==================== pipeline_ctrl
Fig. 1: pipeline_ctrl, close-up of the layout
Window x 50 to 75, y 8 to 33 um. Cells in grey, sequential cells in the stronger grey; small squares are vias.
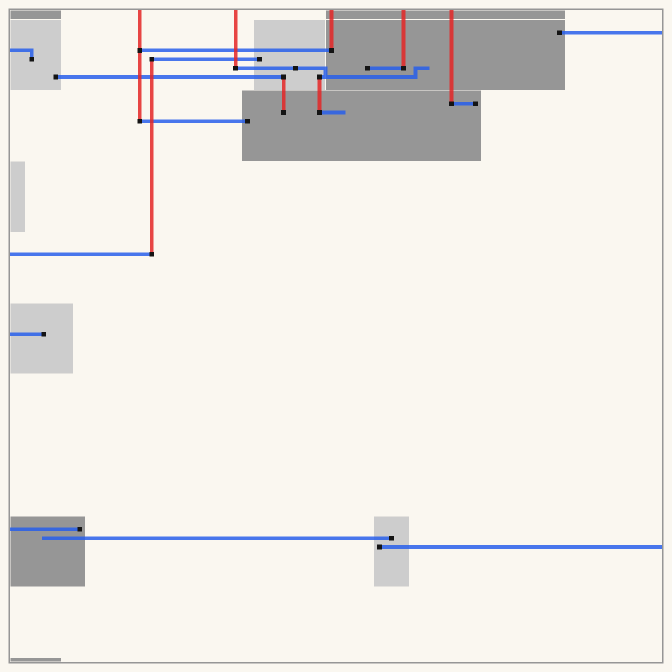
Fig. 2: pipeline_ctrl, where the registers sit
Other sequential cells in the stronger grey, the rest of the logic in the fainter grey.
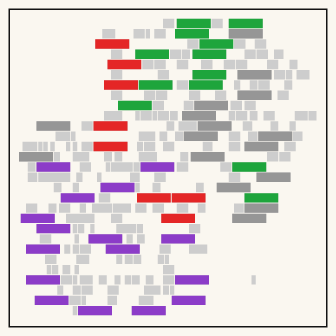
===== src/rtl/pipeline_ctrl.sv =====
// Hazard and pipeline-control unit for the 5-stage MIPS datapath: forwarding selects,
// load-use stall, branch flush and multi-cycle EX occupancy from shadow EX/MEM/WB slots.
module pipeline_ctrl #(
  parameter int REGW = 5,
  parameter int MCYC = 4,
  parameter int CNTW = 16
) (
  input  logic            clk,
  input  logic            reset,
  input  logic            id_valid,
  input  logic [REGW-1:0] id_rs,
  input  logic [REGW-1:0] id_rt,
  input  logic            id_use_rs,
  input  logic            id_use_rt,
  input  logic [REGW-1:0] id_dst,
  input  logic            id_regwrite,
  input  logic            id_memtoreg,
  input  logic            id_multi,
  input  logic            branch_taken_mem,
  output logic            stall_f,
  output logic            stall_d,
  output logic            bubble_e,
  output logic            flush_d,
  output logic            flush_e,
  output logic            flush_m,
  output logic            ex_busy,
  output logic [1:0]      fwd_a,
  output logic [1:0]      fwd_b,
  output logic [CNTW-1:0] stall_cycles
);

  localparam int CW = $clog2(MCYC);
  localparam logic [CW-1:0] CNT_LOAD = CW'(MCYC - 1);

  typedef struct packed {
    logic            valid;
    logic [REGW-1:0] rs;
    logic [REGW-1:0] rt;
    logic            use_rs;
    logic            use_rt;
    logic [REGW-1:0] dst;
    logic            regwrite;
    logic            memtoreg;
  } ex_slot_t;

  typedef struct packed {
    logic            valid;
    logic [REGW-1:0] dst;
    logic            regwrite;
    logic            memtoreg;
  } mw_slot_t;

  ex_slot_t      ex_q;
  ex_slot_t      id_slot;
  mw_slot_t      mem_q;
  mw_slot_t      wb_q;
  mw_slot_t      ex_as_mw;
  logic [CW-1:0] mcnt;
  logic          ex_wr;
  logic          mem_wr;
  logic          wb_wr;
  logic          lu;

  always_comb begin
    id_slot.valid    = id_valid;
    id_slot.rs       = id_rs;
    id_slot.rt       = id_rt;
    id_slot.use_rs   = id_use_rs;
    id_slot.use_rt   = id_use_rt;
    id_slot.dst      = id_dst;
    id_slot.regwrite = id_regwrite;
    id_slot.memtoreg = id_memtoreg;

    ex_as_mw.valid    = ex_q.valid;
    ex_as_mw.dst      = ex_q.dst;
    ex_as_mw.regwrite = ex_q.regwrite;
    ex_as_mw.memtoreg = ex_q.memtoreg;
  end

  // A writer to $0 is architecturally a no-op, so it never stalls or forwards.
  assign ex_wr  = ex_q.valid  & ex_q.regwrite  & (ex_q.dst  != '0);
  assign mem_wr = mem_q.valid & mem_q.regwrite & (mem_q.dst != '0);
  assign wb_wr  = wb_q.valid  & wb_q.regwrite  & (wb_q.dst  != '0);

  assign lu = ex_wr & ex_q.memtoreg & id_valid &
              ((id_use_rs & (id_rs == ex_q.dst)) | (id_use_rt & (id_rt == ex_q.dst)));

  assign ex_busy  = (mcnt != '0);
  assign stall_f  = (lu | ex_busy) & ~branch_taken_mem;
  assign stall_d  = stall_f;
  assign bubble_e = lu & ~ex_busy & ~branch_taken_mem;
  assign flush_d  = branch_taken_mem;
  assign flush_e  = branch_taken_mem;
  assign flush_m  = branch_taken_mem;

  always_comb begin
    fwd_a = 2'b00;
    fwd_b = 2'b00;
    if (ex_q.use_rs) begin
      if (mem_wr && (mem_q.dst == ex_q.rs))    fwd_a = 2'b10;
      else if (wb_wr && (wb_q.dst == ex_q.rs)) fwd_a = 2'b01;
    end
    if (ex_q.use_rt) begin
      if (mem_wr && (mem_q.dst == ex_q.rt))    fwd_b = 2'b10;
      else if (wb_wr && (wb_q.dst == ex_q.rt)) fwd_b = 2'b01;
    end
  end

  // Branch kills EX/MEM and any in-progress multi op; busy holds EX and feeds MEM bubbles.
  always_ff @(posedge clk or posedge reset) begin
    if (reset) begin
      ex_q         <= '0;
      mem_q        <= '0;
      wb_q         <= '0;
      mcnt         <= '0;
      stall_cycles <= '0;
    end else begin
      wb_q <= mem_q;
      if (branch_taken_mem) begin
        ex_q  <= '0;
        mem_q <= '0;
        mcnt  <= '0;
      end else if (ex_busy) begin
        mem_q <= '0;
        mcnt  <= mcnt - CW'(1);
      end else if (lu) begin
        mem_q <= ex_as_mw;
        ex_q  <= '0;
      end else begin
        mem_q <= ex_as_mw;
        ex_q  <= id_slot;
        if (id_valid && id_multi) mcnt <= CNT_LOAD;
      end
      if (stall_f && (stall_cycles != '1)) stall_cycles <= stall_cycles + CNTW'(1);
    end
  end

endmodule

===== config.mk =====
export PLATFORM = sky130hd
export DESIGN_NAME = pipeline_ctrl
export DESIGN_NICKNAME = d
export VERILOG_FILES = /design/src/rtl/pipeline_ctrl.sv
export SDC_FILE = /design/constraint.sdc
export NUM_CORES = 1
export LEC_CHECK = 0
export CORE_MARGIN = 2
export CORE_UTILIZATION = 40
export CTS_CLUSTER_DIAMETER = 60
export DETAILED_ROUTE_END_ITERATION = 12
export DONT_BUFFER_PORTS = 1
export SKIP_LAST_GASP = 1
export SYNTH_ARGS = -nofsm -noshare
export SYNTH_HDL_FRONTEND = slang
export SYNTH_SLANG_ARGS = --single-unit

===== constraint.sdc =====
create_clock -name clk -period 3.9 [get_ports clk]
set_input_delay 0.78 -clock clk [delete_from_list [all_inputs] [get_ports clk]]
set_output_delay 0.78 -clock clk [all_outputs]
set_load 0.05 [all_outputs]

==> flow_summary.json <==
{
  "nWellTaps": 77,
  "total_power_w": 0.00177,
  "cts_setup_buffers": 0,
  "ys_cells": 222,
  "cts_root_buf": "clkbuf_8",
  "grt_max_degree": 34,
  "comb_power_share_pct": 29.6,
  "yosysTopAreaCellShare_pct": 51.0,
  "insertion_delay_ps": 310,
  "io_buffers": 0,
  "outcome": "finished, final reports clean",
  "met1_length_um": 2550,
  "grtUsageMet1_pct": 22.6,
  "ys.flops": 52,
  "num-multi-input-gates": 156,
  "num_vias": 1660,
  "clkPwrFrac_pct": 18.0,
  "cts.sinks": 52,
  "fin_skew_ps": 9.48,
  "initial_utilization_pct": 40.9,
  "hold_violations": 0,
  "internal_power_w": 0.00101,
  "die_w_um": 83.8,
  "syn-num-nets": 248,
  "ant_nets": 0,
  "firstDrtPassIters": 4,
  "finalSetupViolations": 0,
  "wl_per_cell_um": 18.0,
  "n_antenna_cell": 0,
  "die_h_um": 83.8,
  "yosys.cell_types.count": 37,
  "finish.cell_count_without_fillers": 301,
  "nNonClkInverters": 4,
  "track_usage_pct": 16.3,
  "rr_worst_depth": 6,
  "crit_arrival_ps": 2300,
  "grt_antenna_before_repair": 0
}
## Picture notes: Fig. 1
M1: drawn in blue. M2: drawn in red.
Sequential cells in the window: 2. Most frequent: dfrtp_1 (2). Netlist names of flops here include mem_q (1), wb_q (1). 5 logic cells have their middle in the window.

## Picture notes: Fig. 2
ex_q: drawn in green, flops 12. ex_as_mw: drawn in red, flops 8. stall_cycles: drawn in purple, flops 16.
Another 16 sequential cells are not coloured.
FF+latch area: 1300 sq um
Seq/total area: 47.8%
Util after Layout: 43.6%
reported sequential group power: 0.000928 W

==> Yosys cell counts (2+ instances only) <==
cell type,instances
or4_1,2
nand3_1,12
inv_1,4
and2_1,9
and3_1,3
nand2_2,2
mux2_2,2
xor2_1,24
nor4_1,4
o211ai_1,2
buf_4,4
nand2_1,7
nor3_1,10
clkbuf_1,3
a22o_1,19
nor3_2,2
buf_2,2
dfrtp_1,52
nand4_1,8
nor2_1,13
xnor2_1,20
ha_1,2
a21oi_1,2
==> worst max-delay path, stage by stage (launching register included) <==
cell	delay (ps)
dfrtp_1	440
or4_1	510
o211ai_1	210
nor4_1	120
nor3_2	700
==> cells by family after synthesis <==
family	count (synthesis)	synth area share, %
AOI/OAI and AO/OA	31	10.8
adders and majority gates	2	0.981
muxes	3	1.32
xor gates and xnor gates	44	15.1
DFF	52	51.0
and+or+nand+nor	76	17.7
buffers and inverters	14	3.04
==> state kept, by name (all words and copies together), names as in the netlist <==
| name | flops |
|---|---|
| ex_as_mw | 8 |
| stall_cycles | 16 |
| wb_q | 7 |
| mem_q | 7 |
| ex_q | 12 |
| mcnt | 2 |

==================== ast_pkt_arbiter
Fig. 3: ast_pkt_arbiter, metal layers overlaid
Two of the layers only.
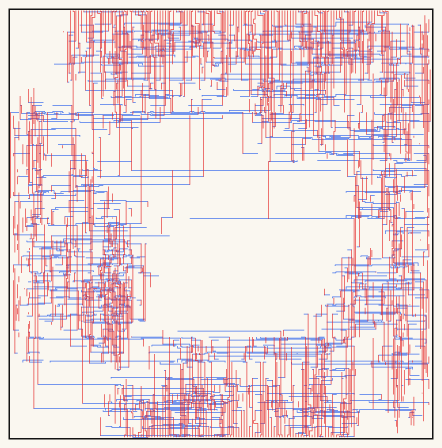
$ cat src/rtl/bloom_pkg.sv
// Shared definitions for the Avalon-ST packet arbiter: symbol width, empty-field sizing
// and the arbiter FSM state type.
package bloom_pkg;

  localparam int unsigned BYTE_W = 8;

  typedef enum logic {
    StIdle,
    StPkt
  } arb_state_e;

  // Avalon-ST empty field is at least one bit wide even for single-symbol beats.
  function automatic int unsigned empty_w(input int unsigned symbols);
    return (symbols == 1) ? 1 : $clog2(symbols);
  endfunction

endpackage

$ cat src/rtl/rr_picker.sv
// Combinational round-robin search: returns the first set request at or after base,
// wrapping modulo N.
module rr_picker #(
  parameter int unsigned N = 4
) (
  input  logic [N-1:0]         req,
  input  logic [$clog2(N)-1:0] base,
  output logic                 found,
  output logic [$clog2(N)-1:0] idx
);

  localparam int unsigned IdxW = $clog2(N);

  always_comb begin
    int unsigned cand;
    logic [IdxW-1:0] cand_idx;
    found    = 1'b0;
    idx      = '0;
    cand     = 0;
    cand_idx = '0;
    for (int unsigned off = 0; off < N; off++) begin
      cand     = (32'(base) + off) % N;
      cand_idx = IdxW'(cand);
      if (!found && req[cand_idx]) begin
        found = 1'b1;
        idx   = cand_idx;
      end
    end
  end

endmodule

$ cat src/rtl/ast_pkt_arbiter.sv
// Round-robin packet arbiter merging NUM_SRC Avalon-ST sources onto one stream; the grant
// is held for a whole packet and re-arbitrated with a one-cycle bubble after each eop.
module ast_pkt_arbiter
  import bloom_pkg::*;
#(
  parameter int unsigned NUM_SRC     = 4,
  parameter int unsigned AST_SYMBOLS = 8,
  parameter int unsigned AST_EMPTY_W = empty_w(AST_SYMBOLS)
) (
  input  logic                                        clk_i,
  input  logic                                        srst_i,
  input  logic [NUM_SRC-1:0][AST_SYMBOLS*BYTE_W-1:0]  src_data_i,
  input  logic [NUM_SRC-1:0]                          src_valid_i,
  input  logic [NUM_SRC-1:0][AST_EMPTY_W-1:0]         src_empty_i,
  input  logic [NUM_SRC-1:0]                          src_sop_i,
  input  logic [NUM_SRC-1:0]                          src_eop_i,
  output logic [NUM_SRC-1:0]                          src_ready_o,
  output logic [AST_SYMBOLS*BYTE_W-1:0]               ast_data_o,
  output logic                                        ast_valid_o,
  output logic [AST_EMPTY_W-1:0]                      ast_empty_o,
  output logic                                        ast_sop_o,
  output logic                                        ast_eop_o,
  input  logic                                        ast_ready_i,
  output logic [$clog2(NUM_SRC)-1:0]                  grant_o,
  output logic                                        busy_o,
  output logic                                        sop_err_o
);

  localparam int unsigned GrantW = $clog2(NUM_SRC);

  arb_state_e        state_q;
  logic [GrantW-1:0] grant_q;
  logic [GrantW-1:0] last_grant_q;
  logic              first_beat_q;

  logic [GrantW-1:0] base;
  logic              pick_found;
  logic [GrantW-1:0] pick_idx;
  logic              in_pkt;
  logic              beat_acc;

  assign base = (last_grant_q == GrantW'(NUM_SRC - 1)) ? '0 : last_grant_q + 1'b1;

  rr_picker #(
    .N (NUM_SRC)
  ) u_picker (
    .req   (src_valid_i),
    .base  (base),
    .found (pick_found),
    .idx   (pick_idx)
  );

  // Gating with srst_i drops the in-flight packet the moment reset is seen.
  assign in_pkt   = (state_q == StPkt) && !srst_i;
  assign beat_acc = ast_valid_o && ast_ready_i;

  always_ff @(posedge clk_i) begin
    if (srst_i) begin
      state_q      <= StIdle;
      grant_q      <= '0;
      last_grant_q <= GrantW'(NUM_SRC - 1);
      first_beat_q <= 1'b0;
    end else begin
      case (state_q)
        StIdle: begin
          if (pick_found) begin
            grant_q      <= pick_idx;
            first_beat_q <= 1'b1;
            state_q      <= StPkt;
          end
        end
        StPkt: begin
          if (beat_acc) begin
            first_beat_q <= 1'b0;
            if (src_eop_i[grant_q]) begin
              last_grant_q <= grant_q;
              state_q      <= StIdle;
            end
          end
        end
      endcase
    end
  end

  assign ast_data_o  = src_data_i[grant_q];
  assign ast_empty_o = src_empty_i[grant_q];
  assign ast_sop_o   = src_sop_i[grant_q];
  assign ast_eop_o   = src_eop_i[grant_q];
  assign ast_valid_o = in_pkt && src_valid_i[grant_q];

  always_comb begin
    src_ready_o = '0;
    if (in_pkt) begin
      src_ready_o[grant_q] = ast_ready_i;
    end
  end

  assign grant_o   = grant_q;
  assign busy_o    = in_pkt;
  assign sop_err_o = beat_acc && first_beat_q && !src_sop_i[grant_q];

endmodule
$ cat config.mk
export PLATFORM = sky130hd
export DESIGN_NAME = ast_pkt_arbiter
export DESIGN_NICKNAME = d
export VERILOG_FILES = /design/src/rtl/bloom_pkg.sv /design/src/rtl/rr_picker.sv /design/src/rtl/ast_pkt_arbiter.sv
export SDC_FILE = /design/constraint.sdc
export NUM_CORES = 1
export LEC_CHECK = 0
export ABC_AREA = 1
export CORE_AREA = 2 2 141 143
export DETAILED_ROUTE_END_ITERATION = 10
export DIE_AREA = 0 0 143 145
export GPL_ROUTABILITY_DRIVEN = 1
export HOLD_SLACK_MARGIN = 0.02
export PLACE_DENSITY = 0.55
export SLEW_MARGIN = 30
export SYNTH_ARGS = -nofsm -noshare
export SYNTH_HDL_FRONTEND = slang
export SYNTH_SLANG_ARGS = --single-unit
$ cat constraint.sdc
create_clock -name clk_i -period 1.55 [get_ports clk_i]
set_input_delay 0.155 -clock clk_i [delete_from_list [all_inputs] [get_ports clk_i]]
set_output_delay 0.155 -clock clk_i [all_outputs]
set_load 0.1 [all_outputs]
==> flow_summary.json <==
{
  "num_vias": 4468,
  "fin_crit_sh_pct": 112,
  "row_count": 51,
  "hold_violations": 0,
  "grt_pass1_wl_um": 26800,
  "wl_met2_um": 10300,
  "cts_buffers": 3,
  "comb_power_share_pct": 91.4,
  "finalSetupViolations": 76,
  "max_freq_mhz": 577,
  "maxSlewViolCount": 0,
  "powerSeq_w": 0.000192,
  "cts.htree.levels": 1,
  "worst-path-buf-inv": 1,
  "setup_ws_ps": -184,
  "p_sw_share_pct": 55.2,
  "clockBufferDepth": 2,
  "syn2layout_area_growth_pct": 325,
  "ys_area_sq_um": 2080,
  "cts_tree": "built",
  "yosys.cell_types.count": 24,
  "crit_chain": "nor2_4 > nand2_1 > nand2_2 > o21a_4 > nand2_4 > nor3b_4 > buf_12",
  "violations": "negative setup slack",
  "outcome": "finished with violations",
  "warnings": 29
}
## Picture notes: Fig. 3
M2: drawn in red, wire length 10,300 um. M1: drawn in blue, wire length 7,170 um.

final timing paths:
kind / slack (ps) / endpoint / startpoint
worst max-delay path: -180 / sop_err_o / grant_o[0]$_SDFFE_PP0P_
worst min-delay path: 480 / first_beat_q$_SDFFE_PP0P_ / first_beat_q$_SDFFE_PP0P_
worst max register to register: -80 / grant_o[1]$_SDFFE_PP0P_ / last_grant_q[0]$_SDFFE_PP1P_
worst min register to register: 480 / first_beat_q$_SDFFE_PP0P_ / first_beat_q$_SDFFE_PP0P_
placed cells by master, fill, tap and decap left out:
cell type and instances:
a22oi_2 110, o21ai_0 2, nand2_4 56, buf_4 31, buf_8 1, dfxtp_4 2, a21oi_2 2, inv_8 3
nand4_1 2, o21a_4 1, nand2_1 66, nand2_2 25, nand3_1 2, nand3_4 26, o21ai_1 3, nand3_2 2
nor3b_4 1, clkbuf_1 1, inv_2 6, nor2_1 4, o21ai_2 2, inv_4 3, o211ai_1 3, inv_1 3
a21oi_1 2, nor3_4 1, buf_6 7, buf_12 87, nor2_4 6, clkdlybuf4s50_1 282, and2_4 1, ha_4 1
dfxtp_1 1, nor2_2 2, buf_16 2, clkbuf_16 7, dfxtp_2 3

==================== soda_change_return
--- config.mk ---
export PLATFORM = sky130hd
export DESIGN_NAME = soda_change_return
export DESIGN_NICKNAME = d
export VERILOG_FILES = /design/src/rtl/soda_pkg.sv /design/src/rtl/soda_coin_select.sv /design/src/rtl/soda_change_return.sv
export SDC_FILE = /design/constraint.sdc
export NUM_CORES = 1
export LEC_CHECK = 0
export CORE_MARGIN = 2
export CORE_UTILIZATION = 50
export CTS_BUF_LIST = sky130_fd_sc_hd__clkbuf_16
export DETAILED_ROUTE_END_ITERATION = 10
export PLACE_DENSITY = 0.86
export SLEW_MARGIN = 20
export SYNTH_ARGS = -nofsm -noshare
export SYNTH_HDL_FRONTEND = slang
export SYNTH_SLANG_ARGS = --single-unit
export TNS_END_PERCENT = 20
--- constraint.sdc ---
create_clock -name clk -period 2.5 [get_ports clk]
set_clock_uncertainty 0.1 [all_clocks]
set_input_delay 0.75 -clock clk [delete_from_list [all_inputs] [get_ports clk]]
set_output_delay 0.75 -clock clk [all_outputs]
set_load 0.02 [all_outputs]
--- src/rtl/soda_pkg.sv ---
// Shared types and defaults for the soda change-return path: denominations,
// FSM state encoding and the ack-timeout counter sizing helper.
package soda_pkg;

  localparam int unsigned D0_DEF      = 25;
  localparam int unsigned D1_DEF      = 10;
  localparam int unsigned D2_DEF      = 5;
  localparam int unsigned TIMEOUT_DEF = 15;

  typedef enum logic [1:0] {
    IDLE  = 2'd0,
    SEL   = 2'd1,
    ISSUE = 2'd2,
    DONE  = 2'd3
  } state_e;

  function automatic int unsigned cnt_width(input int unsigned timeout);
    return $clog2(timeout + 1);
  endfunction

  localparam int unsigned CNT_W_DEF = cnt_width(TIMEOUT_DEF);

endpackage

--- src/rtl/soda_coin_select.sv ---
// Greedy coin pick: largest denomination not exceeding the balance.
// Purely combinational; coin_ok is low when the balance is below the smallest coin.
module soda_coin_select
  import soda_pkg::*;
#(
  parameter int unsigned W  = 8,
  parameter int unsigned D0 = D0_DEF,
  parameter int unsigned D1 = D1_DEF,
  parameter int unsigned D2 = D2_DEF
) (
  input  logic [W-1:0] bal,
  output logic         coin_ok,
  output logic [W-1:0] coin_val
);

  localparam logic [W-1:0] D0_W = W'(D0);
  localparam logic [W-1:0] D1_W = W'(D1);
  localparam logic [W-1:0] D2_W = W'(D2);

  always_comb begin
    coin_ok  = 1'b1;
    coin_val = '0;
    if (bal >= D0_W) begin
      coin_val = D0_W;
    end else if (bal >= D1_W) begin
      coin_val = D1_W;
    end else if (bal >= D2_W) begin
      coin_val = D2_W;
    end else begin
      coin_ok = 1'b0;
    end
  end

endmodule

--- src/rtl/soda_change_return.sv ---
// Change-return transmitter: pays a latched amount as a train of coin strobes,
// each held until the hopper acks or the ack timeout aborts the payout.
module soda_change_return
  import soda_pkg::*;
#(
  parameter int unsigned W       = 8,
  parameter int unsigned D0      = D0_DEF,
  parameter int unsigned D1      = D1_DEF,
  parameter int unsigned D2      = D2_DEF,
  parameter int unsigned TIMEOUT = TIMEOUT_DEF
) (
  input  logic         clk,
  input  logic         rst,
  input  logic         start,
  input  logic [W-1:0] amt,
  input  logic         coin_ack,
  output logic         coin_c,
  output logic [W-1:0] coin_a,
  output logic         busy,
  output logic         done,
  output logic         fault,
  output logic [W-1:0] rem
);

  localparam int unsigned CW = cnt_width(TIMEOUT);
  localparam logic [CW-1:0] CNT_LAST = CW'(TIMEOUT - 1);

  state_e         state_q, state_d;
  logic [W-1:0]   bal_q, bal_d;
  logic [W-1:0]   rem_q, rem_d;
  logic [W-1:0]   coin_a_q, coin_a_d;
  logic [CW-1:0]  cnt_q, cnt_d;
  logic           coin_c_q, coin_c_d;
  logic           busy_q, busy_d;
  logic           done_q, done_d;
  logic           fault_q, fault_d;

  logic           sel_ok;
  logic [W-1:0]   sel_val;

  soda_coin_select #(
    .W  (W),
    .D0 (D0),
    .D1 (D1),
    .D2 (D2)
  ) u_coin_select (
    .bal      (bal_q),
    .coin_ok  (sel_ok),
    .coin_val (sel_val)
  );

  always_comb begin
    state_d  = state_q;
    bal_d    = bal_q;
    rem_d    = rem_q;
    coin_a_d = coin_a_q;
    cnt_d    = cnt_q;
    coin_c_d = coin_c_q;
    busy_d   = busy_q;
    done_d   = 1'b0;
    fault_d  = fault_q;

    unique case (state_q)
      IDLE: begin
        if (start) begin
          bal_d   = amt;
          fault_d = 1'b0;
          rem_d   = '0;
          busy_d  = 1'b1;
          state_d = SEL;
        end
      end
      SEL: begin
        if (sel_ok) begin
          coin_c_d = 1'b1;
          coin_a_d = sel_val;
          cnt_d    = '0;
          state_d  = ISSUE;
        end else begin
          rem_d   = bal_q;
          done_d  = 1'b1;
          state_d = DONE;
        end
      end
      ISSUE: begin
        // An ack on the final timeout edge still pays the coin.
        if (coin_ack) begin
          bal_d    = bal_q - coin_a_q;
          coin_c_d = 1'b0;
          coin_a_d = '0;
          state_d  = SEL;
        end else if (cnt_q == CNT_LAST) begin
          fault_d  = 1'b1;
          rem_d    = bal_q;
          coin_c_d = 1'b0;
          coin_a_d = '0;
          done_d   = 1'b1;
          state_d  = DONE;
        end else begin
          cnt_d = cnt_q + CW'(1);
        end
      end
      DONE: begin
        busy_d  = 1'b0;
        state_d = IDLE;
      end
    endcase
  end

  always_ff @(posedge clk or negedge rst) begin
    if (!rst) begin
      state_q  <= IDLE;
      bal_q    <= '0;
      rem_q    <= '0;
      coin_a_q <= '0;
      cnt_q    <= '0;
      coin_c_q <= 1'b0;
      busy_q   <= 1'b0;
      done_q   <= 1'b0;
      fault_q  <= 1'b0;
    end else begin
      state_q  <= state_d;
      bal_q    <= bal_d;
      rem_q    <= rem_d;
      coin_a_q <= coin_a_d;
      cnt_q    <= cnt_d;
      coin_c_q <= coin_c_d;
      busy_q   <= busy_d;
      done_q   <= done_d;
      fault_q  <= fault_d;
    end
  end

  assign coin_c = coin_c_q;
  assign coin_a = coin_a_q;
  assign busy   = busy_q;
  assign done   = done_q;
  assign fault  = fault_q;
  assign rem    = rem_q;

endmodule
Fig. 4: soda_change_return, where the registers sit
Other sequential cells in the stronger grey, the rest of the logic in the fainter grey.
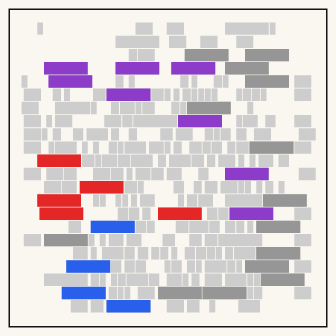
coin_a: drawn in red, flops 5, where west. cnt_q: drawn in blue, flops 4. bal_q: drawn in purple, flops 8.
Another 14 sequential cells are not coloured.
FF+latch area: 776 sq um
reported sequential group power: 0.000909 W
Seq/total area: 32.8%
Util after Layout: 65.0%

Fig. 5: soda_change_return, close-up of the layout
Window x 36 to 61, y 4 to 29 um. Cells in grey, sequential cells in the stronger grey; small squares are vias.
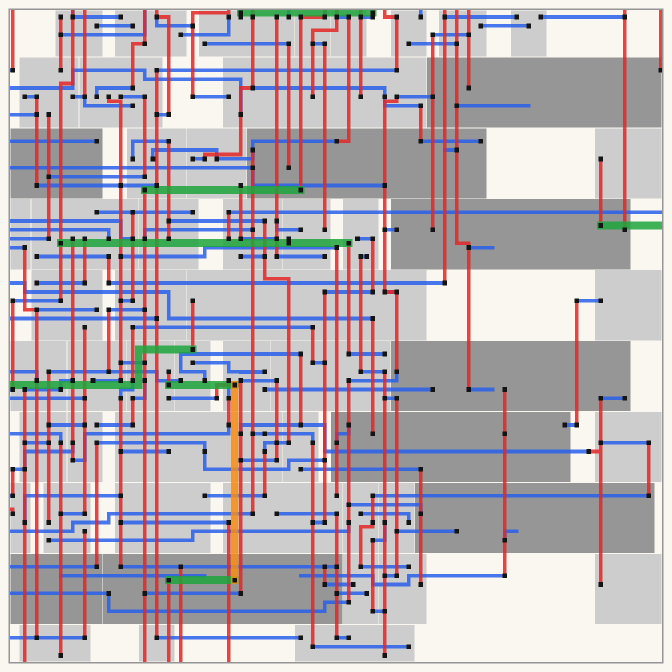
M1: drawn in blue. M3: drawn in green. M4: drawn in orange. M2: drawn in red.
Most frequent: nand2_1 (7), dfrtp_1 (7), clkdlybuf4s50_1 (5). 54 logic cells have their middle in the window. Sequential cells in the window: 7. Netlist names of flops here include rem (2).

==> flow_summary.json <==
{
  "ant_nets": 0,
  "p_switching_w": 0.00145,
  "finalSetupViolations": 0,
  "comb_area_sq_um": 986,
  "vdd_ir_drop_max_mv": 0.735,
  "cts_tree": "built",
  "critical_path.endpoint": "bal_q[7]$_DFFE_PN0P_",
  "top_layer": "met4",
  "worstReg2RegEnd": "bal_q[7]$_DFFE_PN0P_",
  "cts.sinks": 31,
  "warnings": 30,
  "wl_per_cell_um": 13.8,
  "cts.htree.levels": 2,
  "sh_comb_area_pct": 41.7,
  "ys_area_sq_um": 1860,
  "critPathSlowestCell": "or4_1",
  "ys_async_sr_fraction_pct": 100,
  "syn_area_per_cell_sq_um": 9.09,
  "internal_power_w": 0.00189,
  "io_buffers": 28,
  "clockBufferDepth": 2,
  "powerDensity_nw_per_um2": 1410,
  "ys.flops": 31,
  "comb_power_share_pct": 55.8,
  "worst-path-buf-inv": 1,
  "io_pins": 32,
  "outcome": "finished, final reports clean",
  "simple_gate_share_pct": 20.6,
  "row_count": 22,
  "hold_buffers": 0,
  "nWellTaps": 48,
  "drv_cap": 0,
  "drive_gt1_share_pct": 9.84,
  "grt_antenna_before_repair": 0,
  "clock_net_power_w": 0.000565,
  "remaining_drc_errors": 0,
  "syn2layout_area_growth_pct": 26.9,
  "busiest_layer": "met2",
  "placed_cells": 284
}
Fig. 6: soda_change_return, PDN straps and rails
The bar under the picture is 20 um long. Pins as bars on the die edge. Tap cells in grey.
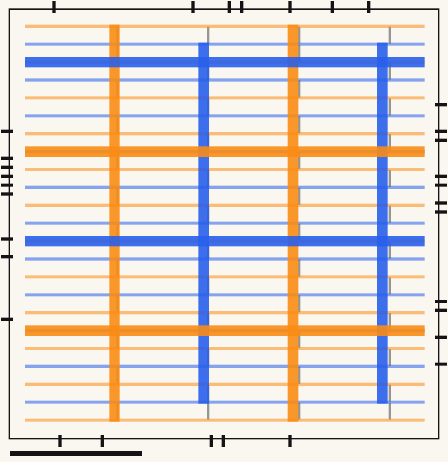
VDD: drawn in blue. VSS: drawn in orange.
48 tap cells. 23 met1 rails follow the rows. The core has 22 rows. 4 straps on met5.
DIE WIDTH: 65.0 um
Core ar.: 3630 sq um

## stage by stage
step	hold WS [ps]	power, W	setup WS (ps)	instance area [sq um]
3_3_place_gp	368	0.00271	44.7	2230
5_1_grt	404	0.00364	162	2360
2_1_floorplan	354	0.00222	153	1870
6_report	381	0.00334	248	2360
3_5_place_dp	366	0.00276	11.0	2230
4_1_cts	388	0.00336	256	2360
## cells in the mapped netlist, types with 2 or more instances
cell	instances	share of area (%)
nand2b_1	4	1.3
nor2_1	13	2.6
o21ai_2	3	1.4
o21ai_1	8	2.1
xor2_1	2	0.94
a31oi_1	3	1.0
o21ai_0	9	2.4
a22o_1	3	1.4
and3_1	2	0.67
o31a_1	2	0.94
buf_6	2	1.2
inv_1	13	2.6
o21a_1	4	1.6
nand2_1	30	6.0
mux2i_1	6	3.2
dfrtp_1	31	42
buf_4	3	1.2
nor2b_1	6	2.0
ha_1	11	7.4
a21o_1	2	0.81
nand2_2	2	0.67
buf_1	3	0.60
nand4_1	4	1.3
a21oi_1	10	2.7
nor3_1	3	0.81
nand3_1	5	1.3
or3_1	2	0.67
## tightest hold or removal path, stage by stage, from the launching register on
cell	delay, ps
dfrtp_1	350
nand2_2	50
o21ai_2	40

==================== apb2axi_rd_engine_flat
Fig. 7: apb2axi_rd_engine_flat, the metal 4 layer
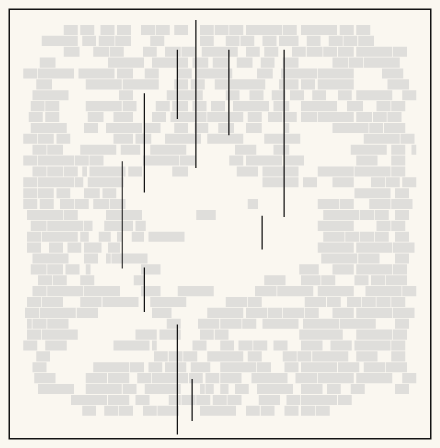
Fig. 8: apb2axi_rd_engine_flat, congestion heat map
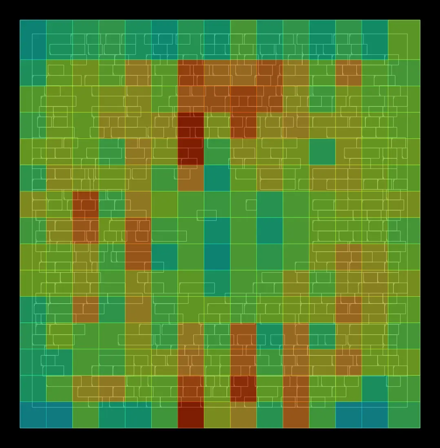
<file path="config.mk">
export PLATFORM = sky130hd
export DESIGN_NAME = apb2axi_rd_engine_flat
export DESIGN_NICKNAME = d
export VERILOG_FILES = /design/src/rtl/apb2axi_pkg.sv /design/src/rtl/apb2axi_rd_engine_if.sv /design/src/rtl/apb2axi_skid_reg.sv /design/src/rtl/apb2axi_rd_engine.sv /design/src/flat_wrapper.sv
export SDC_FILE = /design/constraint.sdc
export NUM_CORES = 1
export LEC_CHECK = 0
export ABC_AREA = 0
export CORE_AREA = 3 3 102 104
export CTS_CLUSTER_SIZE = 8
export DETAILED_ROUTE_END_ITERATION = 10
export DIE_AREA = 0 0 105 107
export PLACE_DENSITY = 0.85
export SLEW_MARGIN = 20
export SYNTH_ARGS = -nofsm -noshare
export SYNTH_HDL_FRONTEND = slang
export SYNTH_SLANG_ARGS = --single-unit
</file>
<file path="constraint.sdc">
create_clock -name aclk -period 8.26 [get_ports aclk]
set_clock_uncertainty 0.15 [all_clocks]
set_input_delay 2.478 -clock aclk [delete_from_list [all_inputs] [get_ports aclk]]
set_output_delay 2.478 -clock aclk [all_outputs]
set_load 0.01 [all_outputs]
</file>
<file path="src/rtl/apb2axi_pkg.sv">
// Shared types and widths for the APB-to-AXI read engine: command entries,
// read-response entries, AXI response codes and the AR state encoding.
package apb2axi_pkg;

  localparam int AXI_ADDR_W = 32;
  localparam int AXI_DATA_W = 32;
  localparam int AXI_ID_W   = 6;
  localparam int TAG_W      = 4;

  localparam logic [1:0] AXI_RESP_OKAY   = 2'b00;
  localparam logic [1:0] AXI_RESP_SLVERR = 2'b10;
  localparam logic [1:0] AXI_RESP_DECERR = 2'b11;

  typedef struct packed {
    logic                  is_write;
    logic [TAG_W-1:0]      tag;
    logic [1:0]            burst;
    logic [2:0]            size;
    logic [7:0]            len;
    logic [AXI_ADDR_W-1:0] addr;
  } directory_entry_t;

  localparam int CMD_ENTRY_W = $bits(directory_entry_t);

  typedef struct packed {
    logic [TAG_W-1:0]      tag;
    logic [AXI_DATA_W-1:0] data;
    logic [1:0]            resp;
    logic                  last;
  } rd_rsp_entry_t;

  localparam int RD_RSP_W = $bits(rd_rsp_entry_t);

  typedef enum logic {
    AR_IDLE  = 1'b0,
    AR_ISSUE = 1'b1
  } ar_state_t;

endpackage

</file>
<file path="src/rtl/apb2axi_rd_engine_if.sv">
// Bus bundle between the read engine and its environment: command FIFO pop
// port, AXI AR and R channels, and the read-response FIFO push port.
interface apb2axi_rd_engine_if;
  import apb2axi_pkg::*;

  logic                   rd_pop_vld;
  logic [CMD_ENTRY_W-1:0] rd_pop_data;
  logic                   rd_pop_rdy;

  logic                  arvalid;
  logic                  arready;
  logic [AXI_ADDR_W-1:0] araddr;
  logic [7:0]            arlen;
  logic [2:0]            arsize;
  logic [1:0]            arburst;
  logic [AXI_ID_W-1:0]   arid;

  logic                  rvalid;
  logic                  rready;
  logic [AXI_DATA_W-1:0] rdata;
  logic [1:0]            rresp;
  logic [AXI_ID_W-1:0]   rid;
  logic                  rlast;

  logic                rsp_push_vld;
  logic                rsp_push_rdy;
  logic [RD_RSP_W-1:0] rsp_push_data;

  modport master (
    input  rd_pop_vld, rd_pop_data,
    output rd_pop_rdy,
    output arvalid, araddr, arlen, arsize, arburst, arid,
    input  arready,
    input  rvalid, rdata, rresp, rid, rlast,
    output rready,
    output rsp_push_vld, rsp_push_data,
    input  rsp_push_rdy
  );

  modport slave (
    output rd_pop_vld, rd_pop_data,
    input  rd_pop_rdy,
    input  arvalid, araddr, arlen, arsize, arburst, arid,
    output arready,
    output rvalid, rdata, rresp, rid, rlast,
    input  rready,
    input  rsp_push_vld, rsp_push_data,
    output rsp_push_rdy
  );

endinterface

</file>
<file path="src/rtl/apb2axi_skid_reg.sv">
// One-entry output register from the AXI R channel to the response FIFO.
// Ready is combinational so a full-rate stream passes without bubbles.
module apb2axi_skid_reg #(
  parameter int W = 8
) (
  input  logic         clk,
  input  logic         rst,
  input  logic         in_vld,
  output logic         in_rdy,
  input  logic [W-1:0] in_data,
  output logic         out_vld,
  output logic [W-1:0] out_data,
  input  logic         out_rdy
);

  // Held low during reset so no beat is taken before the engine is live.
  assign in_rdy = !rst && (!out_vld || out_rdy);

  always_ff @(posedge clk or posedge rst) begin
    if (rst) begin
      out_vld  <= 1'b0;
      out_data <= '0;
    end else if (in_vld && in_rdy) begin
      out_vld  <= 1'b1;
      out_data <= in_data;
    end else if (out_vld && out_rdy) begin
      out_vld  <= 1'b0;
    end
  end

endmodule

</file>
<file path="src/rtl/apb2axi_rd_engine.sv">
// AXI-side read engine: pops read commands, issues AR bursts under a credit
// limit, and forwards R beats to the response FIFO. States: AR_IDLE | AR_ISSUE.
module apb2axi_rd_engine
  import apb2axi_pkg::*;
#(
  parameter int MAX_OUTSTANDING = 4
) (
  input logic                 aclk,
  input logic                 areset,
  apb2axi_rd_engine_if.master bus
);

  localparam int CNT_W = $clog2(MAX_OUTSTANDING + 1);

  ar_state_t        state;
  logic [CNT_W-1:0] out_cnt;
  directory_entry_t entry;
  logic             can_pop;
  logic             pop;
  logic             r_acc;
  logic             dec;
  rd_rsp_entry_t    rsp_in;

  assign entry   = directory_entry_t'(bus.rd_pop_data);
  assign can_pop = bus.rd_pop_vld && (out_cnt < CNT_W'(MAX_OUTSTANDING));

  always_comb begin
    pop = 1'b0;
    if (!areset) begin
      case (state)
        AR_IDLE:  pop = can_pop;
        AR_ISSUE: pop = bus.arready && can_pop;
        default:  pop = 1'b0;
      endcase
    end
  end

  assign bus.rd_pop_rdy = pop;

  // A pop in AR_ISSUE only happens alongside arready, so reloading here
  // never disturbs an unaccepted request.
  always_ff @(posedge aclk or posedge areset) begin
    if (areset) begin
      state       <= AR_IDLE;
      bus.arvalid <= 1'b0;
      bus.araddr  <= '0;
      bus.arlen   <= '0;
      bus.arsize  <= '0;
      bus.arburst <= '0;
      bus.arid    <= '0;
    end else if (pop) begin
      state       <= AR_ISSUE;
      bus.arvalid <= 1'b1;
      bus.araddr  <= entry.addr;
      bus.arlen   <= entry.len;
      bus.arsize  <= entry.size;
      bus.arburst <= entry.burst;
      bus.arid    <= AXI_ID_W'(entry.tag);
    end else if (state == AR_ISSUE && bus.arready) begin
      state       <= AR_IDLE;
      bus.arvalid <= 1'b0;
    end
  end

  assign r_acc = bus.rvalid && bus.rready;
  // Stray final beats with no credit in use must not wrap the counter.
  assign dec   = r_acc && bus.rlast && (out_cnt != '0);

  always_ff @(posedge aclk or posedge areset) begin
    if (areset) begin
      out_cnt <= '0;
    end else if (pop && !dec) begin
      out_cnt <= out_cnt + CNT_W'(1);
    end else if (dec && !pop) begin
      out_cnt <= out_cnt - CNT_W'(1);
    end
  end

  always_comb begin
    rsp_in      = '0;
    rsp_in.tag  = bus.rid[TAG_W-1:0];
    rsp_in.data = bus.rdata;
    rsp_in.resp = bus.rresp;
    rsp_in.last = bus.rlast;
  end

  apb2axi_skid_reg #(
    .W (RD_RSP_W)
  ) u_rsp_reg (
    .clk      (aclk),
    .rst      (areset),
    .in_vld   (bus.rvalid),
    .in_rdy   (bus.rready),
    .in_data  (rsp_in),
    .out_vld  (bus.rsp_push_vld),
    .out_data (bus.rsp_push_data),
    .out_rdy  (bus.rsp_push_rdy)
  );

  logic unused_bits;
  assign unused_bits = ^{bus.rid[AXI_ID_W-1:TAG_W], entry.is_write};

endmodule

</file>
<file path="src/flat_wrapper.sv">
// flat-port wrapper written by rule: the top's interface ports become plain ports
module apb2axi_rd_engine_flat import apb2axi_pkg::*;
#(
  parameter int MAX_OUTSTANDING = 4
)
  (aclk, areset, bus_rd_pop_vld, bus_rd_pop_data, bus_rd_pop_rdy, bus_arvalid, bus_araddr, bus_arlen, bus_arsize, bus_arburst, bus_arid, bus_arready, bus_rvalid, bus_rdata, bus_rresp, bus_rid, bus_rlast, bus_rready, bus_rsp_push_vld, bus_rsp_push_data, bus_rsp_push_rdy);
  apb2axi_rd_engine_if bus_i ();
  input logic aclk;
  input logic areset;
  input wire logic [$bits(bus_i.rd_pop_vld)-1:0] bus_rd_pop_vld;
  input wire logic [$bits(bus_i.rd_pop_data)-1:0] bus_rd_pop_data;
  output wire logic [$bits(bus_i.rd_pop_rdy)-1:0] bus_rd_pop_rdy;
  output wire logic [$bits(bus_i.arvalid)-1:0] bus_arvalid;
  output wire logic [$bits(bus_i.araddr)-1:0] bus_araddr;
  output wire logic [$bits(bus_i.arlen)-1:0] bus_arlen;
  output wire logic [$bits(bus_i.arsize)-1:0] bus_arsize;
  output wire logic [$bits(bus_i.arburst)-1:0] bus_arburst;
  output wire logic [$bits(bus_i.arid)-1:0] bus_arid;
  input wire logic [$bits(bus_i.arready)-1:0] bus_arready;
  input wire logic [$bits(bus_i.rvalid)-1:0] bus_rvalid;
  input wire logic [$bits(bus_i.rdata)-1:0] bus_rdata;
  input wire logic [$bits(bus_i.rresp)-1:0] bus_rresp;
  input wire logic [$bits(bus_i.rid)-1:0] bus_rid;
  input wire logic [$bits(bus_i.rlast)-1:0] bus_rlast;
  output wire logic [$bits(bus_i.rready)-1:0] bus_rready;
  output wire logic [$bits(bus_i.rsp_push_vld)-1:0] bus_rsp_push_vld;
  output wire logic [$bits(bus_i.rsp_push_data)-1:0] bus_rsp_push_data;
  input wire logic [$bits(bus_i.rsp_push_rdy)-1:0] bus_rsp_push_rdy;
  assign bus_i.rd_pop_vld = bus_rd_pop_vld;
  assign bus_i.rd_pop_data = bus_rd_pop_data;
  assign bus_rd_pop_rdy = bus_i.rd_pop_rdy;
  assign bus_arvalid = bus_i.arvalid;
  assign bus_araddr = bus_i.araddr;
  assign bus_arlen = bus_i.arlen;
  assign bus_arsize = bus_i.arsize;
  assign bus_arburst = bus_i.arburst;
  assign bus_arid = bus_i.arid;
  assign bus_i.arready = bus_arready;
  assign bus_i.rvalid = bus_rvalid;
  assign bus_i.rdata = bus_rdata;
  assign bus_i.rresp = bus_rresp;
  assign bus_i.rid = bus_rid;
  assign bus_i.rlast = bus_rlast;
  assign bus_rready = bus_i.rready;
  assign bus_rsp_push_vld = bus_i.rsp_push_vld;
  assign bus_rsp_push_data = bus_i.rsp_push_data;
  assign bus_i.rsp_push_rdy = bus_rsp_push_rdy;
  apb2axi_rd_engine #(.MAX_OUTSTANDING(MAX_OUTSTANDING)) u_core (.aclk(aclk), .areset(areset), .bus(bus_i));
endmodule
</file>
==> flow_summary.json <==
{
  "warnings": 29,
  "nNonClkInverters": 3,
  "hold_violations": 0,
  "min_path_type": "reg -> reg",
  "fin_util_pct": 61.2,
  "worst-path-buf-inv": 3,
  "top_layer": "met4",
  "max_slew.worst_pin.slew_ps": 986,
  "power_leakage_nw": 2.63,
  "r2r_slack_ps": 5920,
  "clock_net_power_w": 0.000303,
  "ant_nets": 0,
  "synth_cells": 214,
  "routed_wl_um": 9080,
  "ys_area_sq_um": 3800,
  "clockNetworkAreaShare_pct": 3.27,
  "powerSeq_w": 0.000719,
  "drv_cap": 0,
  "outcome": "finished, final reports clean",
  "buf_share_pct": 31.7,
  "rr_startpoint": "u_core.out_cnt[2]$_DFFE_PP0P_",
  "ys_warn_count": 0,
  "clkPwrFrac_pct": 16.9,
  "drtIter0Drc": 77
}
## Picture notes: Fig. 7
The layer holds 2.5% of the routed length. The wires run mostly vertical. The layer carries 224 um of wire.

## Picture notes: Fig. 8
grt peak-use layer: met2
met2 Track Usage GR: 27.7%
met3 usage: 5.12%
Routed wire per std cell: 16.9 um
Tot GR Track Use: 16.3%

-- flip-flops by register name (all words and copies together), names as in the netlist --
name / cells
u_core.bus.araddr: 32
u_core.out_cnt: 3
u_core.u_rsp_reg.out_vld: 1
u_core.bus.arlen: 8
u_core.bus.arsize: 3
u_core.bus.arburst: 2
u_core.bus.arid: 4
u_core.state: 1
u_core.u_rsp_reg.out_data: 39
-- layer usage --
metal / GRT usage (%) / vias up
li1: - / 1104
met1: 18.9 / 1218
met2: 27.7 / 105
met3: 5.12 / 22
met4: 7.31 / 0
met5: 0 / -
-- placed cells by master (no fill, tap or decap) --
cell type        instances
clkbuf_1                 3
inv_4                    1
inv_1                    2
buf_4                    2
nand2b_1                 2
nand2_1                  2
nand3_2                  1
fa_1                     1
bufinv_16                1
clkdlybuf4s50_1        185
nand4_1                  1
conb_1                   2
ha_1                     1
xor2_1                   2
and2_1                   1
nand2b_4                 1
clkbuf_8                11
xnor2_1                  1
mux2_2                  40
mux2_4                  49
or3b_1                   1
dfrtp_1                 93
nor2_1                   1
or3_2                    1
-- cell families after synthesis --
kind of cell,Yosys count
simple gates,11
buf+inv,15
xor+xnor,3
flops,93
other cells,1
mux,89
fa+ha+maj,2

==================== hazard_scoreboard
Fig. 9: hazard_scoreboard, congestion heat map
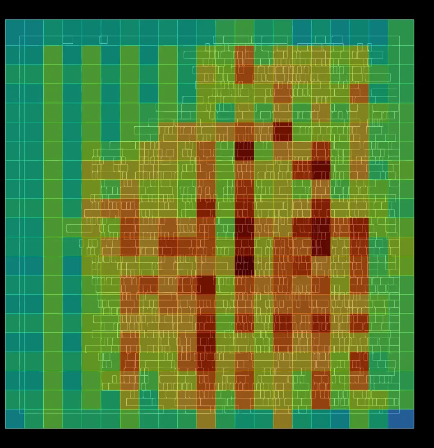
Fig. 10: hazard_scoreboard, the metal 4 layer
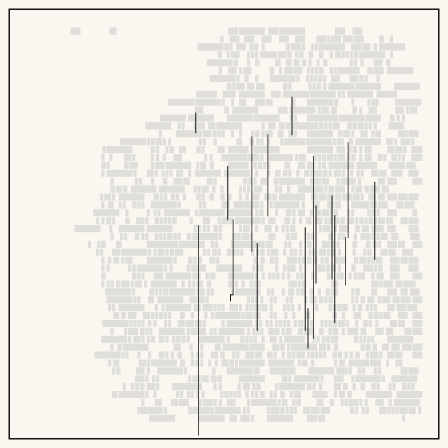
### src/rtl/hazard_scoreboard.sv
// Issue-side register scoreboard: per-register forwarding countdowns, stall and
// bubble generation toward ID/EX, and a saturating hazard-stall cycle counter.
module hazard_scoreboard #(
  parameter int NREGS    = 32,
  parameter int LAT_W    = 2,
  parameter int CNT_W    = 16,
  parameter int ZERO_REG = 1
) (
  input  logic             clk,
  input  logic             rst,
  input  logic             IssueValidIN,
  input  logic [4:0]       DirAIN,
  input  logic [4:0]       DirBIN,
  input  logic             UsaAIN,
  input  logic             UsaBIN,
  input  logic             WriteRegIN,
  input  logic [4:0]       DirWriteIN,
  input  logic [LAT_W-1:0] LatIN,
  input  logic             StallExtIN,
  input  logic             FlushIN,
  output logic             StallOUT,
  output logic             BubbleOUT,
  output logic [CNT_W-1:0] StallCntOUT,
  output logic [NREGS-1:0] PendOUT
);

  logic [LAT_W-1:0] cnt_q [NREGS];
  logic [LAT_W-1:0] cnt_d [NREGS];
  logic [CNT_W-1:0] stall_cnt_q;
  logic [CNT_W-1:0] stall_cnt_d;
  logic [NREGS-1:0] pend;
  logic [31:0]      pend_ext;
  logic             haz_a;
  logic             haz_b;
  logic             haz_w;
  logic             hazard;
  logic             issue;

  function automatic logic tracked(input logic [4:0] addr);
    return !((ZERO_REG != 0) && (addr == 5'd0));
  endfunction

  function automatic logic [CNT_W-1:0] sat_inc(input logic [CNT_W-1:0] v);
    return (&v) ? v : v + CNT_W'(1);
  endfunction

  always_comb begin
    pend = '0;
    for (int r = 0; r < NREGS; r++) begin
      pend[r] = (cnt_q[r] != '0);
    end
  end

  // Address lookups go through a 32-wide view so any 5-bit address is in range.
  assign pend_ext = 32'(pend);

  always_comb begin
    haz_a  = UsaAIN     & tracked(DirAIN)     & pend_ext[DirAIN];
    haz_b  = UsaBIN     & tracked(DirBIN)     & pend_ext[DirBIN];
    haz_w  = WriteRegIN & tracked(DirWriteIN) & pend_ext[DirWriteIN];
    hazard = IssueValidIN & ~FlushIN & (haz_a | haz_b | haz_w);
    issue  = IssueValidIN & ~FlushIN & ~hazard & ~StallExtIN;
  end

  assign StallOUT    = hazard | StallExtIN;
  assign BubbleOUT   = (hazard | FlushIN) & ~StallExtIN;
  assign StallCntOUT = stall_cnt_q;
  assign PendOUT     = pend;

  always_comb begin
    for (int r = 0; r < NREGS; r++) begin
      cnt_d[r] = cnt_q[r];
      if (issue && WriteRegIN && (DirWriteIN == 5'(r)) && tracked(5'(r))) begin
        cnt_d[r] = LatIN;
      end else if ((cnt_q[r] != '0) && !StallExtIN) begin
        cnt_d[r] = cnt_q[r] - LAT_W'(1);
      end
    end
    stall_cnt_d = hazard ? sat_inc(stall_cnt_q) : stall_cnt_q;
  end

  always_ff @(posedge clk or posedge rst) begin
    if (rst) begin
      for (int r = 0; r < NREGS; r++) begin
        cnt_q[r] <= '0;
      end
      stall_cnt_q <= '0;
    end else begin
      for (int r = 0; r < NREGS; r++) begin
        cnt_q[r] <= cnt_d[r];
      end
      stall_cnt_q <= stall_cnt_d;
    end
  end

endmodule

### config.mk
export PLATFORM = sky130hd
export DESIGN_NAME = hazard_scoreboard
export DESIGN_NICKNAME = d
export VERILOG_FILES = /design/src/rtl/hazard_scoreboard.sv
export SDC_FILE = /design/constraint.sdc
export NUM_CORES = 1
export LEC_CHECK = 0
export ABC_AREA = 1
export CAP_MARGIN = 20
export CORE_MARGIN = 5
export CORE_UTILIZATION = 36
export CTS_CLUSTER_DIAMETER = 100
export DETAILED_ROUTE_END_ITERATION = 10
export HOLD_SLACK_MARGIN = 0.05
export PLACE_DENSITY = 0.65
export SYNTH_ARGS = -nofsm -noshare
export SYNTH_HDL_FRONTEND = slang
export SYNTH_SLANG_ARGS = --single-unit
### constraint.sdc
create_clock -name clk -period 2.5 [get_ports clk]
set_input_delay 0.625 -clock clk [delete_from_list [all_inputs] [get_ports clk]]
set_output_delay 0.625 -clock clk [all_outputs]
set_load 0.02 [all_outputs]
==> flow_summary.json <==
{
  "outcome": "finished with violations",
  "violations": "negative setup slack",
  "syn2layout_area_growth_pct": 39.8,
  "grt-ovfl-total": 0,
  "worst-path-buf-inv": 3,
  "r2r_slack_ps": 150,
  "finish.cell_count_without_fillers": 1479,
  "ant_nets": 0,
  "logic_family": "simple AND/OR/NAND/NOR gates",
  "ys_seq_share_pct": 29.5,
  "seq_share_pct": 21.1,
  "path_class": "in -> out",
  "top_area_cell": "dfrtp_1",
  "max_stage_delay_ps": 290,
  "critPathSlowestCell": "dlygate4sd2_1",
  "p_sw_share_pct": 41.5,
  "worst_ep_required_time_ps": 1880,
  "fin_crit_sh_pct": 105,
  "finalSetupViolations": 2,
  "powerSeq_w": 0.00213,
  "worstPathMaxFanout": 9,
  "ys_sh_xor_pct": 5.55,
  "max_freq_mhz": 382,
  "core_sq_um": 18600,
  "crit_arrival_ps": 2000,
  "worst_setup_path_start_kind": "primary input",
  "clk_pin_slew_ps": 70,
  "power_leakage_nw": 4.78,
  "warnings": 28,
  "cts.sinks": 80,
  "setup_ws_ps": -121,
  "insertion_delay_ps": 350,
  "ys_area_sq_um": 6790,
  "ys_cells": 1062,
  "chip_area_sq_um": 21700,
  "row_count": 50,
  "comb_power_share_pct": 62.9,
  "top_layer": "met4"
}
Notes on Fig. 9 above:
grt peak-use layer: met2
Tot GR Track Use: 18.7%
met1 Use GR: 24.4%
met3 usage: 3.89%
Util after Layout: 50.9%

Notes on Fig. 10 above:
The layer carries 515 um of wire. The longest straight run is 72.1 um. 14 nets have wire on it.
final wirelength: 20,600 um
via count: 7,168

state kept, by name (all words and copies together), names as in the netlist:
name / cells
cnt_q: 64
StallCntOUT: 16
cell usage in the layout, fill, tap and decap left out, types with 2 or more instances in the layout:
| master | count |
|---|---|
| buf_4 | 123 |
| inv_4 | 8 |
| clkinv_4 | 2 |
| or2_2 | 3 |
| nand3_2 | 19 |
| clkinvlp_4 | 4 |
| clkdlybuf4s50_1 | 61 |
| buf_2 | 5 |
| o21ai_2 | 2 |
| inv_1 | 137 |
| nand4_1 | 35 |
| bufinv_16 | 2 |
| a21oi_1 | 32 |
| clkbuf_16 | 11 |
| buf_6 | 9 |
| dlygate4sd2_1 | 5 |
| nor2_1 | 120 |
| buf_12 | 7 |
| dfrtp_1 | 80 |
| nor2_2 | 2 |
| o21ai_0 | 6 |
| nand2_2 | 9 |
| inv_2 | 42 |
| xor2_1 | 38 |
| xnor2_1 | 5 |
| nand3_1 | 99 |
| ha_4 | 25 |
| nor4_1 | 2 |
| nor3_1 | 4 |
| ha_2 | 7 |
| o211ai_1 | 10 |
| nand2_1 | 296 |
| o21ai_1 | 22 |

==================== ex_stage
**src/rtl/mips_pkg.sv**
```systemverilog
// Shared MIPS definitions: ALU opcodes, ALUOp encodings and R-type funct codes.
package mips_pkg;

    // 3-bit opcode consumed by alu_unit
    typedef enum logic [2:0] {
        AluAdd = 3'b000,
        AluSub = 3'b001,
        AluAnd = 3'b010,
        AluOr  = 3'b011,
        AluSlt = 3'b100
    } alu_opcode_e;

    // 2-bit ALUOp produced by the main decoder in ID
    typedef enum logic [1:0] {
        AluOpAdd     = 2'b00,
        AluOpSub     = 2'b01,
        AluOpFunct   = 2'b10,
        AluOpIllegal = 2'b11
    } alu_op_e;

    localparam logic [5:0] FunctAdd = 6'b100000;
    localparam logic [5:0] FunctSub = 6'b100010;
    localparam logic [5:0] FunctAnd = 6'b100100;
    localparam logic [5:0] FunctOr  = 6'b100101;
    localparam logic [5:0] FunctSlt = 6'b101010;

endpackage

```
**src/rtl/alu_unit.sv**
```systemverilog
// Combinational integer ALU: add/sub wrap, signed set-less-than, zero flag.
module alu_unit
    import mips_pkg::*;
#(
    parameter int unsigned DATA_W = 32
) (
    input  logic [DATA_W-1:0] a,
    input  logic [DATA_W-1:0] b,
    input  alu_opcode_e       alu_opcode,
    output logic [DATA_W-1:0] result,
    output logic              zero
);

    // Select the operation and derive the zero flag from the result
    always_comb begin
        result = '0;
        unique case (alu_opcode)
            AluAdd:  result = a + b;
            AluSub:  result = a - b;
            AluAnd:  result = a & b;
            AluOr:   result = a | b;
            AluSlt:  result = {{(DATA_W-1){1'b0}}, ($signed(a) < $signed(b))};
            default: result = '0;
        endcase
        zero = (result == '0);
    end

endmodule

```
**src/rtl/ex_stage.sv**
```systemverilog
// EX pipeline stage: operand forwarding, ALU decode, branch resolution and the
// EX/MEM pipeline register with stall and flush.
module ex_stage
    import mips_pkg::*;
#(
    parameter int unsigned DATA_W = 32,
    parameter int unsigned REG_AW = 5
) (
    input  logic              clk,
    input  logic              rst,
    input  logic              stall_in,
    input  logic              flush_in,
    input  logic              id_valid,
    input  logic [1:0]        id_alu_op,
    input  logic [5:0]        id_funct,
    input  logic              id_alu_src,
    input  logic [DATA_W-1:0] id_rs_data,
    input  logic [DATA_W-1:0] id_rt_data,
    input  logic [DATA_W-1:0] id_imm,
    input  logic [DATA_W-1:0] id_pc_plus4,
    input  logic [REG_AW-1:0] id_rs,
    input  logic [REG_AW-1:0] id_rt,
    input  logic [REG_AW-1:0] id_rd,
    input  logic              id_reg_write,
    input  logic              id_mem_read,
    input  logic              id_mem_write,
    input  logic              id_branch,
    input  logic              mem_fwd_we,
    input  logic              wb_fwd_we,
    input  logic [REG_AW-1:0] mem_fwd_rd,
    input  logic [REG_AW-1:0] wb_fwd_rd,
    input  logic [DATA_W-1:0] mem_fwd_data,
    input  logic [DATA_W-1:0] wb_fwd_data,
    output logic              exm_valid,
    output logic              exm_reg_write,
    output logic              exm_mem_read,
    output logic              exm_mem_write,
    output logic [DATA_W-1:0] exm_alu_result,
    output logic              exm_zero,
    output logic [DATA_W-1:0] exm_store_data,
    output logic [REG_AW-1:0] exm_rd,
    output logic              exm_br_taken,
    output logic [DATA_W-1:0] exm_br_target,
    output logic              exm_illegal
);

    logic [DATA_W-1:0] fwd_a, fwd_b, op_b;
    logic [DATA_W-1:0] alu_result, br_target;
    logic              alu_zero, illegal;
    alu_opcode_e       alu_opcode;

    // Forwarding: MEM beats WB beats register file; r0 is never forwarded
    always_comb begin
        fwd_a = id_rs_data;
        if (wb_fwd_we && (wb_fwd_rd == id_rs) && (id_rs != '0)) fwd_a = wb_fwd_data;
        if (mem_fwd_we && (mem_fwd_rd == id_rs) && (id_rs != '0)) fwd_a = mem_fwd_data;
        fwd_b = id_rt_data;
        if (wb_fwd_we && (wb_fwd_rd == id_rt) && (id_rt != '0)) fwd_b = wb_fwd_data;
        if (mem_fwd_we && (mem_fwd_rd == id_rt) && (id_rt != '0)) fwd_b = mem_fwd_data;
        op_b = id_alu_src ? id_imm : fwd_b;
    end

    // ALUOp/funct decode; anything undecodable falls back to ADD and is flagged
    always_comb begin
        alu_opcode = AluAdd;
        illegal    = 1'b0;
        unique case (alu_op_e'(id_alu_op))
            AluOpAdd: alu_opcode = AluAdd;
            AluOpSub: alu_opcode = AluSub;
            AluOpFunct: begin
                case (id_funct)
                    FunctAdd: alu_opcode = AluAdd;
                    FunctSub: alu_opcode = AluSub;
                    FunctAnd: alu_opcode = AluAnd;
                    FunctOr:  alu_opcode = AluOr;
                    FunctSlt: alu_opcode = AluSlt;
                    default:  illegal    = 1'b1;
                endcase
            end
            AluOpIllegal: illegal = 1'b1;
            default:      illegal = 1'b1;
        endcase
    end

    alu_unit #(
        .DATA_W (DATA_W)
    ) u_alu (
        .a          (fwd_a),
        .b          (op_b),
        .alu_opcode (alu_opcode),
        .result     (alu_result),
        .zero       (alu_zero)
    );

    // Target is always computed; only the taken flag depends on id_branch
    always_comb begin
        br_target = id_pc_plus4 + (id_imm << 2);
    end

    // EX/MEM register: reset/flush clear, stall holds, invalid bundle loads a bubble
    always_ff @(posedge clk) begin
        if (rst || flush_in || (!stall_in && !id_valid)) begin
            exm_valid      <= 1'b0;
            exm_reg_write  <= 1'b0;
            exm_mem_read   <= 1'b0;
            exm_mem_write  <= 1'b0;
            exm_alu_result <= '0;
            exm_zero       <= 1'b0;
            exm_store_data <= '0;
            exm_rd         <= '0;
            exm_br_taken   <= 1'b0;
            exm_br_target  <= '0;
            exm_illegal    <= 1'b0;
        end else if (!stall_in) begin
            exm_valid      <= 1'b1;
            exm_reg_write  <= id_reg_write & ~illegal;
            exm_mem_read   <= id_mem_read;
            exm_mem_write  <= id_mem_write & ~illegal;
            exm_alu_result <= alu_result;
            exm_zero       <= alu_zero;
            exm_store_data <= fwd_b;
            exm_rd         <= id_rd;
            exm_br_taken   <= id_branch & alu_zero;
            exm_br_target  <= br_target;
            exm_illegal    <= illegal;
        end
    end

endmodule

```
**config.mk**
```make
export PLATFORM = sky130hd
export DESIGN_NAME = ex_stage
export DESIGN_NICKNAME = d
export VERILOG_FILES = /design/src/rtl/mips_pkg.sv /design/src/rtl/alu_unit.sv /design/src/rtl/ex_stage.sv
export SDC_FILE = /design/constraint.sdc
export NUM_CORES = 1
export LEC_CHECK = 0
export CAP_MARGIN = 20
export CORE_ASPECT_RATIO = 1.2
export CORE_MARGIN = 3
export CORE_UTILIZATION = 46
export DETAILED_ROUTE_END_ITERATION = 10
export HOLD_SLACK_MARGIN = 0.12
export PLACE_DENSITY = 0.82
export SLEW_MARGIN = 40
export SYNTH_ARGS = -nofsm -noshare
export SYNTH_HDL_FRONTEND = slang
export SYNTH_SLANG_ARGS = --single-unit
export TNS_END_PERCENT = 5
```
**constraint.sdc**
```tcl
create_clock -name clk -period 6.65 [get_ports clk]
set_input_delay 1.33 -clock clk [delete_from_list [all_inputs] [get_ports clk]]
set_output_delay 1.33 -clock clk [all_outputs]
set_load 0.005 [all_outputs]
```
Fig. 11: ex_stage, close-up of the layout
Window x 106 to 131, y 35 to 60 um. Cells in grey, sequential cells in the stronger grey; small squares are vias.
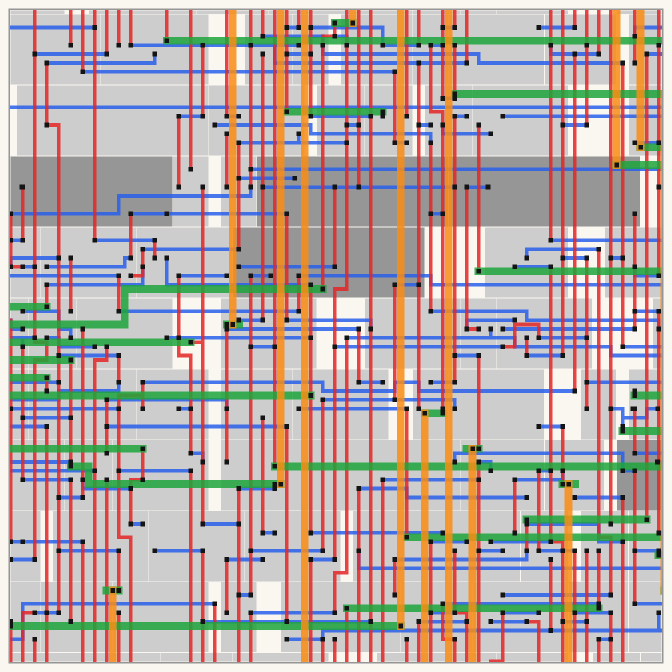
M1: drawn in blue. M3: drawn in green. M4: drawn in orange. M2: drawn in red.
Netlist names of flops here include exm_store_data (4). Most frequent: mux2i_1 (9), clkdlybuf4s50_1 (9). 61 logic cells have their middle in the window. Sequential cells in the window: 4.

timing repair:
item                                    in CTS  in global routing
gates resized                               11                 78
pin swaps                                    1                 18
endpoints found under the setup margin       2                  3
buffers inserted                             1                  4
Yosys cell counts (11+ instances only):
master / n / area (sq um)
o21a_1: 25 / 188
a31oi_1: 15 / 93.8
and3_1: 12 / 75.1
xor2_1: 23 / 201
buf_2: 17 / 85.1
nand3_1: 26 / 130
xnor2_1: 31 / 272
mux2i_1: 126 / 1260
buf_1: 15 / 56.3
nand2b_1: 17 / 106
a211oi_1: 22 / 165
a21o_1: 21 / 158
nand2_1: 159 / 597
o21ai_0: 123 / 616
nor3_1: 35 / 175
nor2_1: 213 / 800
clkbuf_1: 62 / 233
mux2_2: 30 / 338
a21oi_1: 127 / 636
ha_1: 135 / 1690
nor2b_1: 12 / 75.1
or3_1: 11 / 68.8
o211ai_1: 23 / 173
inv_1: 104 / 390
o31ai_1: 11 / 82.6
and2_1: 13 / 81.3
nand4_1: 18 / 113
dfxtp_1: 108 / 2160
layer usage:
layer | wire length, um | vias to the layer above
met3 | 6150 | 251
met5 | 13 | -
met2 | 27300 | 901
met1 | 24100 | 7716
li1 | - | 7443
met4 | 3970 | 2
==> flow_summary.json <==
{
  "power_leakage_nw": 8.53,
  "grtUsageMet1_pct": 48.4,
  "ys_sh_adder_pct": 13.7,
  "worst_ep_required_time_ps": 6980,
  "ys_area_sq_um": 12700,
  "mostFrequentLayoutCells": "buf_4, clkdlybuf4s50_1, nor2_1",
  "num_vias": 16300,
  "finalSetupTns_ps": 0,
  "placed_cells": 2674,
  "worstPathMaxFanout": 14,
  "drv_cap": 0,
  "clkPwrFrac_pct": 18.8,
  "worst_setup_path_start_kind": "primary input",
  "comb_power_share_pct": 59.2,
  "seq_share_pct": 10.9,
  "crit_chain": "clkdlybuf4s50_1 > or4_1 > nor2_1 > nor4_2 > buf_4 > buf_4 > buf_12 > mux2i_1 > o21ai_0 > ha_1 > buf_4 > or4_1 > nor3_2 > o221ai_1 > and2_1 > a21oi_1 > o31a_1 > o2111a_1 > nand4_1 > or4b_1 > nand2_1",
  "synthAoiAreaFrac_pct": 25.6,
  "r2r_slack_ps": 5920,
  "insertion_delay_ps": 380,
  "power.group.top": "combinational logic",
  "cts.htree.levels": 3,
  "outcome": "finished, final reports clean",
  "io_buffers": 344,
  "syn-cell-area_sq_um": 12700,
  "ys.flops": 108,
  "die_h_um": 188,
  "grt_pass1_wl_um": 90300,
  "syn2layout_area_growth_pct": 55.4,
  "fillers": 2125,
  "holdWs_ps": 461,
  "dp_worst_setup_slack_ps": -657,
  "die_w_um": 158
}

==================== xy_resource_ni
[src/rtl/xy_resource_ni.sv]
// Resource-side network interface for one XY mesh node: TX FIFO towards the switch
// resource input, RX FIFO from the switch ejection port with overflow/misroute reporting.
module xy_resource_ni #(
  parameter int X_CORD          = 0,
  parameter int Y_CORD          = 0,
  parameter int PCKT_XADDR_W    = 4,
  parameter int PCKT_YADDR_W    = 4,
  parameter int PCKT_DATA_W     = 8,
  parameter int TX_FIFO_DEPTH_W = 2,
  parameter int RX_FIFO_DEPTH_W = 2,
  localparam int PCKT_W = PCKT_XADDR_W + PCKT_YADDR_W + PCKT_DATA_W
) (
  input  logic                    clk_i,
  input  logic                    rst_i,
  input  logic                    tx_vld_i,
  output logic                    tx_rdy_o,
  input  logic [PCKT_XADDR_W-1:0] tx_x_addr_i,
  input  logic [PCKT_YADDR_W-1:0] tx_y_addr_i,
  input  logic [PCKT_DATA_W-1:0]  tx_data_i,
  output logic                    sw_wr_en_o,
  output logic [PCKT_W-1:0]       sw_pckt_o,
  input  logic                    sw_in_fifo_full_i,
  input  logic                    sw_wr_en_i,
  input  logic [PCKT_W-1:0]       sw_pckt_i,
  output logic                    rx_fifo_full_o,
  output logic                    rx_fifo_overflow_o,
  output logic                    rx_vld_o,
  input  logic                    rx_rdy_i,
  output logic [PCKT_DATA_W-1:0]  rx_data_o,
  output logic                    misroute_o,
  output logic [15:0]             tx_cnt_o,
  output logic [15:0]             rx_cnt_o
);

  localparam int TX_DEPTH = 2 ** TX_FIFO_DEPTH_W;
  localparam int RX_DEPTH = 2 ** RX_FIFO_DEPTH_W;
  localparam logic [TX_FIFO_DEPTH_W:0] TX_FULL_CNT = (TX_FIFO_DEPTH_W+1)'(TX_DEPTH);
  localparam logic [RX_FIFO_DEPTH_W:0] RX_FULL_CNT = (RX_FIFO_DEPTH_W+1)'(RX_DEPTH);
  localparam logic [PCKT_XADDR_W-1:0] MY_X = PCKT_XADDR_W'(X_CORD);
  localparam logic [PCKT_YADDR_W-1:0] MY_Y = PCKT_YADDR_W'(Y_CORD);

  logic [PCKT_W-1:0]          tx_mem_q [TX_DEPTH];
  logic [PCKT_W-1:0]          tx_mem_d [TX_DEPTH];
  logic [TX_FIFO_DEPTH_W-1:0] tx_wr_ptr_q, tx_wr_ptr_d, tx_rd_ptr_q, tx_rd_ptr_d;
  logic [TX_FIFO_DEPTH_W:0]   tx_count_q, tx_count_d;

  logic [PCKT_DATA_W-1:0]     rx_mem_q [RX_DEPTH];
  logic [PCKT_DATA_W-1:0]     rx_mem_d [RX_DEPTH];
  logic [RX_FIFO_DEPTH_W-1:0] rx_wr_ptr_q, rx_wr_ptr_d, rx_rd_ptr_q, rx_rd_ptr_d;
  logic [RX_FIFO_DEPTH_W:0]   rx_count_q, rx_count_d;

  logic [15:0] tx_cnt_q, tx_cnt_d, rx_cnt_q, rx_cnt_d;
  logic        misroute_q, misroute_d, rx_ovf_q, rx_ovf_d;

  logic tx_full_s, tx_empty_s, tx_push_s, tx_pop_s;
  logic rx_full_s, rx_empty_s, rx_wr_s, rx_pop_s, rx_addr_bad_s;

  assign tx_full_s  = (tx_count_q == TX_FULL_CNT);
  assign tx_empty_s = (tx_count_q == {(TX_FIFO_DEPTH_W+1){1'b0}});
  assign rx_full_s  = (rx_count_q == RX_FULL_CNT);
  assign rx_empty_s = (rx_count_q == {(RX_FIFO_DEPTH_W+1){1'b0}});

  // Reset gating keeps the handshake outputs quiet while rst_i is held.
  assign tx_rdy_o   = !tx_full_s && !rst_i;
  assign sw_wr_en_o = !tx_empty_s && !sw_in_fifo_full_i && !rst_i;
  assign sw_pckt_o  = sw_wr_en_o ? tx_mem_q[tx_rd_ptr_q] : {PCKT_W{1'b0}};
  assign tx_push_s  = tx_vld_i && tx_rdy_o;
  assign tx_pop_s   = sw_wr_en_o;

  assign rx_fifo_full_o     = rx_full_s;
  assign rx_fifo_overflow_o = rx_ovf_q;
  assign rx_vld_o           = !rx_empty_s && !rst_i;
  assign rx_data_o          = rx_mem_q[rx_rd_ptr_q];
  assign rx_wr_s            = sw_wr_en_i && !rx_full_s;
  assign rx_pop_s           = rx_vld_o && rx_rdy_i;
  assign rx_addr_bad_s      = (sw_pckt_i[PCKT_W-1 -: PCKT_XADDR_W] != MY_X) ||
                              (sw_pckt_i[PCKT_DATA_W +: PCKT_YADDR_W] != MY_Y);

  assign misroute_o = misroute_q;
  assign tx_cnt_o   = tx_cnt_q;
  assign rx_cnt_o   = rx_cnt_q;

  // Next-state for both FIFOs, counters and status flags.
  always_comb begin
    tx_mem_d    = tx_mem_q;
    tx_wr_ptr_d = tx_wr_ptr_q;
    tx_rd_ptr_d = tx_rd_ptr_q;
    tx_count_d  = tx_count_q;
    rx_mem_d    = rx_mem_q;
    rx_wr_ptr_d = rx_wr_ptr_q;
    rx_rd_ptr_d = rx_rd_ptr_q;
    rx_count_d  = rx_count_q;
    tx_cnt_d    = tx_cnt_q;
    rx_cnt_d    = rx_cnt_q;
    misroute_d  = misroute_q;
    rx_ovf_d    = sw_wr_en_i && rx_full_s;

    if (tx_push_s) begin
      tx_mem_d[tx_wr_ptr_q] = {tx_x_addr_i, tx_y_addr_i, tx_data_i};
      tx_wr_ptr_d           = tx_wr_ptr_q + 1'b1;
    end else begin
      tx_wr_ptr_d = tx_wr_ptr_q;
    end
    if (tx_pop_s) begin
      tx_rd_ptr_d = tx_rd_ptr_q + 1'b1;
      tx_cnt_d    = tx_cnt_q + 16'd1;
    end else begin
      tx_rd_ptr_d = tx_rd_ptr_q;
    end
    case ({tx_push_s, tx_pop_s})
      2'b10:   tx_count_d = tx_count_q + 1'b1;
      2'b01:   tx_count_d = tx_count_q - 1'b1;
      default: tx_count_d = tx_count_q;
    endcase

    // Misrouted packets are still stored; only the sticky flag records them.
    if (rx_wr_s) begin
      rx_mem_d[rx_wr_ptr_q] = sw_pckt_i[PCKT_DATA_W-1:0];
      rx_wr_ptr_d           = rx_wr_ptr_q + 1'b1;
      rx_cnt_d              = rx_cnt_q + 16'd1;
      misroute_d            = misroute_q || rx_addr_bad_s;
    end else begin
      rx_wr_ptr_d = rx_wr_ptr_q;
    end
    if (rx_pop_s) begin
      rx_rd_ptr_d = rx_rd_ptr_q + 1'b1;
    end else begin
      rx_rd_ptr_d = rx_rd_ptr_q;
    end
    case ({rx_wr_s, rx_pop_s})
      2'b10:   rx_count_d = rx_count_q + 1'b1;
      2'b01:   rx_count_d = rx_count_q - 1'b1;
      default: rx_count_d = rx_count_q;
    endcase
  end

  // State registers; reset empties both FIFOs and clears all status.
  always_ff @(posedge clk_i or posedge rst_i) begin
    if (rst_i) begin
      for (int i = 0; i < TX_DEPTH; i++) tx_mem_q[i] <= {PCKT_W{1'b0}};
      for (int i = 0; i < RX_DEPTH; i++) rx_mem_q[i] <= {PCKT_DATA_W{1'b0}};
      tx_wr_ptr_q <= {TX_FIFO_DEPTH_W{1'b0}};
      tx_rd_ptr_q <= {TX_FIFO_DEPTH_W{1'b0}};
      tx_count_q  <= {(TX_FIFO_DEPTH_W+1){1'b0}};
      rx_wr_ptr_q <= {RX_FIFO_DEPTH_W{1'b0}};
      rx_rd_ptr_q <= {RX_FIFO_DEPTH_W{1'b0}};
      rx_count_q  <= {(RX_FIFO_DEPTH_W+1){1'b0}};
      tx_cnt_q    <= 16'd0;
      rx_cnt_q    <= 16'd0;
      misroute_q  <= 1'b0;
      rx_ovf_q    <= 1'b0;
    end else begin
      tx_mem_q    <= tx_mem_d;
      rx_mem_q    <= rx_mem_d;
      tx_wr_ptr_q <= tx_wr_ptr_d;
      tx_rd_ptr_q <= tx_rd_ptr_d;
      tx_count_q  <= tx_count_d;
      rx_wr_ptr_q <= rx_wr_ptr_d;
      rx_rd_ptr_q <= rx_rd_ptr_d;
      rx_count_q  <= rx_count_d;
      tx_cnt_q    <= tx_cnt_d;
      rx_cnt_q    <= rx_cnt_d;
      misroute_q  <= misroute_d;
      rx_ovf_q    <= rx_ovf_d;
    end
  end

endmodule

[config.mk]
export PLATFORM = sky130hd
export DESIGN_NAME = xy_resource_ni
export DESIGN_NICKNAME = d
export VERILOG_FILES = /design/src/rtl/xy_resource_ni.sv
export SDC_FILE = /design/constraint.sdc
export NUM_CORES = 1
export LEC_CHECK = 0
export CAP_MARGIN = 20
export CORE_MARGIN = 3
export CORE_UTILIZATION = 54
export CTS_BUF_LIST = sky130_fd_sc_hd__clkbuf_8 sky130_fd_sc_hd__clkbuf_16
export DETAILED_ROUTE_END_ITERATION = 12
export DONT_BUFFER_PORTS = 1
export GPL_TIMING_DRIVEN = 0
export HOLD_SLACK_MARGIN = 0.05
export PLACE_DENSITY = 0.8
export SETUP_SLACK_MARGIN = 0.4
export SLEW_MARGIN = 10
export SYNTH_ARGS = -nofsm -noshare
export SYNTH_HDL_FRONTEND = slang
export SYNTH_SLANG_ARGS = --single-unit
[constraint.sdc]
create_clock -name clk_i -period 5.7 [get_ports clk_i]
set_input_delay 1.14 -clock clk_i [delete_from_list [all_inputs] [get_ports clk_i]]
set_output_delay 1.14 -clock clk_i [all_outputs]
set_load 0.02 [all_outputs]
Fig. 12: xy_resource_ni, congestion heat map
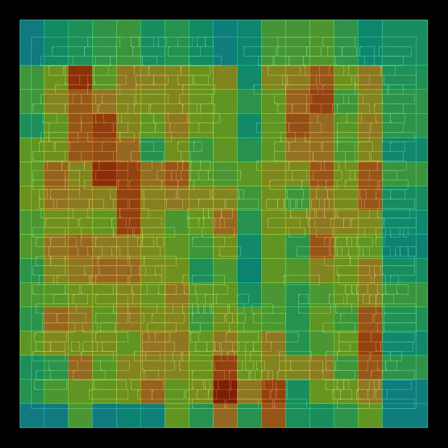
met2 Track Usage GR: 33.5%
Routed wire per std cell: 19.9 um
met1 Use GR: 22.5%
Util after Layout: 63.2%
Tot GR Track Use: 19.5%

Fig. 13: xy_resource_ni, PDN straps and rails
The bar under the picture is 20 um long. Pins as bars on the die edge. Tap cells in grey.
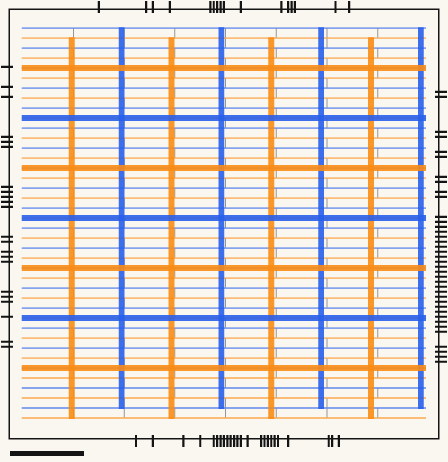
VDD: drawn in blue. VSS: drawn in orange.
The core has 39 rows. 100 signal pins sit on the boundary. 8 straps on met4.

==> kinds of logic after synthesis <==
logic type / Yosys count / synth area share (%)
simple gates: 87 / 8.19
mux: 124 / 25.3
flops: 144 / 54.7
fa+ha+maj: 14 / 2.89
buf+inv: 32 / 2.72
xor+xnor: 42 / 5.70
compound gates: 3 / 0.513
==> sequential cells by signal (all words and copies together), names as in the netlist <==
| name | flops |
|---|---|
| misroute_o | 1 |
| tx_count_q | 3 |
| rx_rd_ptr_q | 2 |
| rx_cnt_o | 16 |
| tx_wr_ptr_q | 2 |
| tx_rd_ptr_q | 2 |
| rx_fifo_overflow_o | 1 |
| rx_count_q | 3 |
| rx_wr_ptr_q | 2 |
| rx_mem_q | 32 |
| tx_mem_q | 64 |
| tx_cnt_o | 16 |
==> per-layer routing <==
| layer | part of all wire (%) | global-route usage [%] | up-vias |
|---|---|---|---|
| met3 | 6.4 | 7.20 | 16 |
| met2 | 52 | 33.5 | 97 |
| met4 | 1.6 | 7.04 | 0 |
| met5 | 0 | 0 | - |
| li1 | - | - | 1622 |
| met1 | 40 | 22.5 | 1894 |
==> flow_summary.json <==
{
  "fin_crit_sh_pct": 60.8,
  "max_slew.worst_pin.slew_ps": 722,
  "die_w_um": 116,
  "critPathSlowestCell": "or3_1",
  "endpoint_kind": "primary output",
  "post_synth_main_area_contributors": "dfrtp_1, mux2_2, mux4_2",
  "outcome": "finished, final reports clean",
  "holdWs_ps": 480,
  "ys_cells": 446,
  "ys_area_sq_um": 6590,
  "nWellTaps": 143,
  "ys_warn_count": 0,
  "ff_count": 144,
  "fin_skew_ps": 5.59,
  "ys_seq_share_pct": 54.7,
  "cp_common_cell": "buf_2",
  "core_sq_um": 11700,
  "p_seq_share_pct": 42.3,
  "cts_resized": 0,
  "die_h_um": 116,
  "via_per_inst": 5.83,
  "seq_share_pct": 48.9,
  "ys.flops": 144,
  "flop_area_sq_um": 3600,
  "finish.cell_count_without_fillers": 622,
  "critical_path.endpoint": "sw_pckt_o[11]",
  "routed_wl_um": 12400,
  "grt_pass1_wl_um": 20100,
  "io_buffers": 0,
  "cts_tree": "built",
  "dp_worst_setup_slack_ps": 2210
}

==================== pc_fetch_stage
Fig. 14: pc_fetch_stage, close-up of the layout
Window x 78 to 103, y 18 to 43 um. Cells in grey, sequential cells in the stronger grey; small squares are vias.
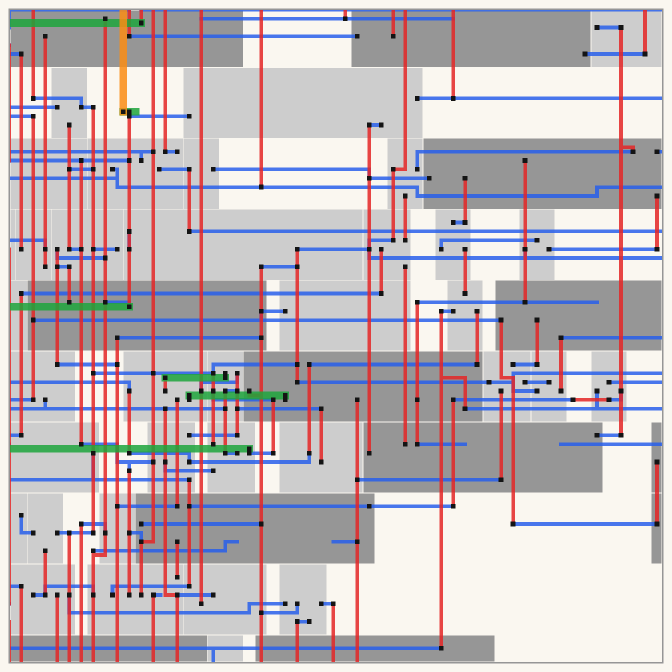
Fig. 15: pc_fetch_stage, congestion heat map
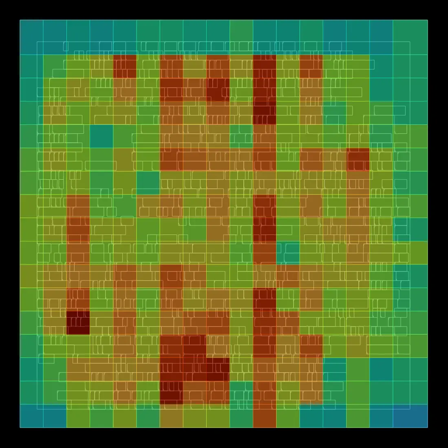
Fig. 16: pc_fetch_stage, metal layers overlaid
Two of the layers only.
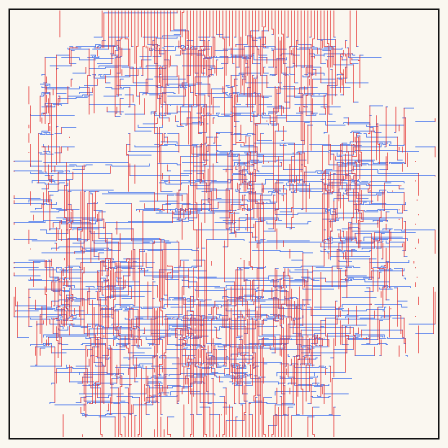
### src/rtl/pc_fetch_stage.sv
// -----------------------------------------------------------------------------
// pc_fetch_stage
// Instruction-fetch stage of the MIPS datapath. Owns the program counter,
// issues one word fetch per cycle to instruction memory (same-cycle ready
// response), and registers {instr, pc, pc+4} into the IF/ID slot for decode.
// A redirect (branch/jump target) reloads the PC and flushes the slot; a stall
// freezes the PC and the slot.
//
// Parameters
//   RESET_PC        PC loaded on reset (low two bits are ignored)
//   PC_STEP         increment applied after each accepted fetch
//
// Ports
//   clk             single clock, all state on rising edge
//   rst_n           asynchronous active-low reset
//   stall           freeze PC and IF/ID slot
//   redirect_valid  load redirect_pc and flush the slot (highest priority)
//   redirect_pc     branch/jump target, word aligned internally
//   imem_req        fetch request (combinational)
//   imem_addr       fetch address = pc (combinational)
//   imem_ready      memory returns imem_rdata this cycle
//   imem_rdata      instruction word
//   id_ready        decode consumes the IF/ID slot this cycle
//   if_valid        IF/ID slot holds a valid instruction
//   if_instr        fetched instruction
//   if_pc           address of if_instr
//   if_pc_plus4     if_pc + PC_STEP, modulo 2^32
// -----------------------------------------------------------------------------
module pc_fetch_stage #(
  parameter logic [31:0] RESET_PC = 32'h0000_0000,
  parameter int unsigned PC_STEP  = 4
) (
  input  logic        clk,
  input  logic        rst_n,
  input  logic        stall,
  input  logic        redirect_valid,
  input  logic [31:0] redirect_pc,
  output logic        imem_req,
  output logic [31:0] imem_addr,
  input  logic        imem_ready,
  input  logic [31:0] imem_rdata,
  input  logic        id_ready,
  output logic        if_valid,
  output logic [31:0] if_instr,
  output logic [31:0] if_pc,
  output logic [31:0] if_pc_plus4
);

  localparam int unsigned XLEN = 32;

  localparam logic [XLEN-1:0] RESET_PC_ALIGNED = {RESET_PC[XLEN-1:2], 2'b00};
  localparam logic [XLEN-1:0] STEP             = XLEN'(PC_STEP);

  typedef enum logic {
    ST_BOOT  = 1'b0,
    ST_FETCH = 1'b1
  } state_t;

  state_t            r_state;
  logic [XLEN-1:0]   r_pc;
  logic              r_if_valid;
  logic [XLEN-1:0]   r_if_instr;
  logic [XLEN-1:0]   r_if_pc;
  logic [XLEN-1:0]   r_if_pc_plus4;

  logic              w_slot_free;
  logic              w_req;
  logic              w_accept;
  logic              w_drain;
  logic [XLEN-1:0]   w_pc_inc;
  logic [XLEN-1:0]   w_redirect_aligned;
  logic              w_unused_bits;

  // Low target bits are discarded by word alignment.
  assign w_unused_bits = ^redirect_pc[1:0];

  // Handshake and datapath helpers.
  assign w_slot_free        = !r_if_valid || id_ready;
  assign w_req              = (r_state == ST_FETCH) && !stall && !redirect_valid && w_slot_free;
  assign w_accept           = w_req && imem_ready;
  // Slot empties when decode takes it and nothing refills it; a stall blocks this.
  assign w_drain            = r_if_valid && id_ready && !w_accept && !stall;
  assign w_pc_inc           = r_pc + STEP;
  assign w_redirect_aligned = {redirect_pc[XLEN-1:2], 2'b00};

  // BOOT lasts exactly one clock after reset release; FETCH is terminal.
  always_ff @(posedge clk or negedge rst_n) begin
    if (!rst_n) begin
      r_state <= ST_BOOT;
    end else begin
      r_state <= ST_FETCH;
    end
  end

  // Program counter: redirect beats everything, otherwise advance on accept.
  always_ff @(posedge clk or negedge rst_n) begin
    if (!rst_n) begin
      r_pc <= RESET_PC_ALIGNED;
    end else if (redirect_valid) begin
      r_pc <= w_redirect_aligned;
    end else if (w_accept) begin
      r_pc <= w_pc_inc;
    end
  end

  // Slot valid: flush on redirect, hold on stall, fill on accept, clear on drain.
  always_ff @(posedge clk or negedge rst_n) begin
    if (!rst_n) begin
      r_if_valid <= 1'b0;
    end else if (redirect_valid) begin
      r_if_valid <= 1'b0;
    end else if (w_accept) begin
      r_if_valid <= 1'b1;
    end else if (w_drain) begin
      r_if_valid <= 1'b0;
    end
  end

  // Slot payload only changes on an accepted fetch; a redirect discards the response.
  always_ff @(posedge clk or negedge rst_n) begin
    if (!rst_n) begin
      r_if_instr    <= '0;
      r_if_pc       <= '0;
      r_if_pc_plus4 <= '0;
    end else if (w_accept) begin
      r_if_instr    <= imem_rdata;
      r_if_pc       <= r_pc;
      r_if_pc_plus4 <= w_pc_inc;
    end
  end

  assign imem_req    = w_req;
  assign imem_addr   = r_pc;
  assign if_valid    = r_if_valid;
  assign if_instr    = r_if_instr;
  assign if_pc       = r_if_pc;
  assign if_pc_plus4 = r_if_pc_plus4;

endmodule

### config.mk
export PLATFORM = sky130hd
export DESIGN_NAME = pc_fetch_stage
export DESIGN_NICKNAME = d
export VERILOG_FILES = /design/src/rtl/pc_fetch_stage.sv
export SDC_FILE = /design/constraint.sdc
export NUM_CORES = 1
export LEC_CHECK = 0
export CAP_MARGIN = 20
export CORE_MARGIN = 5
export CORE_UTILIZATION = 45
export DETAILED_ROUTE_END_ITERATION = 10
export PLACE_DENSITY = 0.9
export SLEW_MARGIN = 10
export SYNTH_ARGS = -nofsm -noshare
export SYNTH_HDL_FRONTEND = slang
export SYNTH_SLANG_ARGS = --single-unit
### constraint.sdc
create_clock -name clk -period 2.3 [get_ports clk]
set_clock_uncertainty 0.2 [all_clocks]
set_input_delay 0.46 -clock clk [delete_from_list [all_inputs] [get_ports clk]]
set_output_delay 0.46 -clock clk [all_outputs]
set_load 0.05 [all_outputs]
==> flow_summary.json <==
{
  "die_h_um": 121,
  "outcome": "finished, final reports clean",
  "dpl.hpwl_um": 11500,
  "drv_cap": 0,
  "warnings": 28,
  "min_path_type": "reg -> reg",
  "fillers": 881,
  "post_synth_main_area_contributors": "dfrtp_1, nand2_1, xor2_1",
  "powerSeq_w": 0.00283,
  "io_buffers": 191,
  "mostFrequentLayoutCells": "nand2_1, clkdlybuf4s50_1, dfrtp_1",
  "clock_net_power_w": 0.00304,
  "synth-edff-count": 0,
  "syn2layout_area_growth_pct": 52.2,
  "syn_area_per_cell_sq_um": 9.47,
  "grt_antenna_before_repair": 0,
  "drive_gt1_share_pct": 13.3,
  "slew_headroom_pct": 61.9,
  "ys_sh_adder_pct": 0.227,
  "rr_worst_depth": 7,
  "clkPwrFrac_pct": 34.7,
  "fin_crit_sh_pct": 97.5,
  "finalSetupTns_ps": 0,
  "top_area_cell": "dfrtp_1",
  "p_comb_w": 0.00291
}
Notes on Fig. 14 above:
M4: drawn in orange. M1: drawn in blue. M2: drawn in red. M3: drawn in green.
Sequential cells in the window: 8. Most frequent: nand2_1 (9), dfrtp_1 (8), o21ai_0 (4). 37 logic cells have their middle in the window. Netlist names of flops here include if_pc_plus4 (4), imem_addr (3).

Notes on Fig. 15 above:
Util after Layout: 69.8%
met3 usage: 5.66%
met1 Use GR: 27.9%

Notes on Fig. 16 above:
M2: drawn in red, wire length 8,090 um. M1: drawn in blue, wire length 6,410 um.
Tot GR Track Use: 22.0%
via count: 4,960
final wirelength: 15,800 um
Routed wire per std cell: 16.6 um

[logic make-up after synthesis]
family | Yosys count
xor+xnor | 26
buf+inv | 44
compound gates | 90
fa+ha+maj | 1
simple gates | 295
flops | 124
other cells | 2
[metal layers]
metal  track usage (%)  wire length, um  vias to the layer above
met5                 0                0                        -
met4              7.37              358                        0
met3              5.66              960                       26
met2              36.9             8090                      175
met1              27.9             6410                     2402
li1                  -                -                     2357
[per-stage QoR]
stage / hold WS (ps) / util (%) / power [W]
after CTS: 274 / 69.6 / 0.00885
final: 270 / 69.8 / 0.00878
after global routing: 284 / 69.8 / 0.00912
after detailed placement: 194 / 64.0 / 0.00579
after floorplan: -35.6 / - / 0.00464
after global placement: 196 / 64.0 / 0.00574
[final cells by class]
type	instances	share of cell area [%]
clock buffer	25	5.91
multi-input combinational	419	26.5
inverter	3	0.134
timing repair buffer	227	26.1
tap	147	2.19
sequential	124	37.0
clock inverter	6	2.15
[repair_timing]
action | CTS | global route
hold buffers | 1 | 0
resized | 6 | 4
buffers inserted | 0 | 2
hold endpoints to repair | 37 | 0
endpoints found under the setup margin | 6 | 14
pin swaps | 1 | 2
cloned | 0 | 0

==================== conv_stream_master
Fig. 17: conv_stream_master, metal layers overlaid
Two of the layers only.
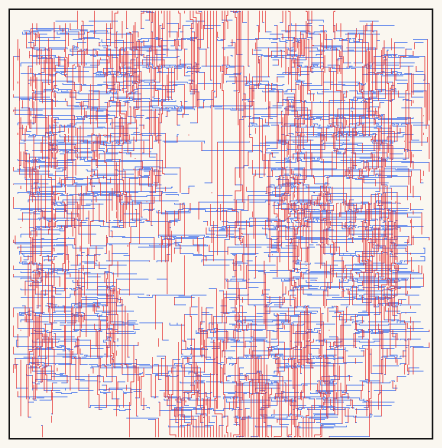
Fig. 18: conv_stream_master, close-up of the layout
Window x 88 to 113, y 22 to 47 um. Cells in grey, sequential cells in the stronger grey; small squares are vias.
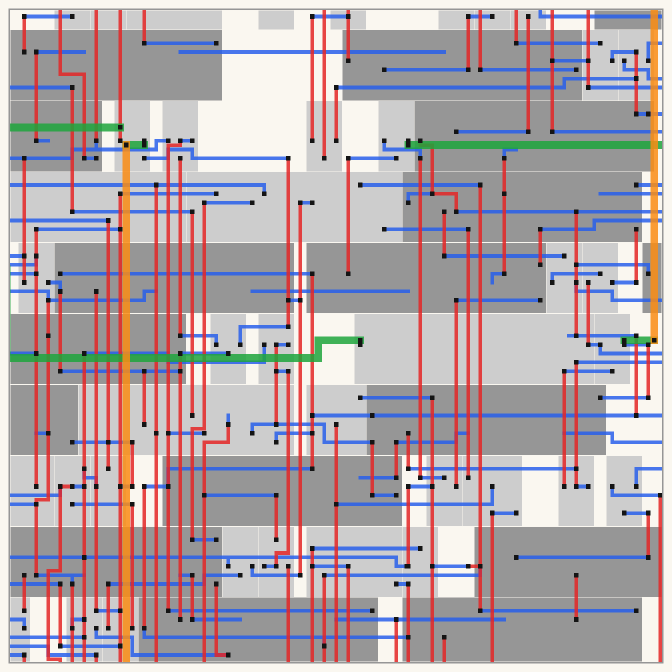
Fig. 19: conv_stream_master, the metal 4 layer
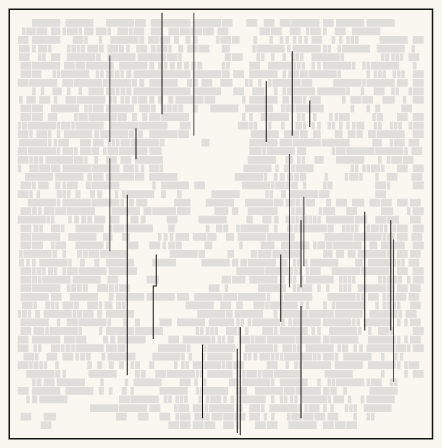
**src/rtl/conv_stream_master.sv**
```systemverilog
// conv_stream_master: serialises captured X/F vectors onto valid/ready streams and gathers Y results into a vector
module conv_stream_master #(
  parameter int DATA_WIDTH_X = 8,
  parameter int DATA_WIDTH_F = 8,
  parameter int X_SIZE       = 8,
  parameter int F_SIZE       = 4,
  parameter int ACC_SIZE     = 18
) (
  input  logic                                     clk,
  input  logic                                     reset,
  input  logic                                     start_valid,
  output logic                                     start_ready,
  input  logic [X_SIZE*DATA_WIDTH_X-1:0]           x_vec,
  input  logic [F_SIZE*DATA_WIDTH_F-1:0]           f_vec,
  output logic                                     m_valid_x,
  output logic [DATA_WIDTH_X-1:0]                  m_data_out_x,
  input  logic                                     m_ready_x,
  output logic                                     m_valid_f,
  output logic [DATA_WIDTH_F-1:0]                  m_data_out_f,
  input  logic                                     m_ready_f,
  input  logic                                     s_valid_y,
  input  logic [ACC_SIZE-1:0]                      s_data_in_y,
  output logic                                     s_ready_y,
  output logic [(X_SIZE-F_SIZE+1)*ACC_SIZE-1:0]    y_vec,
  output logic                                     busy,
  output logic                                     done
);
  localparam int Y_SIZE = X_SIZE - F_SIZE + 1;
  localparam int XC = $clog2(X_SIZE + 1);
  localparam int FC = $clog2(F_SIZE + 1);
  localparam int YC = $clog2(Y_SIZE + 1);
  localparam logic [XC-1:0] X_END = XC'(X_SIZE);
  localparam logic [FC-1:0] F_END = FC'(F_SIZE);
  localparam logic [YC-1:0] Y_END = YC'(Y_SIZE);
  typedef enum logic [1:0] {IDLE, RUN, DONE} state_t;
  state_t state_q, state_d;
  logic [X_SIZE*DATA_WIDTH_X-1:0] x_q, x_d;
  logic [F_SIZE*DATA_WIDTH_F-1:0] f_q, f_d;
  logic [Y_SIZE*ACC_SIZE-1:0]     y_q, y_d;
  logic [XC-1:0]                  x_cnt_q, x_cnt_d;
  logic [FC-1:0]                  f_cnt_q, f_cnt_d;
  logic [YC-1:0]                  y_cnt_q, y_cnt_d;
  logic                           accept, x_beat, f_beat, y_beat;
  assign accept = start_valid && start_ready;
  assign x_beat = m_valid_x && m_ready_x;
  assign f_beat = m_valid_f && m_ready_f;
  assign y_beat = s_valid_y && s_ready_y;
  assign y_vec  = y_q;
  // State register
  always_ff @(posedge clk or posedge reset) begin
    if (reset) state_q <= IDLE;
    else state_q <= state_d;
  end
  // Next state: a job ends once all three counters reach their terminal counts after this edge
  always_comb begin
    state_d = (state_q == IDLE) ? (accept ? RUN : IDLE) :
              (state_q == RUN)  ? ((x_cnt_d == X_END && f_cnt_d == F_END && y_cnt_d == Y_END) ? DONE : RUN) :
              IDLE;
  end
  // Outputs: channels are only live in RUN; data is the element selected by each counter
  always_comb begin
    start_ready  = state_q == IDLE;
    busy         = state_q != IDLE;
    done         = state_q == DONE;
    m_valid_x    = state_q == RUN && x_cnt_q < X_END;
    m_valid_f    = state_q == RUN && f_cnt_q < F_END;
    s_ready_y    = state_q == RUN && y_cnt_q < Y_END;
    m_data_out_x = '0;
    m_data_out_f = '0;
    for (int i = 0; i < X_SIZE; i++)
      if (x_cnt_q == XC'(i)) m_data_out_x = x_q[i*DATA_WIDTH_X +: DATA_WIDTH_X];
    for (int i = 0; i < F_SIZE; i++)
      if (f_cnt_q == FC'(i)) m_data_out_f = f_q[i*DATA_WIDTH_F +: DATA_WIDTH_F];
  end
  // Datapath next state: capture on accept, otherwise advance counters and fill Y slots per beat
  always_comb begin
    x_d     = accept ? x_vec : x_q;
    f_d     = accept ? f_vec : f_q;
    x_cnt_d = accept ? '0 : x_cnt_q + XC'(x_beat);
    f_cnt_d = accept ? '0 : f_cnt_q + FC'(f_beat);
    y_cnt_d = accept ? '0 : y_cnt_q + YC'(y_beat);
    y_d     = accept ? '0 : y_q;
    for (int k = 0; k < Y_SIZE; k++)
      if (y_beat && y_cnt_q == YC'(k)) y_d[k*ACC_SIZE +: ACC_SIZE] = s_data_in_y;
  end
  // Datapath registers
  always_ff @(posedge clk or posedge reset) begin
    if (reset) begin
      x_q     <= '0;
      f_q     <= '0;
      y_q     <= '0;
      x_cnt_q <= '0;
      f_cnt_q <= '0;
      y_cnt_q <= '0;
    end else begin
      x_q     <= x_d;
      f_q     <= f_d;
      y_q     <= y_d;
      x_cnt_q <= x_cnt_d;
      f_cnt_q <= f_cnt_d;
      y_cnt_q <= y_cnt_d;
    end
  end
endmodule

```
**config.mk**
```make
export PLATFORM = sky130hd
export DESIGN_NAME = conv_stream_master
export DESIGN_NICKNAME = d
export VERILOG_FILES = /design/src/rtl/conv_stream_master.sv
export SDC_FILE = /design/constraint.sdc
export NUM_CORES = 1
export LEC_CHECK = 0
export CAP_MARGIN = 20
export CORE_AREA = 2 2 132 134
export DETAILED_ROUTE_END_ITERATION = 8
export DIE_AREA = 0 0 134 136
export PLACE_DENSITY = 0.85
export SLEW_MARGIN = 20
export SYNTH_ARGS = -nofsm -noshare
export SYNTH_HDL_FRONTEND = slang
export SYNTH_SLANG_ARGS = --single-unit
```
**constraint.sdc**
```tcl
create_clock -name clk -period 15 [get_ports clk]
set_clock_uncertainty 0.05 [all_clocks]
set_input_delay 3 -clock clk [delete_from_list [all_inputs] [get_ports clk]]
set_output_delay 3 -clock clk [all_outputs]
set_load 0.02 [all_outputs]
```
==> flow_summary.json <==
{
  "grtUsageMet3_pct": 8.95,
  "outcome": "finished, final reports clean",
  "cts.htree.levels": 4,
  "chip_area_sq_um": 18200,
  "setup_ws_ps": 8810,
  "mostFrequentLayoutCells": "nand2_1, clkdlybuf4s50_1, dfrtp_1",
  "cts.sinks": 198,
  "layout_top_cell": "nand2_1",
  "max_freq_mhz": 162,
  "io_buffers": 231,
  "rr_worst_depth": 5,
  "num-nets-final": 1281,
  "clockBufferDepth": 2,
  "worstPathMaxFanout": 25,
  "crit_chain": "nand2_1 > nor3_1 > a222oi_1 > o221ai_1 > clkdlybuf4s50_1",
  "crit_arrival_ps": 3140,
  "core_sq_um": 16900,
  "syn_area_per_cell_sq_um": 9.16,
  "num-multi-input-gates": 678,
  "worst-path-buf-inv": 1,
  "slew_headroom_pct": 32.9,
  "syn-num-nets": 1088,
  "finish.cell_count_without_fillers": 1393,
  "powerSeq_w": 0.000933,
  "r2r_slack_ps": 12250,
  "comb_area_sq_um": 3440,
  "min_path_cells": 2,
  "synth_cells": 962,
  "critPathSlowestCell": "dfrtp_1"
}
## Picture notes: Fig. 17
M1: drawn in blue, wire length 9,840 um. M2: drawn in red, wire length 11,300 um.
Tot GR Track Use: 26.7%
via count: 7,344

## Picture notes: Fig. 18
M4: drawn in orange. M3: drawn in green. M2: drawn in red. M1: drawn in blue.
Most frequent: nand2_1 (23), dfrtp_1 (13). 44 logic cells have their middle in the window. Sequential cells in the window: 13. Netlist names of flops here include x_q (7), f_q (6).

## Picture notes: Fig. 19
The layer carries 617 um of wire. The longest straight run is 57.1 um. The wires run mostly vertical. The layer holds 2.6% of the routed length.

[kinds of logic (layout without fill, tap and decap cells)]
family | count (synthesis) | count (layout) | share of synthesized area (%)
multiplexers | 23 | 23 | 3.86
adder cells (fa/ha/maj) | 6 | 6 | 0.852
XOR/XNOR | 4 | 4 | 0.398
AND-OR/OR-AND | 130 | 130 | 9.46
AND/OR/NAND/NOR | 515 | 515 | 24.4
flip-flops | 198 | 198 | 56.2
buffers and inverters | 86 | 292 | 4.80
[synthesized netlist by cell type]
cell      number
ha_1           6
xnor2_1        2
mux4_2         8
nand3_1       37
nand2b_1       4
buf_1          2
o21ai_0       36
nand2_1      403
and2_1        11
buf_4          2
o21ai_2       24
a222oi_1       6
nand3b_1       2
xor2_1         2
nor3_1         3
nor3b_2        1
o22ai_1        2
dfrtp_1      198
o21ai_1       36
mux2i_1        7
buf_2         25
nor4_4         2
nand4b_1       2
a31oi_1        2
clkbuf_2       1
mux2_2         8
o221ai_1       6
buf_6          8
nand4b_2       1
nor2_1        31
nor2b_1       13
clkbuf_1      25
nor4_1         2
nand4_2        1
inv_1         23
a211oi_1       1
a21o_1         6
a21oi_1        4
and4b_1        1
a22oi_1        7
or3b_2         1

==================== upcntr_mod
Fig. 20: upcntr_mod, close-up of the layout
Window x 16 to 41, y 0 to 25 um. Cells in grey, sequential cells in the stronger grey; small squares are vias.
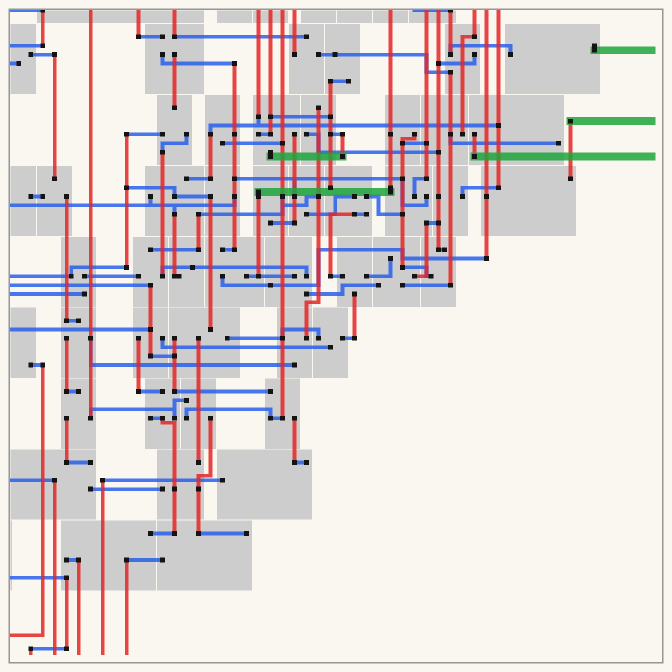
Fig. 21: upcntr_mod, PDN straps and rails
The bar under the picture is 10 um long. Pins as bars on the die edge. Tap cells in grey.
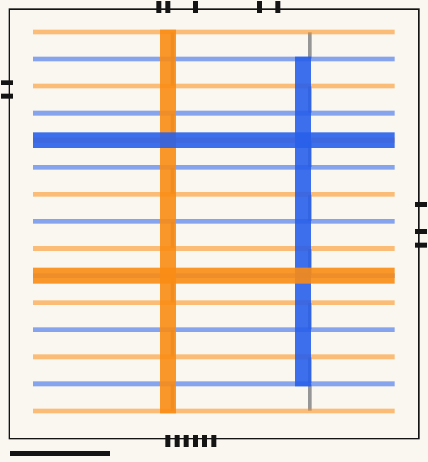
File: src/rtl/upcntr_mod.sv
`default_nettype none
`timescale 1ns/1ps
// ============================================================================
//  Module      : upcntr_mod
//  Description : Parametrised modulo up/down counter. Counts over
//                0..MODULUS-1 with direction control, wrap-or-saturate
//                behaviour at both boundaries, a clamped synchronous load,
//                a one-cycle terminal-count pulse and a sticky saturation
//                flag. All outputs are registered.
//  Revision    : 1.0 - initial release (supersedes the fixed 2-bit counter)
// ----------------------------------------------------------------------------
//  Parameters
//    WIDTH     bit width of the count output
//    MODULUS   number of count states, 2 <= MODULUS <= 2**WIDTH
//  Ports
//    clk       in   1      system clock, rising edge
//    reset     in   1      asynchronous reset, active low
//    trigger   in   1      count enable, one step per edge while high
//    dir       in   1      1 = up, 0 = down
//    wrap_en   in   1      1 = wrap at boundary, 0 = saturate
//    load      in   1      synchronous load strobe (beats trigger)
//    load_val  in   WIDTH  value to load, clamped to MODULUS-1
//    state     out  WIDTH  current count
//    tc        out  1      terminal-count pulse, one cycle per wrap
//    sat       out  1      saturation flag, sticky until load or step
// ============================================================================
module upcntr_mod #(
    parameter int WIDTH   = 4,
    parameter int MODULUS = 10
) (
    input  logic             clk,
    input  logic             reset,
    input  logic             trigger,
    input  logic             dir,
    input  logic             wrap_en,
    input  logic             load,
    input  logic [WIDTH-1:0] load_val,
    output logic [WIDTH-1:0] state,
    output logic             tc,
    output logic             sat
);

    // ------------------------------------------------------------------------
    // Elaboration-time parameter check
    // ------------------------------------------------------------------------
    generate
        if ((MODULUS < 2) || (longint'(MODULUS) > (longint'(1) << WIDTH))) begin : g_bad_modulus
            $error("upcntr_mod: MODULUS=%0d illegal for WIDTH=%0d", MODULUS, WIDTH);
        end
    endgenerate

    // Highest legal count. When MODULUS == 2**WIDTH this is all-ones, so the
    // boundary compare below catches the top value before any carry occurs.
    localparam logic [WIDTH-1:0] c_MAX  = WIDTH'(MODULUS - 1);
    localparam logic [WIDTH-1:0] c_ZERO = '0;
    localparam logic [WIDTH-1:0] c_ONE  = WIDTH'(1);

    // ------------------------------------------------------------------------
    // State registers
    // ------------------------------------------------------------------------
    logic [WIDTH-1:0] r_state;
    logic             r_tc;
    logic             r_sat;

    logic [WIDTH-1:0] w_state_nxt;
    logic             w_tc_nxt;
    logic             w_sat_nxt;
    logic             w_at_max;
    logic             w_at_min;
    logic [WIDTH-1:0] w_load_clamped;

    assign w_at_max       = (r_state == c_MAX);
    assign w_at_min       = (r_state == c_ZERO);
    assign w_load_clamped = (load_val > c_MAX) ? c_MAX : load_val;

    // ------------------------------------------------------------------------
    // Next-state logic. Priority: load, then trigger, then hold.
    // ------------------------------------------------------------------------
    always_comb begin
        w_state_nxt = r_state;
        w_tc_nxt    = 1'b0;
        w_sat_nxt   = r_sat;

        if (load) begin
            w_state_nxt = w_load_clamped;
            w_sat_nxt   = 1'b0;
        end else if (trigger) begin
            if (dir) begin
                if (!w_at_max) begin
                    w_state_nxt = r_state + c_ONE;
                    w_sat_nxt   = 1'b0;
                end else if (wrap_en) begin
                    w_state_nxt = c_ZERO;
                    w_tc_nxt    = 1'b1;
                    w_sat_nxt   = 1'b0;
                end else begin
                    w_sat_nxt   = 1'b1;
                end
            end else begin
                if (!w_at_min) begin
                    w_state_nxt = r_state - c_ONE;
                    w_sat_nxt   = 1'b0;
                end else if (wrap_en) begin
                    w_state_nxt = c_MAX;
                    w_tc_nxt    = 1'b1;
                    w_sat_nxt   = 1'b0;
                end else begin
                    w_sat_nxt   = 1'b1;
                end
            end
        end
    end

    always_ff @(posedge clk or negedge reset) begin
        if (!reset) begin
            r_state <= c_ZERO;
            r_tc    <= 1'b0;
            r_sat   <= 1'b0;
        end else begin
            r_state <= w_state_nxt;
            r_tc    <= w_tc_nxt;
            r_sat   <= w_sat_nxt;
        end
    end

    assign state = r_state;
    assign tc    = r_tc;
    assign sat   = r_sat;

endmodule
`default_nettype wire

File: config.mk
export PLATFORM = sky130hd
export DESIGN_NAME = upcntr_mod
export DESIGN_NICKNAME = d
export VERILOG_FILES = /design/src/rtl/upcntr_mod.sv
export SDC_FILE = /design/constraint.sdc
export NUM_CORES = 1
export LEC_CHECK = 0
export ABC_AREA = 1
export ABC_CLOCK_PERIOD_IN_PS = 2900
export CORE_AREA = 2 2 39 41
export CTS_BUF_LIST = sky130_fd_sc_hd__clkbuf_8
export DETAILED_ROUTE_END_ITERATION = 12
export DIE_AREA = 0 0 41 43
export GPL_ROUTABILITY_DRIVEN = 0
export PLACE_DENSITY = 0.7
export SYNTH_ARGS = -nofsm -noshare
export SYNTH_HDL_FRONTEND = slang
export SYNTH_SLANG_ARGS = --single-unit
File: constraint.sdc
create_clock -name clk -period 2.9 [get_ports clk]
set_clock_uncertainty 0.1 [all_clocks]
set_input_delay 0.87 -clock clk [delete_from_list [all_inputs] [get_ports clk]]
set_output_delay 0.87 -clock clk [all_outputs]
set_load 0.05 [all_outputs]
==> flow_summary.json <==
{
  "internal_power_w": 0.000256,
  "p_sw_share_pct": 40.9,
  "p_switching_w": 0.000177,
  "most_common_cell": "nand2_1",
  "syn-num-nets": 91,
  "ant_nets": 0,
  "critPathSlowestCell": "clkdlybuf4s50_1",
  "worst-path-buf-inv": 1,
  "grt-ovfl-total": 0,
  "dpl.hpwl_um": 890,
  "rsz0062_at_grt": "false",
  "worstPathMaxFanout": 8,
  "insertion_delay_ps": 220,
  "top_cells_by_count": "nand2_1, nand3_1, nor2_1",
  "rr_worst_depth": 8,
  "worstReg2RegEnd": "state[0]$_DFFE_PN0P_",
  "clkPwrFrac_pct": 27.7,
  "outcome": "finished, final reports clean",
  "cts_tree": "built",
  "grtUsageMet1_pct": 22.5,
  "endpoint_kind": "primary output",
  "max_slew.worst_pin.slew_ps": 498,
  "crit_chain": "clkdlybuf4s50_1",
  "n_antenna_cell": 0,
  "initial_utilization_pct": 35.9,
  "firstDrtPassIters": 4,
  "min-delay-start": "sat$_DFFE_PN0P_",
  "crit_arrival_ps": 1570,
  "power_leakage_nw": 0.376,
  "top_layer": "met3",
  "mux_area_share_pct": 0,
  "min_path_type": "reg -> reg",
  "r2r_slack_ps": 1540
}
Notes on Fig. 20 above:
M1: drawn in blue. M3: drawn in green. M2: drawn in red.
Most frequent: nand2_1 (18), clkdlybuf4s50_1 (7), nand3_1 (6). 44 logic cells have their middle in the window. Sequential cells in the window: 0.

Notes on Fig. 21 above:
VDD: drawn in blue. VSS: drawn in orange.
The core has 14 rows. 15 met1 rails follow the rows. 16 tap cells. 16 signal pins sit on the boundary.
Core ar.: 1380 sq um
DIE WIDTH: 41 um
Peak VDD IR: 0.378 mV
Die H: 43 um

[state kept, by name, summed over array words and instances (netlist names)]
signal  count
state       4
sat         1
tc          1
[area by class of cell]
type | instances | area (sq um) | share of cell area (%)
sequential | 6 | 150 | 21.2
inverter | 9 | 37.5 | 5.30
timing repair buffer | 15 | 150 | 21.2
clock buffer | 3 | 41.3 | 5.83
multi-input combinational | 66 | 309 | 43.6
tap | 16 | 20.0 | 2.83
[power by group through the flow]
stage                     sequential [W]  clock (W)  combinational [W]
after floorplan                 0.000159          0          0.0000945
after global placement          0.000118          0           0.000196
after detailed placement        0.000120          0           0.000196
after CTS                       0.000118   0.000123           0.000196
after global routing            0.000121   0.000128           0.000216
final                           0.000118   0.000120           0.000195
[kinds of logic after synthesis]
| family | Yosys count |
|---|---|
| AND/OR/NAND/NOR | 62 |
| flip-flops | 6 |
| buffers and inverters | 9 |
| AND-OR/OR-AND | 4 |
[cells in the final DEF (no fill, tap or decap), types with 2 or more instances in the layout]
cell,Yosys,layout
clkdlybuf4s50_1,0,15
nor2_1,9,9
dfrtp_1,6,6
inv_1,6,6
nand2_1,38,38
nand3_1,9,9
nor2_2,2,2
clkbuf_8,0,3

==================== keypad_encoder
Fig. 22: keypad_encoder, close-up of the layout
Window x 43 to 68, y 6 to 31 um. Cells in grey, sequential cells in the stronger grey; small squares are vias.
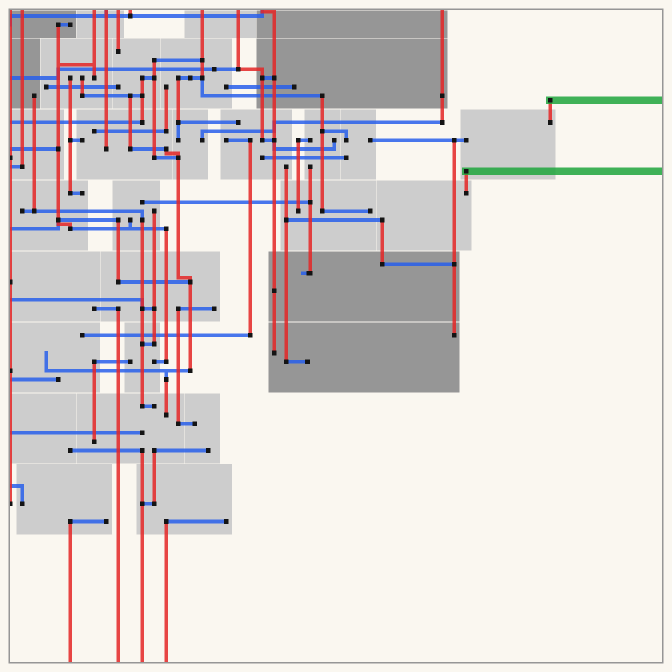
Fig. 23: keypad_encoder, PDN straps and rails
The bar under the picture is 20 um long. Pins as bars on the die edge. Tap cells in grey.
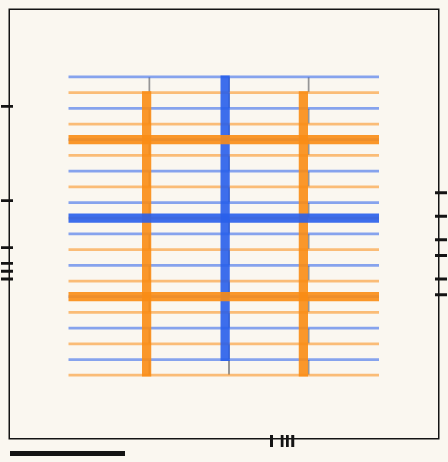
### src/rtl/keypad_encoder.sv
// 4x4 matrix keypad scanner with press/release debounce and
// 4-bit key encoding for the calculator input path.
module keypad_encoder #(
  parameter int SCAN_DIV        = 4,
  parameter int DEBOUNCE_CYCLES = 8
) (
  input  logic       clock,
  input  logic       reset_n,
  input  logic [3:0] row_in,
  output logic [3:0] col_out,
  output logic [3:0] key_code,
  output logic       key_valid,
  output logic       key_held
);

  localparam int DW = $clog2(SCAN_DIV);
  localparam int CW = $clog2(DEBOUNCE_CYCLES + 1);

  localparam logic [DW-1:0] DWELL_MAX = DW'(SCAN_DIV - 1);
  localparam logic [CW-1:0] CNT_MAX   = CW'(DEBOUNCE_CYCLES);
  localparam logic [CW-1:0] CNT_ONE   = CW'(1);

  typedef enum logic [1:0] {
    S_SCAN,
    S_DEB,
    S_HELD,
    S_REL
  } state_t;

  state_t        r_state;
  state_t        w_state;
  logic [3:0]    r_s1;
  logic [3:0]    r_s2;
  logic [1:0]    r_col;
  logic [1:0]    w_col;
  logic [DW-1:0] r_dwell;
  logic [DW-1:0] w_dwell;
  logic [CW-1:0] r_cnt;
  logic [CW-1:0] w_cnt;
  logic [1:0]    r_row;
  logic [1:0]    w_row;
  logic [3:0]    r_code;
  logic [3:0]    w_code;
  logic          r_valid;
  logic          w_valid;
  logic [1:0]    w_low_row;
  logic          w_hit;

  function automatic logic [3:0] f_map(
    input logic [1:0] r,
    input logic [1:0] c
  );
    logic [3:0] v;
    unique case ({r, c})
      4'h0: v = 4'd1;
      4'h1: v = 4'd2;
      4'h2: v = 4'd3;
      4'h3: v = 4'd10;
      4'h4: v = 4'd4;
      4'h5: v = 4'd5;
      4'h6: v = 4'd6;
      4'h7: v = 4'd11;
      4'h8: v = 4'd7;
      4'h9: v = 4'd8;
      4'hA: v = 4'd9;
      4'hB: v = 4'd12;
      4'hC: v = 4'd14;
      4'hD: v = 4'd0;
      4'hE: v = 4'd15;
      4'hF: v = 4'd13;
    endcase
    return v;
  endfunction

  // lowest-index low row wins when several rows are closed
  always_comb begin
    w_low_row = 2'd3;
    if (!r_s2[0])      w_low_row = 2'd0;
    else if (!r_s2[1]) w_low_row = 2'd1;
    else if (!r_s2[2]) w_low_row = 2'd2;
  end

  assign w_hit = ~r_s2[r_row];

  always_comb begin
    w_state = r_state;
    w_col   = r_col;
    w_dwell = r_dwell;
    w_cnt   = r_cnt;
    w_row   = r_row;
    w_code  = r_code;
    w_valid = 1'b0;
    unique case (r_state)
      S_SCAN: begin
        if (r_dwell == DWELL_MAX) begin
          w_dwell = '0;
          if (r_s2 != 4'b1111) begin
            w_row   = w_low_row;
            w_cnt   = CNT_ONE;
            w_state = S_DEB;
          end else begin
            w_col = r_col + 2'd1;
          end
        end else begin
          w_dwell = r_dwell + 1'b1;
        end
      end
      S_DEB: begin
        if (w_hit) begin
          if (r_cnt == CNT_MAX) begin
            w_code  = f_map(r_row, r_col);
            w_valid = 1'b1;
            w_cnt   = '0;
            w_state = S_HELD;
          end else begin
            w_cnt = r_cnt + 1'b1;
          end
        end else begin
          w_cnt   = '0;
          w_dwell = '0;
          w_col   = r_col + 2'd1;
          w_state = S_SCAN;
        end
      end
      S_HELD: begin
        if (!w_hit) begin
          w_cnt   = CNT_ONE;
          w_state = S_REL;
        end
      end
      S_REL: begin
        if (w_hit) begin
          w_cnt   = '0;
          w_state = S_HELD;
        end else if (r_cnt == CNT_MAX) begin
          w_cnt   = '0;
          w_dwell = '0;
          w_col   = r_col + 2'd1;
          w_state = S_SCAN;
        end else begin
          w_cnt = r_cnt + 1'b1;
        end
      end
      default: w_state = S_SCAN;
    endcase
  end

  always_ff @(posedge clock) begin
    if (!reset_n) begin
      r_state <= S_SCAN;
      r_s1    <= 4'b1111;
      r_s2    <= 4'b1111;
      r_col   <= '0;
      r_dwell <= '0;
      r_cnt   <= '0;
      r_row   <= '0;
      r_code  <= '0;
      r_valid <= 1'b0;
    end else begin
      r_state <= w_state;
      r_s1    <= row_in;
      r_s2    <= r_s1;
      r_col   <= w_col;
      r_dwell <= w_dwell;
      r_cnt   <= w_cnt;
      r_row   <= w_row;
      r_code  <= w_code;
      r_valid <= w_valid;
    end
  end

  assign col_out   = ~(4'b0001 << r_col);
  assign key_code  = r_code;
  assign key_valid = r_valid;
  assign key_held  = (r_state == S_HELD) || (r_state == S_REL);

endmodule
### config.mk
export PLATFORM = sky130hd
export DESIGN_NAME = keypad_encoder
export DESIGN_NICKNAME = d
export VERILOG_FILES = /design/src/rtl/keypad_encoder.sv
export SDC_FILE = /design/constraint.sdc
export NUM_CORES = 1
export LEC_CHECK = 0
export CAP_MARGIN = 20
export CORE_MARGIN = 10
export CORE_UTILIZATION = 45
export CTS_CLUSTER_DIAMETER = 100
export CTS_CLUSTER_SIZE = 12
export DETAILED_ROUTE_END_ITERATION = 12
export GPL_TIMING_DRIVEN = 1
export MAX_ROUTING_LAYER = met4
export PLACE_DENSITY = 0.78
export SYNTH_ARGS = -nofsm -noshare
export SYNTH_HDL_FRONTEND = slang
export SYNTH_SLANG_ARGS = --single-unit
export TNS_END_PERCENT = 5
### constraint.sdc
create_clock -name clock -period 4.1 [get_ports clock]
set_clock_uncertainty 0.2 [all_clocks]
set_input_delay 1.23 -clock clock [delete_from_list [all_inputs] [get_ports clock]]
set_output_delay 1.23 -clock clock [all_outputs]
set_load 0.01 [all_outputs]
==> flow_summary.json <==
{
  "cts_resized": 0,
  "yosysTopAreaCellShare_pct": 37.9,
  "fin_crit_ps": 3300,
  "powerDensity_nw_per_um2": 476,
  "wl_met2_um": 1170,
  "cts.htree.levels": 1,
  "sh_comb_area_pct": 48.7,
  "top_layer": "met4",
  "ys_area_sq_um": 1320,
  "ff_type": "dfxtp_1",
  "chip_area_sq_um": 5500,
  "stdcell_area_sq_um": 1510,
  "wl_per_cell_um": 12.8,
  "worst_ep_required_time_ps": 2670,
  "ys_async_sr_fraction_pct": 0,
  "mostFrequentLayoutCells": "dfxtp_1, inv_1, clkdlybuf4s50_1",
  "rr_startpoint": "r_row[0]$_SDFFE_PN0P_",
  "num-nets-final": 176,
  "grtUsageMet3_pct": 3.32,
  "min_path_cells": 1,
  "flop_area_sq_um": 500,
  "nNonClkInverters": 15,
  "endpoint_kind": "primary output",
  "clockBufferDepth": 2,
  "logic_family": "simple AND/OR/NAND/NOR gates",
  "ff_count": 25,
  "comb_area_sq_um": 734,
  "worst_setup_path_start_kind": "flop",
  "largest_class": "combinational gates",
  "grt_pass1_wl_um": 4310,
  "outcome": "finished, final reports clean",
  "synth_cells": 142,
  "buffers": 15,
  "worstPathMaxFanout": 6
}
About Fig. 22:
M2: drawn in red. M3: drawn in green. M1: drawn in blue.
Most frequent: clkdlybuf4s50_1 (6). Netlist names of flops here include key_code (3). Sequential cells in the window: 3. 25 logic cells have their middle in the window.

About Fig. 23:
VDD: drawn in blue. VSS: drawn in orange.
16 signal pins sit on the boundary. 31 tap cells. The core has 19 rows. 3 straps on met4.
Die H: 74.2 um
DIE WIDTH: 74.2 um
Core ar.: 2780 sq um

## worst max path at each step
stage	start	to	depth (start not counted)
after floorplan	r_state[0]$_SDFFE_PN0P_	key_held	3
after CTS	r_state[0]$_SDFFE_PN0P_	key_held	4
after global placement	r_state[0]$_SDFFE_PN0P_	key_held	4
final	r_state[0]$_SDFFE_PN0P_	key_held	4
after detailed placement	r_state[0]$_SDFFE_PN0P_	key_held	4
after global routing	r_state[0]$_SDFFE_PN0P_	key_held	4
## through the flow
stage	setup WS (ps)	total power [W]
floorplan	1680	0.000530
global placement	1210	0.000597
detailed placement	1150	0.000612
CTS	776	0.000724
global route	685	0.000773
finish	801	0.000718
## worst max-delay path, stage by stage, from the launching register on
cell	delay [ps]
dfxtp_1	450
inv_1	90
ha_1	250
or2_2	280
clkdlybuf4s50_1	480
## power breakdown
part	switching (W)	total (W)	leakage, nW	internal, W
clock	0.0000703	0.000107	0.0177	0.0000365
sequential	0.0000352	0.000308	0.204	0.000272
combinational	0.000158	0.000303	0.396	0.000145
## sequential cells by signal, indices dropped and copies added, names as in the netlist, named ones only
register	flops
r_row	2
key_code	4
r_dwell	2
r_state	1
r_s2	4
r_col	2
r_cnt	4
key_valid	1
r_s1	4


==> gallery <==
The metal 4 layer.
picture 1
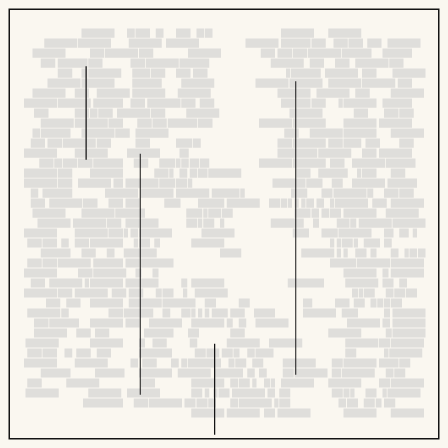
picture 2
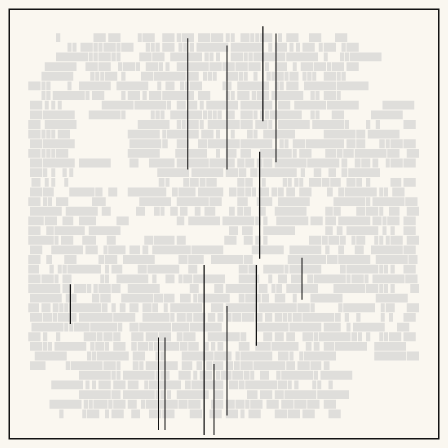
picture 3
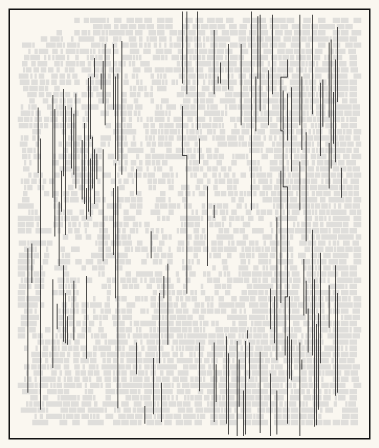
picture 4
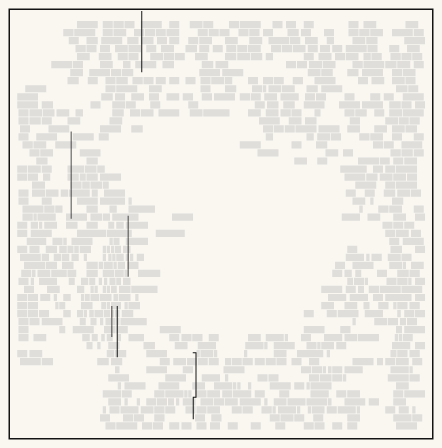
For ex_stage, see picture 3.
For pc_fetch_stage, see picture 2.
For ast_pkt_arbiter, see picture 4.
For xy_resource_ni, see picture 1.


==> layout pictures side by side <==
Close-up of the layout.
image #1
Window x 95 to 120, y 24 to 49 um. Cells in grey, sequential cells in the stronger grey; small squares are vias.
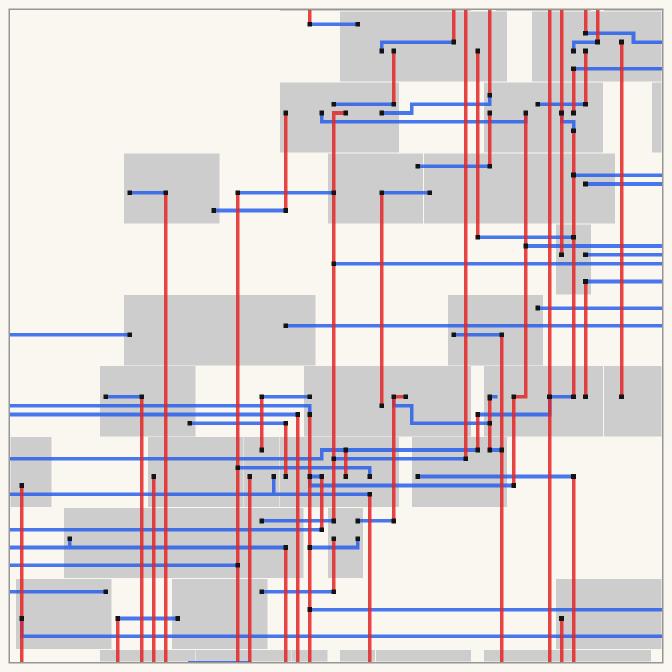
image #2
Window x 66 to 91, y 14 to 39 um. Cells in grey, sequential cells in the stronger grey; small squares are vias.
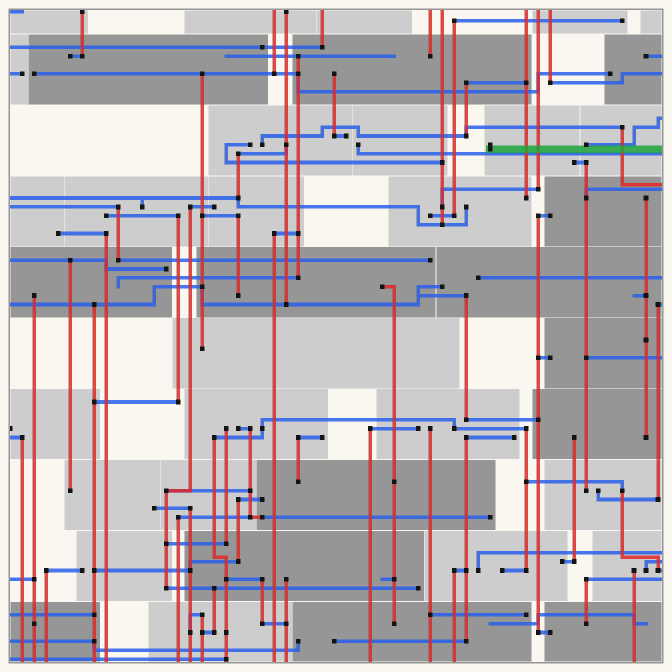
image #3
Window x 98 to 123, y 24 to 49 um. Cells in grey, sequential cells in the stronger grey; small squares are vias.
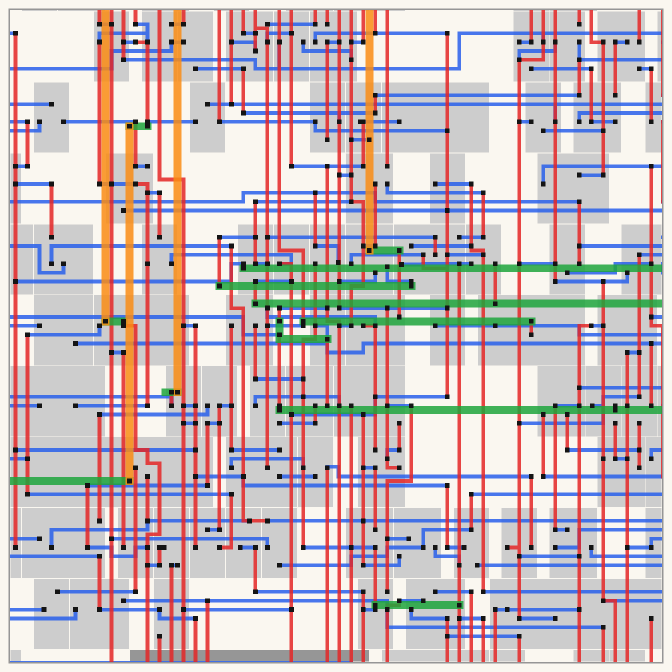
image #4
Window x 75 to 100, y 17 to 42 um. Cells in grey, sequential cells in the stronger grey; small squares are vias.
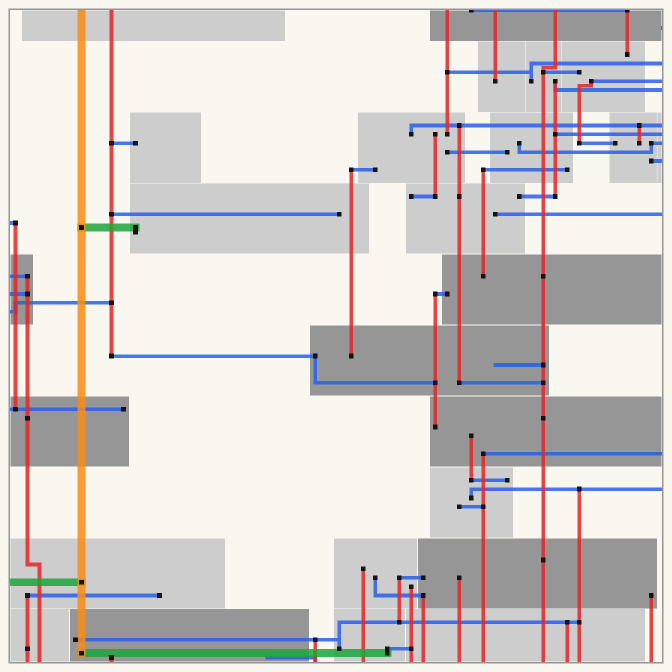
For apb2axi_rd_engine_flat, see image #2.
For hazard_scoreboard, see image #3.
For ast_pkt_arbiter, see image #1.
For xy_resource_ni, see image #4.

Key to image #3:
M1: drawn in blue. M3: drawn in green. M2: drawn in red. M4: drawn in orange.
Most frequent: nand2_1 (23), nand3_1 (13), inv_2 (7). 69 logic cells have their middle in the window. Sequential cells in the window: 0.

Power and IR drop assume default switching activity.
